==================== n64_button_events_flat
Figure 1. Metal layers overlaid (n64_button_events_flat).
(2 px per micron) Only two layers are drawn.
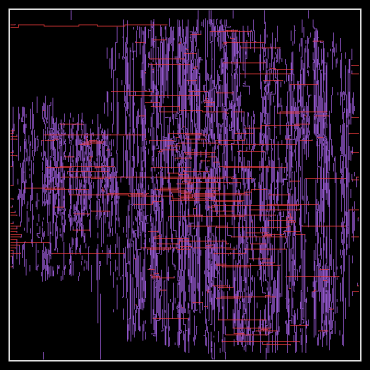

### src/rtl/n64_button_events_if.sv
// Bus bundle between the N64 poll source / APB reader and the button event queue.
// count is sized from DEPTH, so instantiate with the same DEPTH as the block.
interface n64_button_events_if #(
  parameter int DEPTH = 16
);
  localparam int CW = $clog2(DEPTH) + 1;

  logic          flush;
  logic [31:0]   button_data;
  logic          data_valid;
  logic          rd_en;
  logic          overflow_clr;
  logic [23:0]   event_data;
  logic          empty;
  logic [CW-1:0] count;
  logic          overflow;

  modport master (
    output flush, button_data, data_valid, rd_en, overflow_clr,
    input  event_data, empty, count, overflow
  );

  modport slave (
    input  flush, button_data, data_valid, rd_en, overflow_clr,
    output event_data, empty, count, overflow
  );
endinterface

### src/rtl/n64_button_events.sv
// Turns changes between successive N64 button polls into press/release records
// and queues them in a first-word-fall-through FIFO for software to drain.
module n64_button_events #(
  parameter int          DEPTH       = 16,
  parameter logic [15:0] BUTTON_MASK = 16'hFDFF
) (
  input logic                clk,
  input logic                reset,
  n64_button_events_if.slave bus
);
  localparam int AW = $clog2(DEPTH);
  localparam int CW = AW + 1;

  typedef enum logic {IDLE, SCAN} state_t;

  function automatic logic [3:0] lowest_set(input logic [15:0] v);
    lowest_set = '0;
    for (int i = 15; i >= 0; i--) begin
      if (v[i]) lowest_set = 4'(i);
    end
  endfunction

  // Button index i lives at poll bit 31-i; reverse so vector bit i == index i.
  function automatic logic [15:0] to_index_order(input logic [15:0] raw);
    for (int i = 0; i < 16; i++) begin
      to_index_order[i] = raw[15-i];
    end
  endfunction

  state_t        state_q, state_d;
  logic [15:0]   prev_q, prev_d;
  logic [15:0]   cur_q, cur_d;
  logic [15:0]   seq_q, seq_d;
  logic [15:0]   pending_q, pending_d;
  logic [AW-1:0] wr_ptr_q, rd_ptr_q;
  logic [CW-1:0] count_q, count_d;
  logic          overflow_q, overflow_d;
  logic [23:0]   mem_q [DEPTH];

  logic          clr;
  logic [15:0]   btn;
  logic [15:0]   changes;
  logic [3:0]    idx;
  logic [15:0]   pending_rem;
  logic          push;
  logic [23:0]   push_data;
  logic          full;
  logic          push_ok;
  logic          drop;
  logic          pop;
  logic          unused_stick;

  assign clr          = reset | bus.flush;
  assign btn          = to_index_order(bus.button_data[31:16]);
  assign changes      = (btn ^ prev_q) & BUTTON_MASK;
  assign idx          = lowest_set(pending_q);
  assign pending_rem  = pending_q & ~(16'(1) << idx);
  assign unused_stick = ^bus.button_data[15:0];

  always_comb begin
    state_d   = state_q;
    prev_d    = prev_q;
    cur_d     = cur_q;
    seq_d     = seq_q;
    pending_d = pending_q;
    push      = 1'b0;
    push_data = '0;
    case (state_q)
      IDLE: begin
        if (bus.data_valid) begin
          seq_d     = seq_q + 16'd1;
          pending_d = changes;
          cur_d     = btn;
          prev_d    = btn;
          if (|changes) state_d = SCAN;
        end
      end
      SCAN: begin
        // Polls arriving here are dropped; prev keeps the last accepted poll.
        push      = 1'b1;
        push_data = {seq_q, 3'b000, cur_q[idx], idx};
        pending_d = pending_rem;
        if (pending_rem == '0) state_d = IDLE;
      end
      default: state_d = IDLE;
    endcase
  end

  // Fullness uses the pre-pop count, so a same-cycle pop never rescues a push.
  assign full    = (count_q == CW'(DEPTH));
  assign push_ok = push & ~full & ~clr;
  assign drop    = push & full & ~clr;
  assign pop     = bus.rd_en & (count_q != '0) & ~clr;

  always_comb begin
    count_d    = count_q + CW'(push_ok) - CW'(pop);
    overflow_d = overflow_q;
    if (drop)                  overflow_d = 1'b1;
    else if (bus.overflow_clr) overflow_d = 1'b0;
  end

  always_ff @(posedge clk) begin
    if (clr) begin
      state_q    <= IDLE;
      prev_q     <= '0;
      cur_q      <= '0;
      seq_q      <= '0;
      pending_q  <= '0;
      wr_ptr_q   <= '0;
      rd_ptr_q   <= '0;
      count_q    <= '0;
      overflow_q <= 1'b0;
    end else begin
      state_q    <= state_d;
      prev_q     <= prev_d;
      cur_q      <= cur_d;
      seq_q      <= seq_d;
      pending_q  <= pending_d;
      count_q    <= count_d;
      overflow_q <= overflow_d;
      if (push_ok) wr_ptr_q <= wr_ptr_q + AW'(1);
      if (pop)     rd_ptr_q <= rd_ptr_q + AW'(1);
    end
  end

  always_ff @(posedge clk) begin
    if (push_ok) mem_q[wr_ptr_q] <= push_data;
  end

  assign bus.count      = count_q;
  assign bus.empty      = (count_q == '0);
  assign bus.overflow   = overflow_q;
  assign bus.event_data = (count_q == '0) ? 24'h0 : mem_q[rd_ptr_q];
endmodule

### src/flat_wrapper.sv
// flat-port wrapper written by rule: the top's interface ports become plain ports
module n64_button_events_flat 
#(
  parameter int          DEPTH       = 16,
  parameter logic [15:0] BUTTON_MASK = 16'hFDFF
)
  (clk, reset, bus_flush, bus_button_data, bus_data_valid, bus_rd_en, bus_overflow_clr, bus_event_data, bus_empty, bus_count, bus_overflow);
  n64_button_events_if #(.DEPTH(DEPTH)) bus_i ();
  input logic clk;
  input logic reset;
  input wire logic [$bits(bus_i.flush)-1:0] bus_flush;
  input wire logic [$bits(bus_i.button_data)-1:0] bus_button_data;
  input wire logic [$bits(bus_i.data_valid)-1:0] bus_data_valid;
  input wire logic [$bits(bus_i.rd_en)-1:0] bus_rd_en;
  input wire logic [$bits(bus_i.overflow_clr)-1:0] bus_overflow_clr;
  output wire logic [$bits(bus_i.event_data)-1:0] bus_event_data;
  output wire logic [$bits(bus_i.empty)-1:0] bus_empty;
  output wire logic [$bits(bus_i.count)-1:0] bus_count;
  output wire logic [$bits(bus_i.overflow)-1:0] bus_overflow;
  assign bus_i.flush = bus_flush;
  assign bus_i.button_data = bus_button_data;
  assign bus_i.data_valid = bus_data_valid;
  assign bus_i.rd_en = bus_rd_en;
  assign bus_i.overflow_clr = bus_overflow_clr;
  assign bus_event_data = bus_i.event_data;
  assign bus_empty = bus_i.empty;
  assign bus_count = bus_i.count;
  assign bus_overflow = bus_i.overflow;
  n64_button_events #(.DEPTH(DEPTH), .BUTTON_MASK(BUTTON_MASK)) u_core (.clk(clk), .reset(reset), .bus(bus_i));
endmodule
### config.mk
export PLATFORM = sky130hd
export DESIGN_NAME = n64_button_events_flat
export DESIGN_NICKNAME = d
export VERILOG_FILES = /design/src/rtl/n64_button_events_if.sv /design/src/rtl/n64_button_events.sv /design/src/flat_wrapper.sv
export SDC_FILE = /design/constraint.sdc
export NUM_CORES = 1
export LEC_CHECK = 0
export CORE_UTILIZATION = 55
export CTS_BUF_LIST = sky130_fd_sc_hd__clkbuf_16
export DETAILED_ROUTE_END_ITERATION = 8
export PLACE_DENSITY = 0.83
export SYNTH_ARGS = -nofsm -noshare
export SYNTH_HDL_FRONTEND = slang
export SYNTH_SLANG_ARGS = --single-unit
export TNS_END_PERCENT = 5
### constraint.sdc
create_clock -name clk -period 3.6 [get_ports clk]
set_input_delay 0.72 -clock clk [delete_from_list [all_inputs] [get_ports clk]]
set_output_delay 0.72 -clock clk [all_outputs]
set_load 0.005 [all_outputs]
==================== fetch_redirect_ctrl
==> src/rtl/fetch_redirect_ctrl_pkg.sv <==
// Shared definitions for the fetch redirect controller: PC width, default
// return-address-stack depth and the next-PC source encoding used for trace.
package fetch_redirect_ctrl_pkg;

  localparam int PC_W          = 32;
  localparam int RAS_DEPTH_DEF = 8;

  // Where the next fetch address comes from this cycle.
  typedef enum logic [2:0] {
    NPC_SEQ    = 3'd0,  // PC+4, no redirect
    NPC_ID_JAL = 3'd1,  // jal target predicted in ID
    NPC_ID_RAS = 3'd2,  // return address popped for jr $ra in ID
    NPC_ID_BR  = 3'd3,  // backward branch predicted taken in ID
    NPC_EX_FIX = 3'd4   // misprediction correction from EX
  } npc_src_e;

endpackage : fetch_redirect_ctrl_pkg

==> src/rtl/fetch_redirect_ctrl_chk.sv <==
// Simulation checker for the fetch redirect controller's input contract.
module fetch_redirect_ctrl_chk (
  input logic i_clk,
  input logic i_rst,
  input logic i_id_valid,
  input logic i_id_is_jal,
  input logic i_id_is_jr_ra
);

  // A decoded instruction can never be both jal and jr $ra.
  a_jal_jr_exclusive : assert property (
    @(posedge i_clk) disable iff (i_rst)
      !(i_id_valid && i_id_is_jal && i_id_is_jr_ra)
  );

endmodule : fetch_redirect_ctrl_chk

==> src/rtl/fetch_redirect_ctrl_ras_stack.sv <==
// Circular return address stack. Pushing onto a full stack overwrites the
// oldest entry, so the most recent RAS_DEPTH return addresses always survive.
module ras_stack
  import fetch_redirect_ctrl_pkg::*;
#(
  parameter int DEPTH = RAS_DEPTH_DEF,
  parameter int W     = PC_W
) (
  input  logic         i_clk,
  input  logic         i_rst,
  input  logic         i_push,
  input  logic         i_pop,
  input  logic [W-1:0] i_push_data,
  output logic [W-1:0] o_top,
  output logic         o_empty,
  output logic         o_full
);

  localparam int PTR_W = (DEPTH > 1) ? $clog2(DEPTH) : 1;
  localparam logic [PTR_W:0] C_FULL = (PTR_W + 1)'(DEPTH);

  logic [W-1:0]     r_mem [DEPTH];
  logic [PTR_W-1:0] r_ptr;      // next slot to write; top entry sits just below
  logic [PTR_W:0]   r_cnt;      // live entries, saturates at DEPTH
  logic [PTR_W-1:0] w_top_idx;

  assign w_top_idx = r_ptr - PTR_W'(1);
  assign o_top     = r_mem[w_top_idx];
  assign o_empty   = (r_cnt == '0);
  assign o_full    = (r_cnt == C_FULL);

  // Storage, pointer and occupancy update; push has priority over pop.
  always_ff @(posedge i_clk) begin
    if (i_rst) begin
      r_ptr <= '0;
      r_cnt <= '0;
      for (int i = 0; i < DEPTH; i++) begin
        r_mem[i] <= '0;
      end
    end else if (i_push) begin
      r_mem[r_ptr] <= i_push_data;
      r_ptr        <= r_ptr + PTR_W'(1);
      if (r_cnt != C_FULL) begin
        r_cnt <= r_cnt + (PTR_W + 1)'(1);
      end
    end else if (i_pop && (r_cnt != '0)) begin
      r_ptr <= w_top_idx;
      r_cnt <= r_cnt - (PTR_W + 1)'(1);
    end
  end

endmodule : ras_stack

==> src/rtl/fetch_redirect_ctrl.sv <==
// Front-end redirect controller: picks the next fetch source (sequential,
// ID prediction or EX correction), raises the pipeline flushes, drives the
// return address stack and counts EX corrections.
module fetch_redirect_ctrl
  import fetch_redirect_ctrl_pkg::*;
#(
  parameter int RAS_DEPTH = RAS_DEPTH_DEF,
  parameter int CNT_W     = 16
) (
  input  logic              CLK,
  input  logic              Reset,
  input  logic              stall,
  input  logic              id_valid,
  input  logic              id_is_jal,
  input  logic              id_is_jr_ra,
  input  logic              id_is_branch,
  input  logic              id_branch_backward,
  input  logic [PC_W-1:0]   id_pc_plus4,
  input  logic [PC_W-1:0]   id_branch_target,
  input  logic [PC_W-1:0]   id_jump_target,
  input  logic              ex_valid,
  input  logic              ex_is_branch,
  input  logic              ex_is_jr,
  input  logic              ex_pred_taken,
  input  logic [PC_W-1:0]   ex_pred_target,
  input  logic              ex_actual_taken,
  input  logic [PC_W-1:0]   ex_actual_target,
  input  logic [PC_W-1:0]   ex_pc_plus4,
  output logic              redirect,
  output logic [PC_W-1:0]   redirect_pc,
  output logic              id_pred_taken,
  output logic [PC_W-1:0]   id_pred_target,
  output logic              flush_ifid,
  output logic              flush_idex,
  output logic              ras_empty,
  output logic              ras_full,
  output logic [CNT_W-1:0]  mispredict_count
);

  logic             w_ex_br_mp;
  logic             w_ex_jr_mp;
  logic             w_ex_mp;
  logic [PC_W-1:0]  w_ex_fix_pc;
  logic             w_id_en;
  npc_src_e         w_npc_src;
  logic             w_push;
  logic             w_pop;
  logic             w_pred_taken;
  logic [PC_W-1:0]  w_pred_target;
  logic [PC_W-1:0]  w_ras_top;
  logic             w_ras_empty;
  logic             w_ras_full;
  logic [CNT_W-1:0] r_mp_cnt;

  // EX misprediction detection and the address that repairs it.
  always_comb begin
    w_ex_br_mp = ex_valid && ex_is_branch && (ex_pred_taken != ex_actual_taken);
    w_ex_jr_mp = ex_valid && ex_is_jr &&
                 (!ex_pred_taken || (ex_pred_target != ex_actual_target));
    w_ex_mp    = w_ex_br_mp || w_ex_jr_mp;
    if (ex_is_jr) begin
      w_ex_fix_pc = ex_actual_target;
    end else if (ex_actual_taken) begin
      w_ex_fix_pc = ex_actual_target;
    end else begin
      w_ex_fix_pc = ex_pc_plus4;
    end
  end

  // ID is wrong-path under an EX correction and frozen under a stall.
  assign w_id_en = id_valid && !stall && !w_ex_mp;

  // Next-PC source selection and ID static prediction, EX first.
  always_comb begin
    w_npc_src     = NPC_SEQ;
    w_push        = 1'b0;
    w_pop         = 1'b0;
    w_pred_taken  = 1'b0;
    w_pred_target = '0;
    if (w_ex_mp) begin
      w_npc_src = NPC_EX_FIX;
    end else if (w_id_en) begin
      if (id_is_jal) begin
        w_npc_src     = NPC_ID_JAL;
        w_push        = 1'b1;
        w_pred_taken  = 1'b1;
        w_pred_target = id_jump_target;
      end else if (id_is_jr_ra && !w_ras_empty) begin
        w_npc_src     = NPC_ID_RAS;
        w_pop         = 1'b1;
        w_pred_taken  = 1'b1;
        w_pred_target = w_ras_top;
      end else if (id_is_branch && id_branch_backward) begin
        w_npc_src     = NPC_ID_BR;
        w_pred_taken  = 1'b1;
        w_pred_target = id_branch_target;
      end else begin
        w_npc_src = NPC_SEQ;
      end
    end else begin
      w_npc_src = NPC_SEQ;
    end
  end

  // Fetch redirect and flush generation from the selected source.
  always_comb begin
    redirect       = (w_npc_src != NPC_SEQ);
    flush_ifid     = (w_npc_src != NPC_SEQ);
    flush_idex     = (w_npc_src == NPC_EX_FIX);
    id_pred_taken  = w_pred_taken;
    id_pred_target = w_pred_target;
    case (w_npc_src)
      NPC_EX_FIX: redirect_pc = w_ex_fix_pc;
      NPC_ID_JAL: redirect_pc = w_pred_target;
      NPC_ID_RAS: redirect_pc = w_pred_target;
      NPC_ID_BR:  redirect_pc = w_pred_target;
      default:    redirect_pc = '0;
    endcase
  end

  // Saturating count of EX corrections.
  always_ff @(posedge CLK) begin
    if (Reset) begin
      r_mp_cnt <= '0;
    end else if (w_ex_mp && (r_mp_cnt != '1)) begin
      r_mp_cnt <= r_mp_cnt + CNT_W'(1);
    end
  end

  assign mispredict_count = r_mp_cnt;
  assign ras_empty        = w_ras_empty;
  assign ras_full         = w_ras_full;

  ras_stack #(
    .DEPTH (RAS_DEPTH),
    .W     (PC_W)
  ) u_ras (
    .i_clk       (CLK),
    .i_rst       (Reset),
    .i_push      (w_push),
    .i_pop       (w_pop),
    .i_push_data (id_pc_plus4),
    .o_top       (w_ras_top),
    .o_empty     (w_ras_empty),
    .o_full      (w_ras_full)
  );

  fetch_redirect_ctrl_chk u_chk (
    .i_clk         (CLK),
    .i_rst         (Reset),
    .i_id_valid    (id_valid),
    .i_id_is_jal   (id_is_jal),
    .i_id_is_jr_ra (id_is_jr_ra)
  );

endmodule : fetch_redirect_ctrl

==> config.mk <==
export PLATFORM = sky130hd
export DESIGN_NAME = fetch_redirect_ctrl
export DESIGN_NICKNAME = d
export VERILOG_FILES = /design/src/rtl/fetch_redirect_ctrl_pkg.sv /design/src/rtl/fetch_redirect_ctrl_chk.sv /design/src/rtl/fetch_redirect_ctrl_ras_stack.sv /design/src/rtl/fetch_redirect_ctrl.sv
export SDC_FILE = /design/constraint.sdc
export NUM_CORES = 1
export LEC_CHECK = 0
export CAP_MARGIN = 30
export CORE_ASPECT_RATIO = 2
export CORE_MARGIN = 3
export CORE_UTILIZATION = 35
export DETAILED_ROUTE_END_ITERATION = 10
export PLACE_DENSITY_LB_ADDON = 0.08
export SLEW_MARGIN = 10
export SYNTH_ARGS = -nofsm -noshare
export SYNTH_HDL_FRONTEND = slang
export SYNTH_SLANG_ARGS = --single-unit
==> constraint.sdc <==
create_clock -name CLK -period 6.6 [get_ports CLK]
set_input_delay 1.32 -clock CLK [delete_from_list [all_inputs] [get_ports CLK]]
set_output_delay 1.32 -clock CLK [all_outputs]
set_load 0.02 [all_outputs]

==> gallery <==
Cell placement.
picture 1
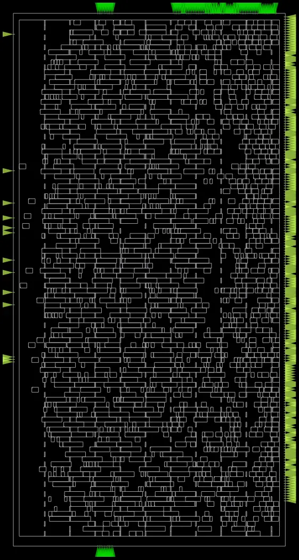
picture 2
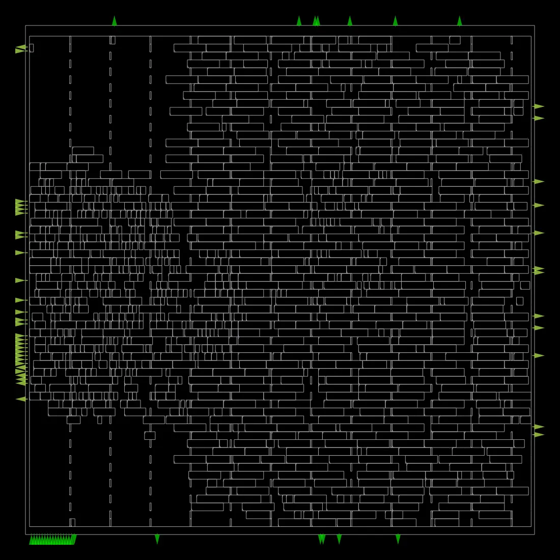
Picture 2 comes from n64_button_events_flat.
Picture 1 comes from fetch_redirect_ctrl.
The one with the most sequential cells is picture 2.
The one with the most cells is picture 1.

Figure 2. Logic cells by family (n64_button_events_flat).
(2 px per micron)
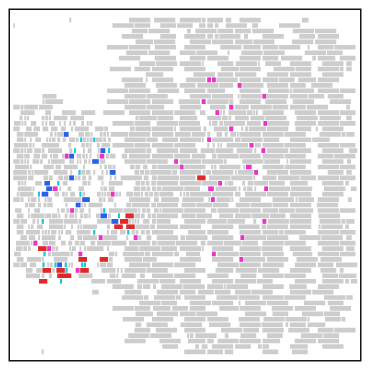
color	family	cells
blue	AND-OR and OR-AND gates	14
cyan	inverters	21
magenta	AND and OR gates	35
red	adder and majority cells	13
final cell count without fillers: 1492
Commonest Layout Cell: edfxtp_1
logic share of the area: 25.2%

About Figure 1:
color	layer	wire length
purple	met2	19800 microns
red	met3	2700 microns
Post-Route WL: 37.9 mm
drt wl/cell: 25.4 microns
total track usage: 25.1%
via count: 9269

==> qor.csv, n64_button_events_flat <==
stage;metric;value;unit
yosys;yosys_warnings;0;
sta;setup_tns;0;ns
critical_path;rr_worst_depth;8;
global_routing;globalRouteMet2Util;44.1;%
yosys;top_cell;edfxtp_1;
global_routing;grt-ovfl-total;0;
global_routing;grt_max_degree;60;
floorplanning;die_w;175;microns
sta;hold_ws;0.460;ns
critical_path;required;2.88;ns
run_status;status;completed;
final_layout;seq_cell_count;403;
yosys;avgSynthCellArea;16.7;sq um
global_routing;met3_usage;3.63;%
floorplanning;taps;384;
route;met1_length;14.6;mm
clocking;cts_tree;yes;
pwr;p_leak;0.00602;uW
final_layout;inv_count;21;
final_layout;final-nonclk-buf-share;5.56;%
floorplanning;die_y;175;microns
final_layout;seq_area;11400;sq um
yosys;ys_sh_simple;7.02;%
route;ant_nets;0;
pwr;p_int;7250;uW
final_layout;n_all_buffers;103;
critical_path;critPathCapture;bus_event_data[22];
sta;rsz0062_at_grt;true;
final_layout;num_antenna_cells;0;
final_layout;comb.multi_input.count;508;
clocking;worstSkewPairLatency;0.53;ns
run;drv_cap;0;
hold_path;worstHoldPathType;reg -> reg;
critical_path;path_delay_family;multiplexers;
floorplanning;fp_util;56.6;%
final_layout;clk_share;6.27;%
yosys;synth_top_flop_cell;edfxtp_1;
critical_path;cp-end-kind;primary output;
sta;final_hold_viol_count;0;
yosys;top_cell_area_share;61.3;%
pwr;seqPwrFrac;54.9;%
final_layout;finish.utilization;65.5;%
hold_path;min-delay-start;u_core.prev_q[9]$_SDFFE_PP0P_;
pwr;pg_seq;5030;uW
critical_path;critPathBufInv;3;
## n64_button_events_flat: worst reg2reg max path, stage by stage, from the launching register on
cell and delay (ns):
dfxtp_1 0.42, nor2_1 0.07, a221o_1 0.39, a211oi_2 0.34, o21a_1 0.49, mux2i_1 0.14
a211o_1 0.32, a221oi_2 0.26, buf_4 0.26
## n64_button_events_flat: registers in the layout, summed over array words and instances, names as in the netlist, named ones only
register / cells
u_core.prev_q: 16
u_core.bus.overflow: 1
u_core.bus.count: 5
u_core.pending_q: 16
u_core.rd_ptr_q: 4
u_core.mem_q: 336
u_core.seq_q: 16
u_core.state_q: 1
u_core.wr_ptr_q: 4
## n64_button_events_flat: cells by family after synthesis
group,after synthesis
XOR/XNOR,36
other,1
buffers and inverters,75
AND/OR/NAND/NOR,245
adder cells (fa/ha/maj),13
flip-flops,403
multiplexers,113
AND-OR/OR-AND,98
## n64_button_events_flat: timing repair
| action | in CTS | in global routing |
|---|---|---|
| buffers inserted | 7 | 2 |
| endpoints found under the setup margin | 20 | 7 |
| endpoints found under the hold margin | 0 | 0 |
| resized | 18 | 8 |
| gates cloned | 2 | 1 |
Figure 3. Zoomed window (fetch_redirect_ctrl).
Region (59, 131) to (89, 161) microns. Cells in gray, sequential cells in the stronger gray; small squares are vias.
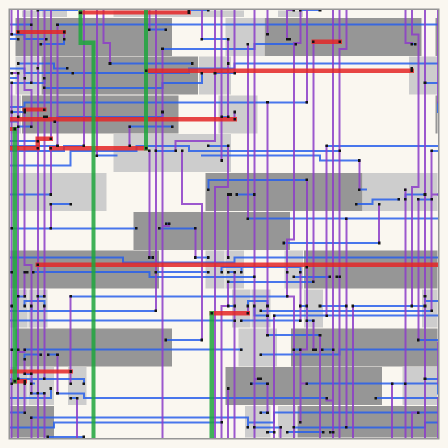
color	layer
green	met4
blue	met1
red	met3
purple	met2
netlist names of flops here include	`u_ras.r_mem` (12)
most frequent	edfxtp_1 (12), nor2_1 (8)
sequential cells in the window	12
cells with their middle in the window	36

==> qor.csv, fetch_redirect_ctrl <==
stage;metric;value;unit
pwr;clkPwrFrac;34.6;%
hold_path;min_to;u_ras.r_cnt[2]$_SDFFE_PP0P_;
global_routing;grt_usage;23.4;%
final_layout;clk_share;4.11;%
floorplanning;rows;104;
global_routing;antenna_found_initial;5;
global_routing;grt-ovfl-total;0;
sta;setup_tns;0;ns
global_routing;globalRouteMet2Util;45.2;%
critical_path;worstPathCellList;clkdlybuf4s50_1 -> xnor2_1 -> nand4_1 -> or4_4 -> nor4_4 -> or2_1 -> inv_2 -> or2_1 -> clkdlybuf4s50_1;
pwr;power_leader;sequential cells;
pwr;seqPwrFrac;48.6;%
clocking;post_cts_resized;0;
yosys;top_cell;edfxtp_1;
yosys;yosys_warnings;0;
placement;dp.cells;1952;
route;vias;10700;
sta;slew_viol_final;0;
sta;setup_viol;0;
pwr;p_leak;0.00632;uW
run_status;status;completed;
floorplanning;ioPinCount;291;
floorplanning;die-area;43500;sq um
==> fetch_redirect_ctrl: flip-flops by register name, indices dropped and copies added, names as in the netlist <==
| signal | flops |
|---|---|
| u_ras.r_mem | 256 |
| u_ras.r_cnt | 4 |
| mispredict_count | 16 |
| u_ras.r_ptr | 3 |
==> fetch_redirect_ctrl: logic make-up after synthesis <==
| group | count (synthesis) | share of synthesized area, % |
|---|---|---|
| muxes | 166 | 17.2 |
| xor gates and xnor gates | 42 | 2.57 |
| DFF | 279 | 56.9 |
| adders and majority gates | 6 | 0.577 |
| and+or+nand+nor | 491 | 15.3 |
| AOI/OAI and AO/OA | 97 | 4.18 |
| buffers and inverters | 114 | 3.17 |
==> fetch_redirect_ctrl: worst min-delay path, stage by stage, from the launching register on <==
cell     delay (ns)
dfxtp_1        0.34
nand2_1        0.06
mux2i_1        0.05
==> fetch_redirect_ctrl: layer usage <==
layer  wire length, microns  up-vias
li1                       -     4953
met1                  19200     5329
met2                  29000      383
met3                   2740       54
met4                   1650        0
met5                      0        -

==================== alu_cmd_ctrl
Figure 4. Routed metal per tile (alu_cmd_ctrl).
(2 px per micron) The die is cut into 30 by 30 equal tiles; dark purple is low, yellow is high, scaled to the fullest tile. Values are wire area over tile area, all layers added.
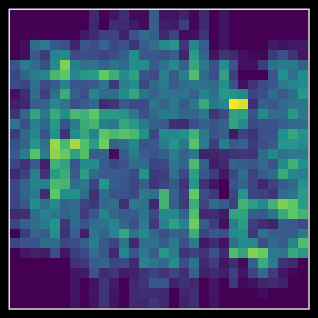

--- config.mk ---
export PLATFORM = sky130hd
export DESIGN_NAME = alu_cmd_ctrl
export DESIGN_NICKNAME = d
export VERILOG_FILES = /design/src/rtl/alu_cmd_ctrl.sv
export SDC_FILE = /design/constraint.sdc
export NUM_CORES = 1
export LEC_CHECK = 0
export CAP_MARGIN = 10
export CORE_MARGIN = 5
export CORE_UTILIZATION = 45
export CTS_CLUSTER_SIZE = 8
export DETAILED_ROUTE_END_ITERATION = 12
export GPL_ROUTABILITY_DRIVEN = 0
export PLACE_DENSITY = 0.69
export SLEW_MARGIN = 20
export SYNTH_ARGS = -nofsm -noshare
export SYNTH_HDL_FRONTEND = slang
export SYNTH_SLANG_ARGS = --single-unit
--- constraint.sdc ---
create_clock -name clk -period 4 [get_ports clk]
set_clock_uncertainty 0.15 [all_clocks]
set_input_delay 0.4 -clock clk [delete_from_list [all_inputs] [get_ports clk]]
set_output_delay 0.4 -clock clk [all_outputs]
set_load 0.005 [all_outputs]
--- src/rtl/alu_cmd_ctrl.sv ---
// Command FIFO + sequencer + result collector in front of the registered 16-bit ALU.
// Optional flag-consistency checker enabled by defining ALU_CMD_CTRL_FLAG_CHK_EN.
module alu_cmd_ctrl #(
  parameter int DATA_W = 16,
  parameter int FUN_W  = 4,
  parameter int DEPTH  = 4
) (
  input  logic              clk,
  input  logic              rst_n,
  input  logic              cmd_valid,
  output logic              cmd_ready,
  input  logic [DATA_W-1:0] cmd_a,
  input  logic [DATA_W-1:0] cmd_b,
  input  logic [FUN_W-1:0]  cmd_fun,
  output logic [DATA_W-1:0] alu_a,
  output logic [DATA_W-1:0] alu_b,
  output logic [FUN_W-1:0]  alu_fun,
  input  logic [DATA_W-1:0] alu_out,
  input  logic              c_out,
  input  logic              arith_flag,
  input  logic              logic_flag,
  input  logic              cmp_flag,
  input  logic              shift_flag,
  output logic              res_valid,
  input  logic              res_ready,
  output logic [DATA_W-1:0] res_data,
  output logic              res_cout,
  output logic [3:0]        res_flags,
  output logic [15:0]       done_cnt,
  output logic              busy,
  output logic              flag_err
);

  localparam int PTR_W = (DEPTH > 1) ? $clog2(DEPTH) : 1;
  localparam int CNT_W = $clog2(DEPTH + 1);

  typedef struct packed {
    logic [FUN_W-1:0]  fun;
    logic [DATA_W-1:0] b;
    logic [DATA_W-1:0] a;
  } cmd_t;

  typedef enum logic [1:0] {
    ST_IDLE,
    ST_DRIVE,
    ST_WAIT,
    ST_HOLD
  } state_t;

  state_t     state, state_nxt;
  cmd_t       mem [DEPTH];
  cmd_t       head;
  logic [PTR_W-1:0] wr_ptr, rd_ptr;
  logic [CNT_W-1:0] count;
  logic       full, empty, push, pop;
  logic [3:0] flags_in;

  assign full      = (count == CNT_W'(DEPTH));
  assign empty     = (count == '0);
  assign cmd_ready = !full;
  assign push      = cmd_valid && cmd_ready;
  assign head      = mem[rd_ptr];
  assign busy      = (state != ST_IDLE) || !empty;
  assign flags_in  = {shift_flag, cmp_flag, logic_flag, arith_flag};

  // NOTE: the storage array has no reset; only pointers/count must be defined, which
  // keeps the array mappable to plain registers or RAM without a reset fan-out.
  always_ff @(posedge clk) begin
    if (push) mem[wr_ptr] <= '{fun: cmd_fun, b: cmd_b, a: cmd_a};
  end

  // NOTE: sequential state uses non-blocking assignments so every register samples
  // pre-edge values regardless of statement order.
  always_ff @(posedge clk or negedge rst_n) begin
    if (!rst_n) begin
      wr_ptr <= '0;
      rd_ptr <= '0;
      count  <= '0;
    end else begin
      if (push) wr_ptr <= wr_ptr + PTR_W'(1);
      if (pop)  rd_ptr <= rd_ptr + PTR_W'(1);
      case ({push, pop})
        2'b10:   count <= count + CNT_W'(1);
        2'b01:   count <= count - CNT_W'(1);
        default: count <= count;
      endcase
    end
  end

  always_ff @(posedge clk or negedge rst_n) begin
    if (!rst_n) state <= ST_IDLE;
    else        state <= state_nxt;
  end

  // NOTE: defaults first, so no path through the case leaves a variable unassigned
  // and no latch is inferred.
  always_comb begin
    state_nxt = state;
    pop       = 1'b0;
    case (state)
      ST_IDLE: begin
        if (!empty) begin
          pop       = 1'b1;
          state_nxt = ST_DRIVE;
        end
      end
      ST_DRIVE: state_nxt = ST_WAIT;
      ST_WAIT:  state_nxt = ST_HOLD;
      ST_HOLD: begin
        if (res_ready) begin
          if (!empty) begin
            pop       = 1'b1;
            state_nxt = ST_DRIVE;
          end else begin
            state_nxt = ST_IDLE;
          end
        end
      end
      default: state_nxt = ST_IDLE;
    endcase
  end

  always_ff @(posedge clk or negedge rst_n) begin
    if (!rst_n) begin
      alu_a     <= '0;
      alu_b     <= '0;
      alu_fun   <= '0;
      res_valid <= 1'b0;
      res_data  <= '0;
      res_cout  <= 1'b0;
      res_flags <= '0;
      done_cnt  <= '0;
    end else begin
      if (pop) begin
        alu_a   <= head.a;
        alu_b   <= head.b;
        alu_fun <= head.fun;
      end
      // The ALU registered its result on the DRIVE->WAIT edge; it is valid now.
      if (state == ST_WAIT) begin
        res_valid <= 1'b1;
        res_data  <= alu_out;
        res_cout  <= c_out;
        res_flags <= flags_in;
        done_cnt  <= done_cnt + 16'd1;
      end else if (state == ST_HOLD && res_ready) begin
        res_valid <= 1'b0;
      end
    end
  end

`ifdef ALU_CMD_CTRL_FLAG_CHK_EN
  logic multi_flag;

  // x & (x-1) is non-zero exactly when two or more bits are set.
  assign multi_flag = |(flags_in & (flags_in - 4'd1));

  always_ff @(posedge clk or negedge rst_n) begin
    if (!rst_n)                             flag_err <= 1'b0;
    else if (state == ST_WAIT && multi_flag) flag_err <= 1'b1;
  end
`else
  assign flag_err = 1'b0;
`endif

endmodule

==================== mu2cgra_stream_buffer
**src/rtl/mu2cgra_pkg.sv**
```systemverilog
// Shared widths, lane/beat types and a saturating-increment helper for the
// matrix-unit to CGRA stream buffer.
package mu2cgra_pkg;

  localparam int unsigned MU2CGRA_NUM_LANES = 32;
  localparam int unsigned MU2CGRA_LANE_W    = 16;
  localparam int unsigned MU2CGRA_BEAT_W    = MU2CGRA_NUM_LANES * MU2CGRA_LANE_W;
  localparam int unsigned MU2CGRA_CNT_W     = 32;

  typedef logic [MU2CGRA_LANE_W-1:0] mu2cgra_lane_t;
  typedef logic [MU2CGRA_BEAT_W-1:0] mu2cgra_beat_t;

  // Counter increment that sticks at all-ones instead of wrapping.
  function automatic logic [MU2CGRA_CNT_W-1:0] mu2cgra_sat_inc(
    input logic [MU2CGRA_CNT_W-1:0] v
  );
    return (&v) ? v : v + MU2CGRA_CNT_W'(1);
  endfunction

endpackage

```
**src/rtl/mu2cgra_fifo.sv**
```systemverilog
// Valid/ready FIFO: storage array, wrapping pointers, separate occupancy count
// and synchronous flush. Storage is never cleared; only pointers and count are.
module mu2cgra_fifo
  import mu2cgra_pkg::*;
#(
  parameter int unsigned DEPTH = 4,
  parameter int unsigned W     = MU2CGRA_BEAT_W
) (
  input  logic                         clk_i,
  input  logic                         rst_ni,
  input  logic                         flush_i,
  input  logic [W-1:0]                 wr_dat_i,
  input  logic                         wr_vld_i,
  output logic                         wr_rdy_o,
  output logic [W-1:0]                 rd_dat_o,
  output logic                         rd_vld_o,
  input  logic                         rd_rdy_i,
  output logic [$clog2(DEPTH+1)-1:0]   count_o
);

  localparam int unsigned AW = $clog2(DEPTH);
  localparam int unsigned CW = $clog2(DEPTH+1);

  logic [W-1:0]  mem_q [DEPTH];
  logic [AW-1:0] wr_ptr_q, wr_ptr_d;
  logic [AW-1:0] rd_ptr_q, rd_ptr_d;
  logic [CW-1:0] count_q, count_d;
  logic          push, pop;

  // Flags depend only on registered count and flush, never on rd_rdy_i.
  assign wr_rdy_o = (count_q != CW'(DEPTH)) && !flush_i;
  assign rd_vld_o = (count_q != CW'(0));
  assign push     = wr_vld_i && wr_rdy_o;
  assign pop      = rd_vld_o && rd_rdy_i;
  assign rd_dat_o = mem_q[rd_ptr_q];
  assign count_o  = count_q;

  always_comb begin
    wr_ptr_d = wr_ptr_q;
    rd_ptr_d = rd_ptr_q;
    count_d  = count_q;
    if (flush_i) begin
      wr_ptr_d = '0;
      rd_ptr_d = '0;
      count_d  = '0;
    end else begin
      if (push) wr_ptr_d = wr_ptr_q + AW'(1);
      if (pop)  rd_ptr_d = rd_ptr_q + AW'(1);
      unique case ({push, pop})
        2'b10:   count_d = count_q + CW'(1);
        2'b01:   count_d = count_q - CW'(1);
        default: count_d = count_q;
      endcase
    end
  end

  always_ff @(posedge clk_i or negedge rst_ni) begin
    if (!rst_ni) begin
      wr_ptr_q <= '0;
      rd_ptr_q <= '0;
      count_q  <= '0;
    end else begin
      wr_ptr_q <= wr_ptr_d;
      rd_ptr_q <= rd_ptr_d;
      count_q  <= count_d;
    end
  end

  // Data array has no reset so it maps onto plain storage.
  always_ff @(posedge clk_i) begin
    if (push) mem_q[wr_ptr_q] <= wr_dat_i;
  end

endmodule

```
**src/rtl/mu2cgra_stream_buffer.sv**
```systemverilog
// Elastic buffer from the matrix-unit output stream to the CGRA lane inputs.
// Optional transfer/stall perf counters are built when MU2CGRA_PERF_CNT_EN is defined.
module mu2cgra_stream_buffer
  import mu2cgra_pkg::*;
#(
  parameter int unsigned DEPTH     = 4,
  parameter int unsigned NUM_LANES = MU2CGRA_NUM_LANES,
  parameter int unsigned LANE_W    = MU2CGRA_LANE_W
) (
  input  logic                             clk_in,
  input  logic                             reset_in_n,
  input  logic                             flush,
  input  logic [NUM_LANES*LANE_W-1:0]      mu_dat,
  input  logic                             mu_vld,
  output logic                             mu_rdy,
  output logic [LANE_W-1:0]                mu2cgra [NUM_LANES],
  output logic                             mu2cgra_valid,
  input  logic                             cgra2mu_ready,
  output logic [$clog2(DEPTH+1)-1:0]       occupancy
`ifdef MU2CGRA_PERF_CNT_EN
  ,
  input  logic                             perf_clear,
  output logic [MU2CGRA_CNT_W-1:0]         xfer_count,
  output logic [MU2CGRA_CNT_W-1:0]         stall_count
`endif
);

  localparam int unsigned BW = NUM_LANES * LANE_W;

  logic [BW-1:0] head;

  mu2cgra_fifo #(
    .DEPTH (DEPTH),
    .W     (BW)
  ) u_fifo (
    .clk_i    (clk_in),
    .rst_ni   (reset_in_n),
    .flush_i  (flush),
    .wr_dat_i (mu_dat),
    .wr_vld_i (mu_vld),
    .wr_rdy_o (mu_rdy),
    .rd_dat_o (head),
    .rd_vld_o (mu2cgra_valid),
    .rd_rdy_i (cgra2mu_ready),
    .count_o  (occupancy)
  );

  // Lane 0 takes the least significant slice of the head beat.
  always_comb begin
    for (int i = 0; i < int'(NUM_LANES); i++) begin
      mu2cgra[i] = head[i*LANE_W +: LANE_W];
    end
  end

`ifdef MU2CGRA_PERF_CNT_EN
  logic [MU2CGRA_CNT_W-1:0] xfer_q, xfer_d;
  logic [MU2CGRA_CNT_W-1:0] stall_q, stall_d;
  logic                     pop, stall;

  // A pop during flush still counts as a transfer.
  assign pop   = mu2cgra_valid && cgra2mu_ready;
  assign stall = mu2cgra_valid && !cgra2mu_ready;

  always_comb begin
    xfer_d  = xfer_q;
    stall_d = stall_q;
    if (perf_clear) begin
      xfer_d  = '0;
      stall_d = '0;
    end else begin
      if (pop)   xfer_d  = mu2cgra_sat_inc(xfer_q);
      if (stall) stall_d = mu2cgra_sat_inc(stall_q);
    end
  end

  always_ff @(posedge clk_in or negedge reset_in_n) begin
    if (!reset_in_n) begin
      xfer_q  <= '0;
      stall_q <= '0;
    end else begin
      xfer_q  <= xfer_d;
      stall_q <= stall_d;
    end
  end

  assign xfer_count  = xfer_q;
  assign stall_count = stall_q;
`endif

endmodule

```
**config.mk**
```make
export PLATFORM = sky130hd
export DESIGN_NAME = mu2cgra_stream_buffer
export DESIGN_NICKNAME = d
export VERILOG_FILES = /design/src/rtl/mu2cgra_pkg.sv /design/src/rtl/mu2cgra_fifo.sv /design/src/rtl/mu2cgra_stream_buffer.sv
export SDC_FILE = /design/constraint.sdc
export NUM_CORES = 1
export LEC_CHECK = 0
export CAP_MARGIN = 20
export CORE_MARGIN = 8
export CORE_UTILIZATION = 49
export DETAILED_ROUTE_END_ITERATION = 6
export PLACE_DENSITY = 0.77
export SLEW_MARGIN = 20
export SYNTH_ARGS = -nofsm -noshare
export SYNTH_HDL_FRONTEND = slang
export SYNTH_SLANG_ARGS = --single-unit
```
**constraint.sdc**
```tcl
create_clock -name clk_in -period 12.9 [get_ports clk_in]
set_input_delay 3.225 -clock clk_in [delete_from_list [all_inputs] [get_ports clk_in]]
set_output_delay 3.225 -clock clk_in [all_outputs]
set_load 0.01 [all_outputs]
```
==================== instruction_fetch
--- src/rtl/instruction_fetch.sv ---
// Program-counter and fetch sequencer for a 1-cycle registered instruction memory.
// Selects a resident program entry, fetches sequentially, holds on stall, squashes on redirect.
module instruction_fetch #(
    parameter int                ADDR_W     = 10,
    parameter int                DATA_W     = 32,
    parameter logic [ADDR_W-1:0] PROG1_BASE = ADDR_W'(0),
    parameter logic [ADDR_W-1:0] PROG2_BASE = ADDR_W'(15),
    parameter logic [ADDR_W-1:0] PROG3_BASE = ADDR_W'(22)
) (
    input  logic              clock,
    input  logic              reset,
    input  logic              start,
    input  logic [1:0]        prog_sel,
    input  logic [ADDR_W-1:0] start_addr,
    input  logic              stall,
    input  logic              redirect_valid,
    input  logic [ADDR_W-1:0] redirect_addr,
    input  logic              halt_req,
    output logic [ADDR_W-1:0] mem_address,
    input  logic [DATA_W-1:0] mem_instrucao,
    output logic [DATA_W-1:0] instr_out,
    output logic [ADDR_W-1:0] instr_pc,
    output logic              instr_valid,
    output logic              busy
);

    typedef enum logic [1:0] {
        S_IDLE,
        S_FETCH,
        S_HALT
    } state_t;

    state_t            state, state_n;
    logic [ADDR_W-1:0] pc, pc_n;
    logic [ADDR_W-1:0] inflight_pc, inflight_pc_n;
    logic              inflight_valid, inflight_valid_n;
    logic [ADDR_W-1:0] entry;
    logic              hold;

    always_comb begin
        unique case (prog_sel)
            2'd0:    entry = PROG1_BASE;
            2'd1:    entry = PROG2_BASE;
            2'd2:    entry = PROG3_BASE;
            default: entry = start_addr;
        endcase
    end

    // While decode stalls, re-present the in-flight address so the memory output stays put.
    assign hold = (state == S_FETCH) && stall && inflight_valid;

    always_comb begin
        // NOTE: every output of this block gets a default first, so no path can infer a latch.
        state_n          = state;
        pc_n             = pc;
        inflight_pc_n    = inflight_pc;
        inflight_valid_n = inflight_valid;
        unique case (state)
            S_IDLE, S_HALT: begin
                if (start) begin
                    state_n          = S_FETCH;
                    pc_n             = entry;
                    inflight_valid_n = 1'b0;
                end
            end
            S_FETCH: begin
                if (start) begin
                    pc_n             = entry;
                    inflight_valid_n = 1'b0;
                end else if (halt_req) begin
                    state_n          = S_HALT;
                    inflight_valid_n = 1'b0;
                end else if (redirect_valid) begin
                    pc_n             = redirect_addr;
                    inflight_valid_n = 1'b0;
                end else if (!hold) begin
                    inflight_pc_n    = pc;
                    inflight_valid_n = 1'b1;
                    pc_n             = pc + ADDR_W'(1);
                end
            end
            default: state_n = S_IDLE;
        endcase
    end

    always_ff @(posedge clock or posedge reset) begin
        // NOTE: state registers use non-blocking assignments so all of them update together at the edge.
        if (reset) begin
            state          <= S_IDLE;
            pc             <= '0;
            inflight_pc    <= '0;
            inflight_valid <= 1'b0;
        end else begin
            state          <= state_n;
            pc             <= pc_n;
            inflight_pc    <= inflight_pc_n;
            inflight_valid <= inflight_valid_n;
        end
    end

    assign mem_address = hold ? inflight_pc : pc;
    assign instr_valid = (state == S_FETCH) && inflight_valid;
    assign instr_pc    = inflight_pc;
    assign instr_out   = instr_valid ? mem_instrucao : '0;
    assign busy        = (state == S_FETCH);

endmodule

--- config.mk ---
export PLATFORM = sky130hd
export DESIGN_NAME = instruction_fetch
export DESIGN_NICKNAME = d
export VERILOG_FILES = /design/src/rtl/instruction_fetch.sv
export SDC_FILE = /design/constraint.sdc
export NUM_CORES = 1
export LEC_CHECK = 0
export CAP_MARGIN = 20
export CORE_UTILIZATION = 40
export CTS_CLUSTER_SIZE = 28
export DETAILED_ROUTE_END_ITERATION = 6
export PLACE_DENSITY = 0.9
export SYNTH_ARGS = -nofsm -noshare
export SYNTH_HDL_FRONTEND = slang
export SYNTH_SLANG_ARGS = --single-unit
--- constraint.sdc ---
create_clock -name clock -period 3 [get_ports clock]
set_input_delay 0.75 -clock clock [delete_from_list [all_inputs] [get_ports clock]]
set_output_delay 0.75 -clock clock [all_outputs]
set_load 0.01 [all_outputs]
==================== vec_ldst_flat
===== src/rtl/vec_ldst_if.sv =====
// vec_ldst_if
// Bundles everything between the vector load/store sequencer and its
// neighbours: the decoder's Start/Busy/Done command handshake, the serial
// port of the vector register file, and the 16-bit data memory port.
//
// Modports
//   master : the sequencer side (drives Busy/Done, register file and memory strobes)
//   slave  : the environment side (decoder, register file, data memory)
//
// Signals
//   Start, Op, VecAddr[2:0], BaseAddr[15:0]  command from the decoder
//   Busy, Done                               command status back to the decoder
//   Addr[2:0], WR_s, DataIn_s[15:0]          serial write into the register file
//   RD_s, DataOut_s[15:0]                    serial read from the register file
//   MemAddr[15:0], MemRD, MemWR              memory address and strobes
//   MemDataOut[15:0], MemDataIn[15:0]        memory write / read data
interface vec_ldst_if;
    logic        Start;
    logic        Op;
    logic [2:0]  VecAddr;
    logic [15:0] BaseAddr;
    logic        Busy;
    logic        Done;
    logic [2:0]  Addr;
    logic        WR_s;
    logic [15:0] DataIn_s;
    logic        RD_s;
    logic [15:0] DataOut_s;
    logic [15:0] MemAddr;
    logic        MemRD;
    logic        MemWR;
    logic [15:0] MemDataOut;
    logic [15:0] MemDataIn;

    modport master (
        input  Start, Op, VecAddr, BaseAddr, DataOut_s, MemDataIn,
        output Busy, Done, Addr, WR_s, DataIn_s, RD_s,
               MemAddr, MemRD, MemWR, MemDataOut
    );

    modport slave (
        output Start, Op, VecAddr, BaseAddr, DataOut_s, MemDataIn,
        input  Busy, Done, Addr, WR_s, DataIn_s, RD_s,
               MemAddr, MemRD, MemWR, MemDataOut
    );
endinterface


===== src/rtl/vec_ldst.sv =====
// vec_ldst
// Vector load/store sequencer. A load reads 16 consecutive memory words and
// streams them into one vector register as a 16-beat serial write; a store
// streams a vector register out as a 16-beat serial read and writes the words
// to 16 consecutive memory locations. Address arithmetic wraps modulo 2^16.
//
// Parameters
//   RD_LAT : cycles from the k-th RD_s-high cycle until element k is valid
//            on DataOut_s (1..4)
//
// Ports
//   Clk1  : sole clock, rising edge
//   Rst_n : asynchronous active-low reset
//   bus   : vec_ldst_if master modport (command handshake, register file
//           serial port, data memory port)
//
// Every output is a register. Each transition therefore writes the values
// the outputs must carry in the *next* cycle, which is why the window
// comparisons below are offset by one from the cycle numbers they produce.
module vec_ldst #(
    parameter int RD_LAT = 2
) (
    input  logic       Clk1,
    input  logic       Rst_n,
    vec_ldst_if.master bus
);

    typedef enum logic [1:0] {
        IDLE,
        LOAD,
        STORE,
        DONE
    } state_t;

    localparam logic [4:0] LAST_BEAT  = 5'd15;
    localparam logic [4:0] LOAD_LAST  = 5'd17;
    localparam logic [4:0] LAT        = 5'(RD_LAT);
    localparam logic [4:0] STORE_WR_E = 5'(RD_LAT + 15);
    localparam logic [4:0] STORE_LAST = 5'(RD_LAT + 16);

    state_t      state;
    logic [4:0]  cnt;
    logic [15:0] base_q;

    logic [4:0]  cnt_next;
    logic [4:0]  store_idx;
    logic        load_capture;
    logic        store_capture;

    assign cnt_next      = cnt + 5'd1;
    // Element of the vector that is on DataOut_s during this store cycle.
    assign store_idx     = cnt - LAT;
    // Memory data for element cnt-1 is on MemDataIn during cycles 1..16.
    assign load_capture  = (cnt >= 5'd1) && (cnt <= 5'd16);
    assign store_capture = (cnt >= LAT) && (cnt <= STORE_WR_E);

    // The op is not kept in a separate register: LOAD and STORE are
    // distinct states, so the accepted Op lives in the state itself.
    always_ff @(posedge Clk1 or negedge Rst_n) begin
        if (!Rst_n) begin
            state          <= IDLE;
            cnt            <= 5'd0;
            base_q         <= 16'd0;
            bus.Busy       <= 1'b0;
            bus.Done       <= 1'b0;
            bus.Addr       <= 3'd0;
            bus.WR_s       <= 1'b0;
            bus.DataIn_s   <= 16'd0;
            bus.RD_s       <= 1'b0;
            bus.MemAddr    <= 16'd0;
            bus.MemRD      <= 1'b0;
            bus.MemWR      <= 1'b0;
            bus.MemDataOut <= 16'd0;
        end else begin
            case (state)
                IDLE: begin
                    bus.Done <= 1'b0;
                    if (bus.Start) begin
                        base_q   <= bus.BaseAddr;
                        bus.Addr <= bus.VecAddr;
                        bus.Busy <= 1'b1;
                        cnt      <= 5'd0;
                        if (!bus.Op) begin
                            // First read goes out in the very first LOAD cycle.
                            state       <= LOAD;
                            bus.MemRD   <= 1'b1;
                            bus.MemAddr <= bus.BaseAddr;
                        end else begin
                            state    <= STORE;
                            bus.RD_s <= 1'b1;
                        end
                    end
                end

                LOAD: begin
                    cnt       <= cnt_next;
                    bus.MemRD <= (cnt < LAST_BEAT);
                    if (cnt < LAST_BEAT) begin
                        bus.MemAddr <= base_q + {11'd0, cnt_next};
                    end
                    bus.WR_s <= load_capture;
                    if (load_capture) begin
                        bus.DataIn_s <= bus.MemDataIn;
                    end
                    if (cnt == LOAD_LAST) begin
                        state    <= DONE;
                        bus.Done <= 1'b1;
                        cnt      <= 5'd0;
                    end
                end

                STORE: begin
                    cnt      <= cnt_next;
                    bus.RD_s <= (cnt < LAST_BEAT);
                    if (store_capture) begin
                        bus.MemWR      <= 1'b1;
                        bus.MemAddr    <= base_q + {11'd0, store_idx};
                        bus.MemDataOut <= bus.DataOut_s;
                    end else begin
                        bus.MemWR <= 1'b0;
                    end
                    if (cnt == STORE_LAST) begin
                        state    <= DONE;
                        bus.Done <= 1'b1;
                        cnt      <= 5'd0;
                    end
                end

                DONE: begin
                    // Start is deliberately not looked at here.
                    state    <= IDLE;
                    bus.Done <= 1'b0;
                    bus.Busy <= 1'b0;
                    cnt      <= 5'd0;
                end

                default: begin
                    state <= IDLE;
                end
            endcase
        end
    end

endmodule


===== src/flat_wrapper.sv =====
// flat-port wrapper written by rule: the top's interface ports become plain ports
module vec_ldst_flat 
#(
    parameter int RD_LAT = 2
)
  (Clk1, Rst_n, bus_Start, bus_Op, bus_VecAddr, bus_BaseAddr, bus_DataOut_s, bus_MemDataIn, bus_Busy, bus_Done, bus_Addr, bus_WR_s, bus_DataIn_s, bus_RD_s, bus_MemAddr, bus_MemRD, bus_MemWR, bus_MemDataOut);
  vec_ldst_if bus_i ();
  input  logic Clk1;
  input  logic Rst_n;
  input wire logic [$bits(bus_i.Start)-1:0] bus_Start;
  input wire logic [$bits(bus_i.Op)-1:0] bus_Op;
  input wire logic [$bits(bus_i.VecAddr)-1:0] bus_VecAddr;
  input wire logic [$bits(bus_i.BaseAddr)-1:0] bus_BaseAddr;
  input wire logic [$bits(bus_i.DataOut_s)-1:0] bus_DataOut_s;
  input wire logic [$bits(bus_i.MemDataIn)-1:0] bus_MemDataIn;
  output wire logic [$bits(bus_i.Busy)-1:0] bus_Busy;
  output wire logic [$bits(bus_i.Done)-1:0] bus_Done;
  output wire logic [$bits(bus_i.Addr)-1:0] bus_Addr;
  output wire logic [$bits(bus_i.WR_s)-1:0] bus_WR_s;
  output wire logic [$bits(bus_i.DataIn_s)-1:0] bus_DataIn_s;
  output wire logic [$bits(bus_i.RD_s)-1:0] bus_RD_s;
  output wire logic [$bits(bus_i.MemAddr)-1:0] bus_MemAddr;
  output wire logic [$bits(bus_i.MemRD)-1:0] bus_MemRD;
  output wire logic [$bits(bus_i.MemWR)-1:0] bus_MemWR;
  output wire logic [$bits(bus_i.MemDataOut)-1:0] bus_MemDataOut;
  assign bus_i.Start = bus_Start;
  assign bus_i.Op = bus_Op;
  assign bus_i.VecAddr = bus_VecAddr;
  assign bus_i.BaseAddr = bus_BaseAddr;
  assign bus_i.DataOut_s = bus_DataOut_s;
  assign bus_i.MemDataIn = bus_MemDataIn;
  assign bus_Busy = bus_i.Busy;
  assign bus_Done = bus_i.Done;
  assign bus_Addr = bus_i.Addr;
  assign bus_WR_s = bus_i.WR_s;
  assign bus_DataIn_s = bus_i.DataIn_s;
  assign bus_RD_s = bus_i.RD_s;
  assign bus_MemAddr = bus_i.MemAddr;
  assign bus_MemRD = bus_i.MemRD;
  assign bus_MemWR = bus_i.MemWR;
  assign bus_MemDataOut = bus_i.MemDataOut;
  vec_ldst #(.RD_LAT(RD_LAT)) u_core (.Clk1(Clk1), .Rst_n(Rst_n), .bus(bus_i));
endmodule

===== config.mk =====
export PLATFORM = sky130hd
export DESIGN_NAME = vec_ldst_flat
export DESIGN_NICKNAME = d
export VERILOG_FILES = /design/src/rtl/vec_ldst_if.sv /design/src/rtl/vec_ldst.sv /design/src/flat_wrapper.sv
export SDC_FILE = /design/constraint.sdc
export NUM_CORES = 1
export LEC_CHECK = 0
export CAP_MARGIN = 30
export CELL_PAD_IN_SITES_DETAIL_PLACEMENT = 0
export CELL_PAD_IN_SITES_GLOBAL_PLACEMENT = 2
export CORE_MARGIN = 1.5
export CORE_UTILIZATION = 25
export CTS_CLUSTER_DIAMETER = 60
export DETAILED_ROUTE_END_ITERATION = 7
export PLACE_DENSITY = 0.66
export SYNTH_ARGS = -nofsm -noshare
export SYNTH_HDL_FRONTEND = slang
export SYNTH_SLANG_ARGS = --single-unit

===== constraint.sdc =====
create_clock -name Clk1 -period 7.9 [get_ports Clk1]
set_clock_uncertainty 0.15 [all_clocks]
set_input_delay 1.975 -clock Clk1 [delete_from_list [all_inputs] [get_ports Clk1]]
set_output_delay 1.975 -clock Clk1 [all_outputs]
set_load 0.02 [all_outputs]


## Gallery

Routed metal per tile.
(a)
(2 px per micron) The die is cut into 26 by 26 equal tiles; dark purple is low, yellow is high, scaled to the fullest tile. Values are wire area over tile area, all layers added.
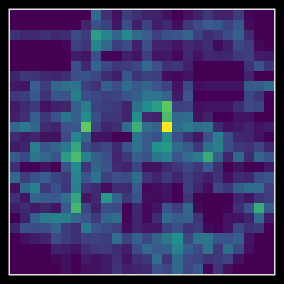
(b)
(4 px per micron) The die is cut into 14 by 14 equal tiles; dark purple is low, yellow is high, scaled to the fullest tile. Values are wire area over tile area, all layers added.
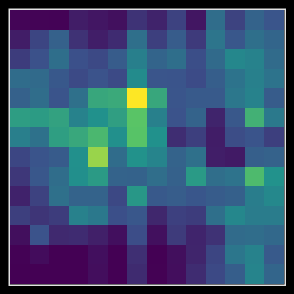
(c)
The die is cut into 20 by 20 equal tiles; dark purple is low, yellow is high, scaled to the fullest tile. Values are wire area over tile area, all layers added.
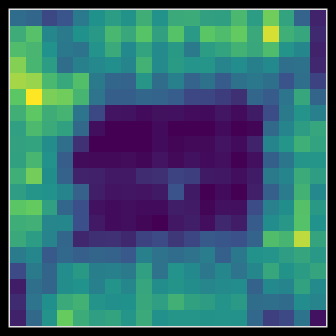
(a): vec_ldst_flat
(b): instruction_fetch
(c): mu2cgra_stream_buffer
- smallest die: (b)

Figure 5. Cell placement (mu2cgra_stream_buffer).
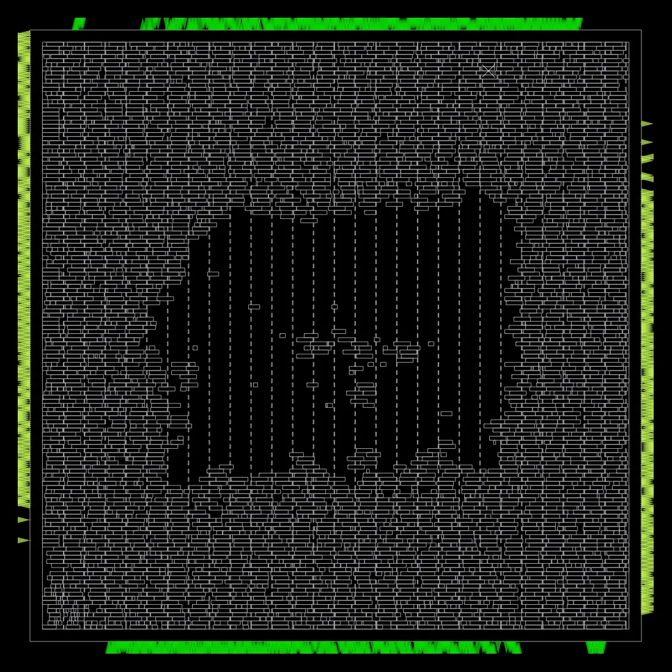
final cell count without fillers: 6122
Post-Route Utilization: 61.8%
row cnt: 143
fillers: 9856
flop share of the area: 66.0%

==> qor.csv, mu2cgra_stream_buffer <==
stage;metric;value;unit
yosys;ys_top_logic_family;multiplexers;
critical_path;start_kind;primary input;
yosys;edf_count;2048;
floorplanning;die-area;164000;sq um
route;met1_length;62.7;mm
floorplanning;fp_util;49.1;%
yosys;yosys_warnings;0;
critical_path;ff2ff_setup_slack;9.12;ns
placement;port_buffers;1033;
clocking;cts_tree;yes;
yosys;yosysTopAreaCell;edfxtp_1;
placement;dp.cells;5710;
run_status;status;finished with violations;
route;first_pass_iters;7;
route;viasPerCell;5.63;
hold_path;min-delay-start;u_fifo.wr_ptr_q[1]$_DFFE_PN0P_;
yosys;fp_nets;3249;
final_layout;comb_area;11900;sq um
final_layout;seq_area;61700;sq um
yosys;avgSynthCellArea;27.2;sq um
yosys;synthTopCellsByArea;edfxtp_1 (83%), mux4_2 (16%), buf_4 (0.48%);
pwr;ir_drop;0.162;mV
run_status;violations;design-rule violations;
critical_path;cp-end-kind;primary output;
route;drc;1;
global_routing;antenna_found_initial;73;
-- mu2cgra_stream_buffer: where the power goes --
group / internal, uW / switching, uW
registers: 7790 / 107
clock network: 3240 / 2410
logic: 1980 / 1790
total: 13000 / 4310
-- mu2cgra_stream_buffer: flip-flops by register name, indices dropped and copies added, names as in the netlist --
name             count
u_fifo.mem_q      2048
u_fifo.count_o       3
u_fifo.rd_ptr_q      2
u_fifo.wr_ptr_q      2
-- mu2cgra_stream_buffer: layout make-up --
class	instances	share of cell area, %
Timing Repair Buffer	1069	11.6
Clock inverter	118	1.24
Tap cell	2030	2.72
Antenna cell	47	0.126
Inverter	4	0.0161
Sequential cell	2055	66.0
Clock buffer	247	5.63
Multi-Input combinational cell	552	12.7
-- mu2cgra_stream_buffer: synth_stat cells (all sizes together), types with 2 or more instances --
master	instances
xor2	3
dfrtp	7
nand2b	2
ha	4
nand2	2
o21ai	2
nor2	7
mux4	512
and2	4
buf	104
clkbuf	12
inv	4
a21oi	3
edfxtp	2048
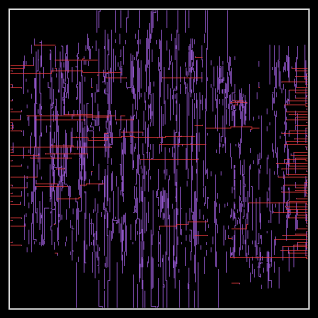
Figure 6: alu_cmd_ctrl, metal layers overlaid.
(2 px per micron) Only two layers are drawn.
color	layer	wire length
red	met3	1270 microns
purple	met2	8010 microns

Figure 7. Zoomed window (alu_cmd_ctrl).
Region (60, 60) to (90, 90) microns. Cells in gray, sequential cells in the stronger gray; small squares are vias.
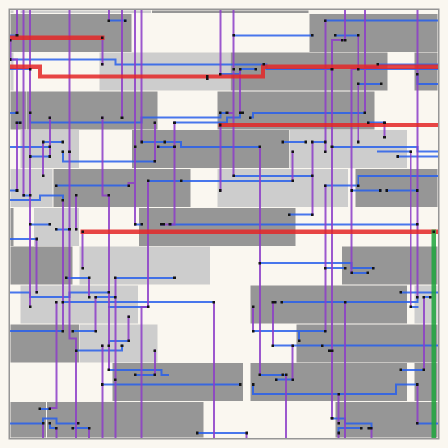
color	layer
red	met3
purple	met2
blue	met1
green	met4
most frequent	edfxtp_1 (13), clkbuf_16 (3)
netlist names of flops here include	`mem` (13)
cells with their middle in the window	24
sequential cells in the window	16

## Picture notes: Figure 4
densest ninth of the die	west
mean over tiles	0.12
emptiest ninth of the die	south-west
tiles over half the peak	13%
fullest tile	0.44

==> qor.csv, alu_cmd_ctrl <==
stage;metric;value;unit
run_status;status;completed;
route;first_pass_iters;4;
global_routing;grt_pass1_vias;4835;
final_layout;finalInstanceArea;11300;sq um
pwr;p_comb;2650;uW
floorplanning;ioPinCount;138;
yosys;yosys_area;8710;sq um
clocking;postCtsSetupRepairBufs;0;
yosys;synth-xor-area-share;2.11;%
pwr;powerClk;2540;uW
global_routing;gr-max-usage-layer;met2;
route;drc;0;
route;dr.max_layer_used;met4;
critical_path;slowest_delay;0.50;ns
clocking;h-tree-depth;2;
clocking;worstSkewPairLatency;0.50;ns
clocking;path_clk_slew;0.05;ns
yosys;async_reset_ff_share;36.6;%
pwr;swShare;26.9;%
yosys;edf_count;144;
[alu_cmd_ctrl: cell type report]
cell class | count | share of cell area [%]
Sequential cell | 227 | 56.6
Multi-Input combinational cell | 176 | 19.2
Timing Repair Buffer | 141 | 12.4
Clock buffer | 54 | 8.18
Tap cell | 265 | 2.93
Clock inverter | 4 | 0.365
Inverter | 11 | 0.365
[alu_cmd_ctrl: worst paths after layout]
| check | from | to | slack [ns] | cells after the start |
|---|---|---|---|---|
| setup reg to reg | count[1]$_DFFE_PN0P_ | count[2]$_DFFE_PN0P_ | 1.62 | 9 |
| hold / removal | done_cnt[15]$_DFFE_PN0P_ | done_cnt[15]$_DFFE_PN0P_ | 0.32 | 1 |
| min in group asynchronous | rst_n | res_data[4]$_DFFE_PN0P_ | 0.40 | 2 |
| setup / recovery | state[0]$_DFFE_PN0P_ | busy | 1.28 | 4 |
| hold reg to reg | done_cnt[15]$_DFFE_PN0P_ | done_cnt[15]$_DFFE_PN0P_ | 0.32 | 1 |
| max in group asynchronous | rst_n | rd_ptr[1]$_DFFE_PN0P_ | 2.74 | 2 |
Figure 8. Cell placement (vec_ldst_flat).
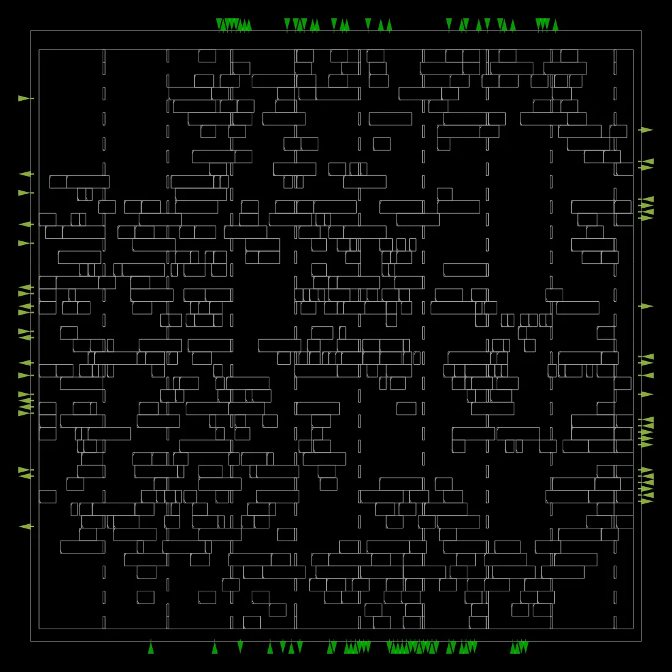
fillers: 1588
n_taps: 216
flop share of the area: 34.5%
Post-Route Utilization: 36.1%

==> qor.csv, vec_ldst_flat <==
stage;metric;value;unit
clocking;post_cts_resized;0;
global_routing;grt-ovfl-total;0;
critical_path;worstPathCellList;clkdlybuf4s50_1 -> nand2b_1 -> a21oi_1 -> o311ai_4 -> buf_4 -> or2_1 -> o211ai_2;
yosys;ys_top_logic_family;multiplexers;
route;vias;2932;
clocking;postCtsSetupRepairBufs;0;
global_routing;grt_pass1_wl;16.3;mm
sta;slew-limit-headroom;37.9;%
critical_path;r2r-start;u_core.state[0]$_DFFE_PN0P_;
route;first_pass_iters;4;
global_routing;grt_max_degree;52;
floorplanning;ioPinCount;112;
critical_path;cp-end-kind;flip-flop;
hold_path;min-delay-start;u_core.bus.MemDataOut[14]$_DFFE_PN0P_;
pwr;swShare;40.4;%
yosys;synthAoiAreaFrac;13.5;%
pwr;p_comb;1500;uW
critical_path;ff2ff_setup_slack;4.41;ns
critical_path;critPathBufInv;2;
yosys;ys_cells;345;
critical_path;required;8.02;ns
yosys;syn_area;4160;sq um
sta;rsz0062_at_grt;false;
yosys;top_cell_area_share;48.1;%
sta;setup_viol;0;
clocking;cts_root_buf;clkbuf_16;
run_status;status;completed;
sta;slew_viol_final;0;
clocking;hold_buffers;0;
pwr;switching_power;1090;uW
yosys;synthTopCellsByArea;dfrtp_1 (48%), mux2_2 (7.0%), ha_1 (4.8%);
sta;layout_min_cycle_time;3.88;ns
route;wl_per_cell;14.6;microns
sta;setup_tns;0;ns
clocking;clkSinkCount;80;
placement;port_buffers;111;
final_layout;lay_top_cells;clkdlybuf4s50_1 (110), dfrtp_1 (80), nand2_1 (36);
route;first_iter_violations;90;
clocking;numCtsBuffers;9;
[vec_ldst_flat: final cells by class]
class                      instances  area, sq um  area share [%]
clock buffer                      10          239            4.12
clock inverter                     6         92.6            1.60
inverter                          14         52.6           0.905
multi-input combinational        236         2000            34.4
sequential                        80         2000            34.5
tap                              216          270            4.66
timing repair buffer             114         1150            19.8
[vec_ldst_flat: state kept, by name (all words and copies together) (netlist names), 2 cells and up]
register	flops
u_core.bus.DataIn_s	16
u_core.cnt	5
u_core.bus.MemDataOut	16
u_core.state	2
u_core.base_q	16
u_core.bus.MemAddr	16
u_core.bus.Addr	3
[vec_ldst_flat: per-stage QoR]
stage | setup WS (ns) | total power [uW] | area (sq um) | hold slack (ns) | instances
after floorplan | 4.67 | 1760 | 4160 | 0.336 | 345
after global placement | 3.71 | 2260 | 5450 | 0.321 | 659
after detailed placement | 3.66 | 2270 | 5470 | 0.321 | 660
after CTS | 4.02 | 2760 | 5800 | 0.345 | 676
after global routing | 3.89 | 2910 | 5800 | 0.354 | 676
final | 4.02 | 2710 | 5800 | 0.339 | 676
[vec_ldst_flat: layer usage]
layer	up-vias	wire (microns)
li1	1443	-
met1	1424	4820
met2	55	4540
met3	10	357
met4	0	172
met5	-	0
Figure 9. Zoomed window (instruction_fetch).
Region (19, 19) to (49, 49) microns. Cells in gray, sequential cells in the stronger gray; small squares are vias.
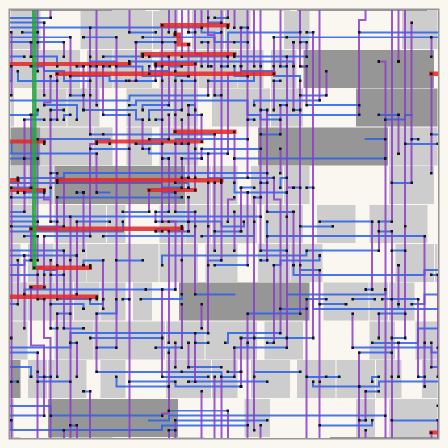
color	layer
red	met3
purple	met2
blue	met1
green	met4
netlist names of flops here include	`pc` (5), `instr_pc` (1)
sequential cells in the window	6
cells with their middle in the window	81
most frequent	nand3_1 (8), o21ai_0 (7), dfrtp_1 (6)

Figure 10. Logic cells by family (instruction_fetch).
(6 px per micron)
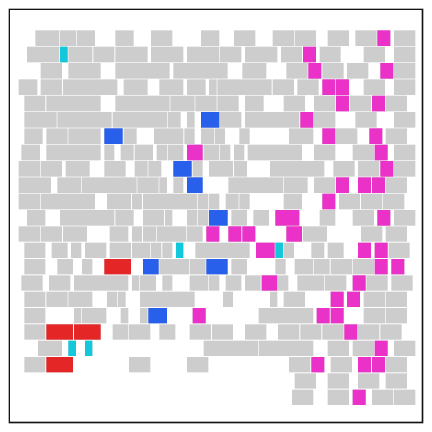
color	family	cells
cyan	inverters	5
blue	AND-OR and OR-AND gates	8
magenta	AND and OR gates	42
red	adder and majority cells	4

==> qor.csv, instruction_fetch <==
stage;metric;value;unit
run_status;status;completed;
pwr;p_int;892;uW
clocking;worstSkewPairLatency;0.26;ns
run;drv_cap;0;
final_layout;comb_area;1110;sq um
yosys;avgSynthCellArea;9.49;sq um
floorplanning;fp_util;42.8;%
route;first_pass_iters;4;
final_layout;comb.multi_input.count;145;
sta;hold_ws;0.535;ns
final_layout;inv_count;5;
pwr;switching_power;450;uW
route;ant_nets;0;
pwr;seqPwrFrac;37.2;%
final_layout;seq_area;576;sq um
clocking;postCtsSetupRepairBufs;0;
pwr;p_leak;0.00137;uW
yosys;fp_nets;251;
sta;fin_skew;0.00633;ns
critical_path;required;2.25;ns
sta;setup_viol;0;
-- instruction_fetch: final timing paths --
| path | start | end | cells past startpoint |
|---|---|---|---|
| max reg2reg | state[1]$_DFFE_PP0P_ | pc[2]$_DFFE_PP0P_ | 5 |
| max in group asynchronous | reset | instr_pc[5]$_DFFE_PP0P_ | 3 |
| max | stall | mem_address[2] | 5 |
| min in group asynchronous | reset | instr_pc[4]$_DFFE_PP0P_ | 3 |
| min | instr_pc[8]$_DFFE_PP0P_ | instr_pc[8]$_DFFE_PP0P_ | 1 |
| min reg2reg | instr_pc[8]$_DFFE_PP0P_ | instr_pc[8]$_DFFE_PP0P_ | 1 |
-- instruction_fetch: cell usage in the layout, fill, tap and decap left out, types with 3 or more instances in the layout --
cell type          n
mux2_2            16
a21oi_1            8
nand2_1            6
buf_4              9
clkdlybuf4s50_1  103
a31oi_1            4
dlygate4sd2_1     10
nand3_1            9
mux2_4             9
a31o_2             3
o21ai_0            7
a211oi_1           3
dfrtp_1           23
nor2_1             4
ha_1               4
inv_1              5
and3_1            33
mux2i_1            4
clkbuf_8           3
-- instruction_fetch: worst max-delay path, delay by kind of cell --
kind          cells  cell delay (ns)
mux               1             0.37
buf+inv           3             0.87
simple gates      1             0.11


==> layout pictures side by side <==
Zoomed window.
Plate I
Region (51, 51) to (81, 81) microns. Cells in gray, sequential cells in the stronger gray; small squares are vias.
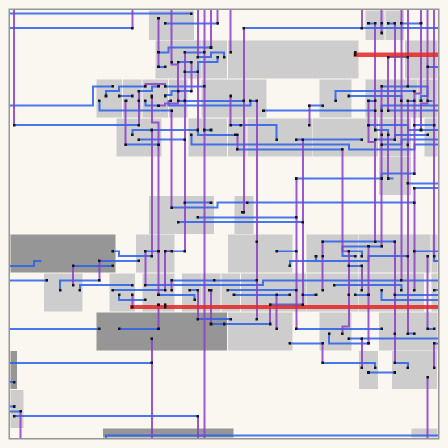
Plate II
Region (188, 188) to (218, 218) microns. Cells in gray, sequential cells in the stronger gray; small squares are vias.
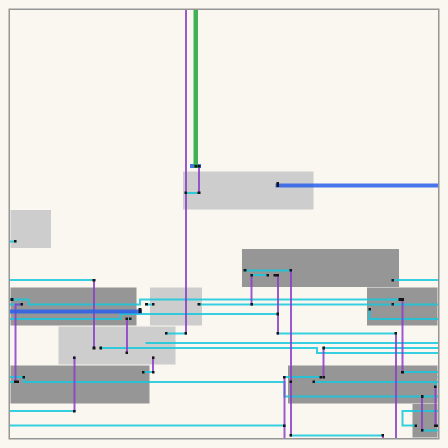
Plate III
Region (73, 73) to (103, 103) microns. Cells in gray, sequential cells in the stronger gray; small squares are vias.
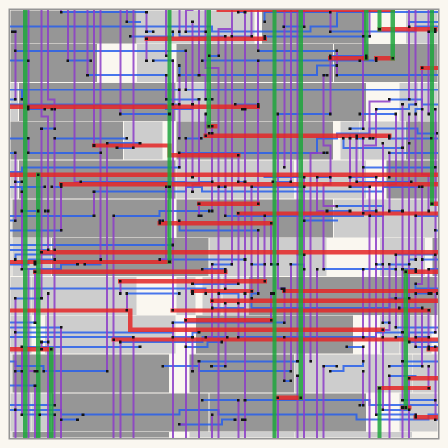
Plate III is n64_button_events_flat.
Plate II is mu2cgra_stream_buffer.
Plate I is vec_ldst_flat.


==> screenshots <==
Metal layers overlaid.
panel A
(3 px per micron) Only two layers are drawn.
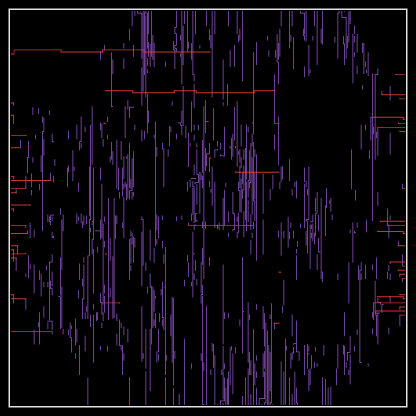
panel B
(1.5 px per micron) Only two layers are drawn.
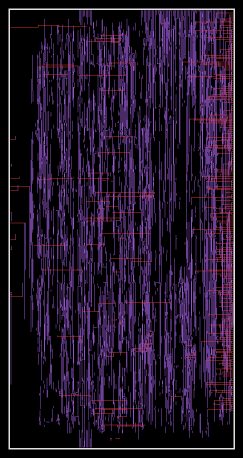
panel C
(6 px per micron) Only two layers are drawn.
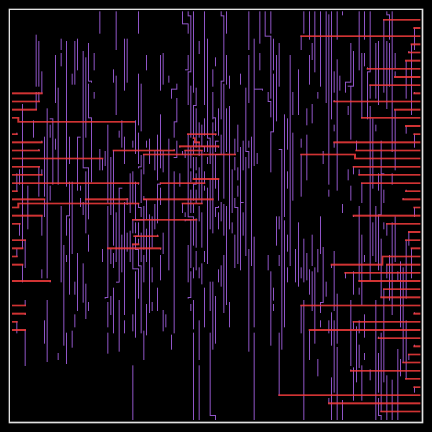
panel D
(1 px per micron) Only two layers are drawn.
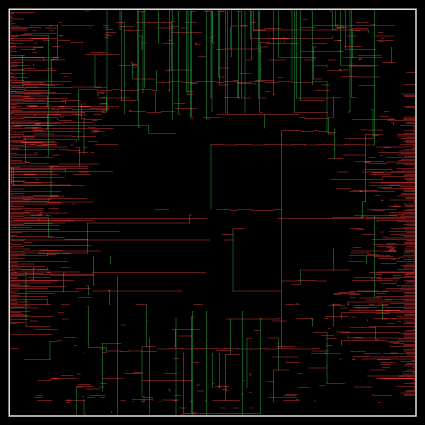
Of these, least wire: panel C
fetch_redirect_ctrl is panel B.
instruction_fetch is panel C.
mu2cgra_stream_buffer is panel D.
vec_ldst_flat is panel A.

Power and IR drop assume default switching activity.
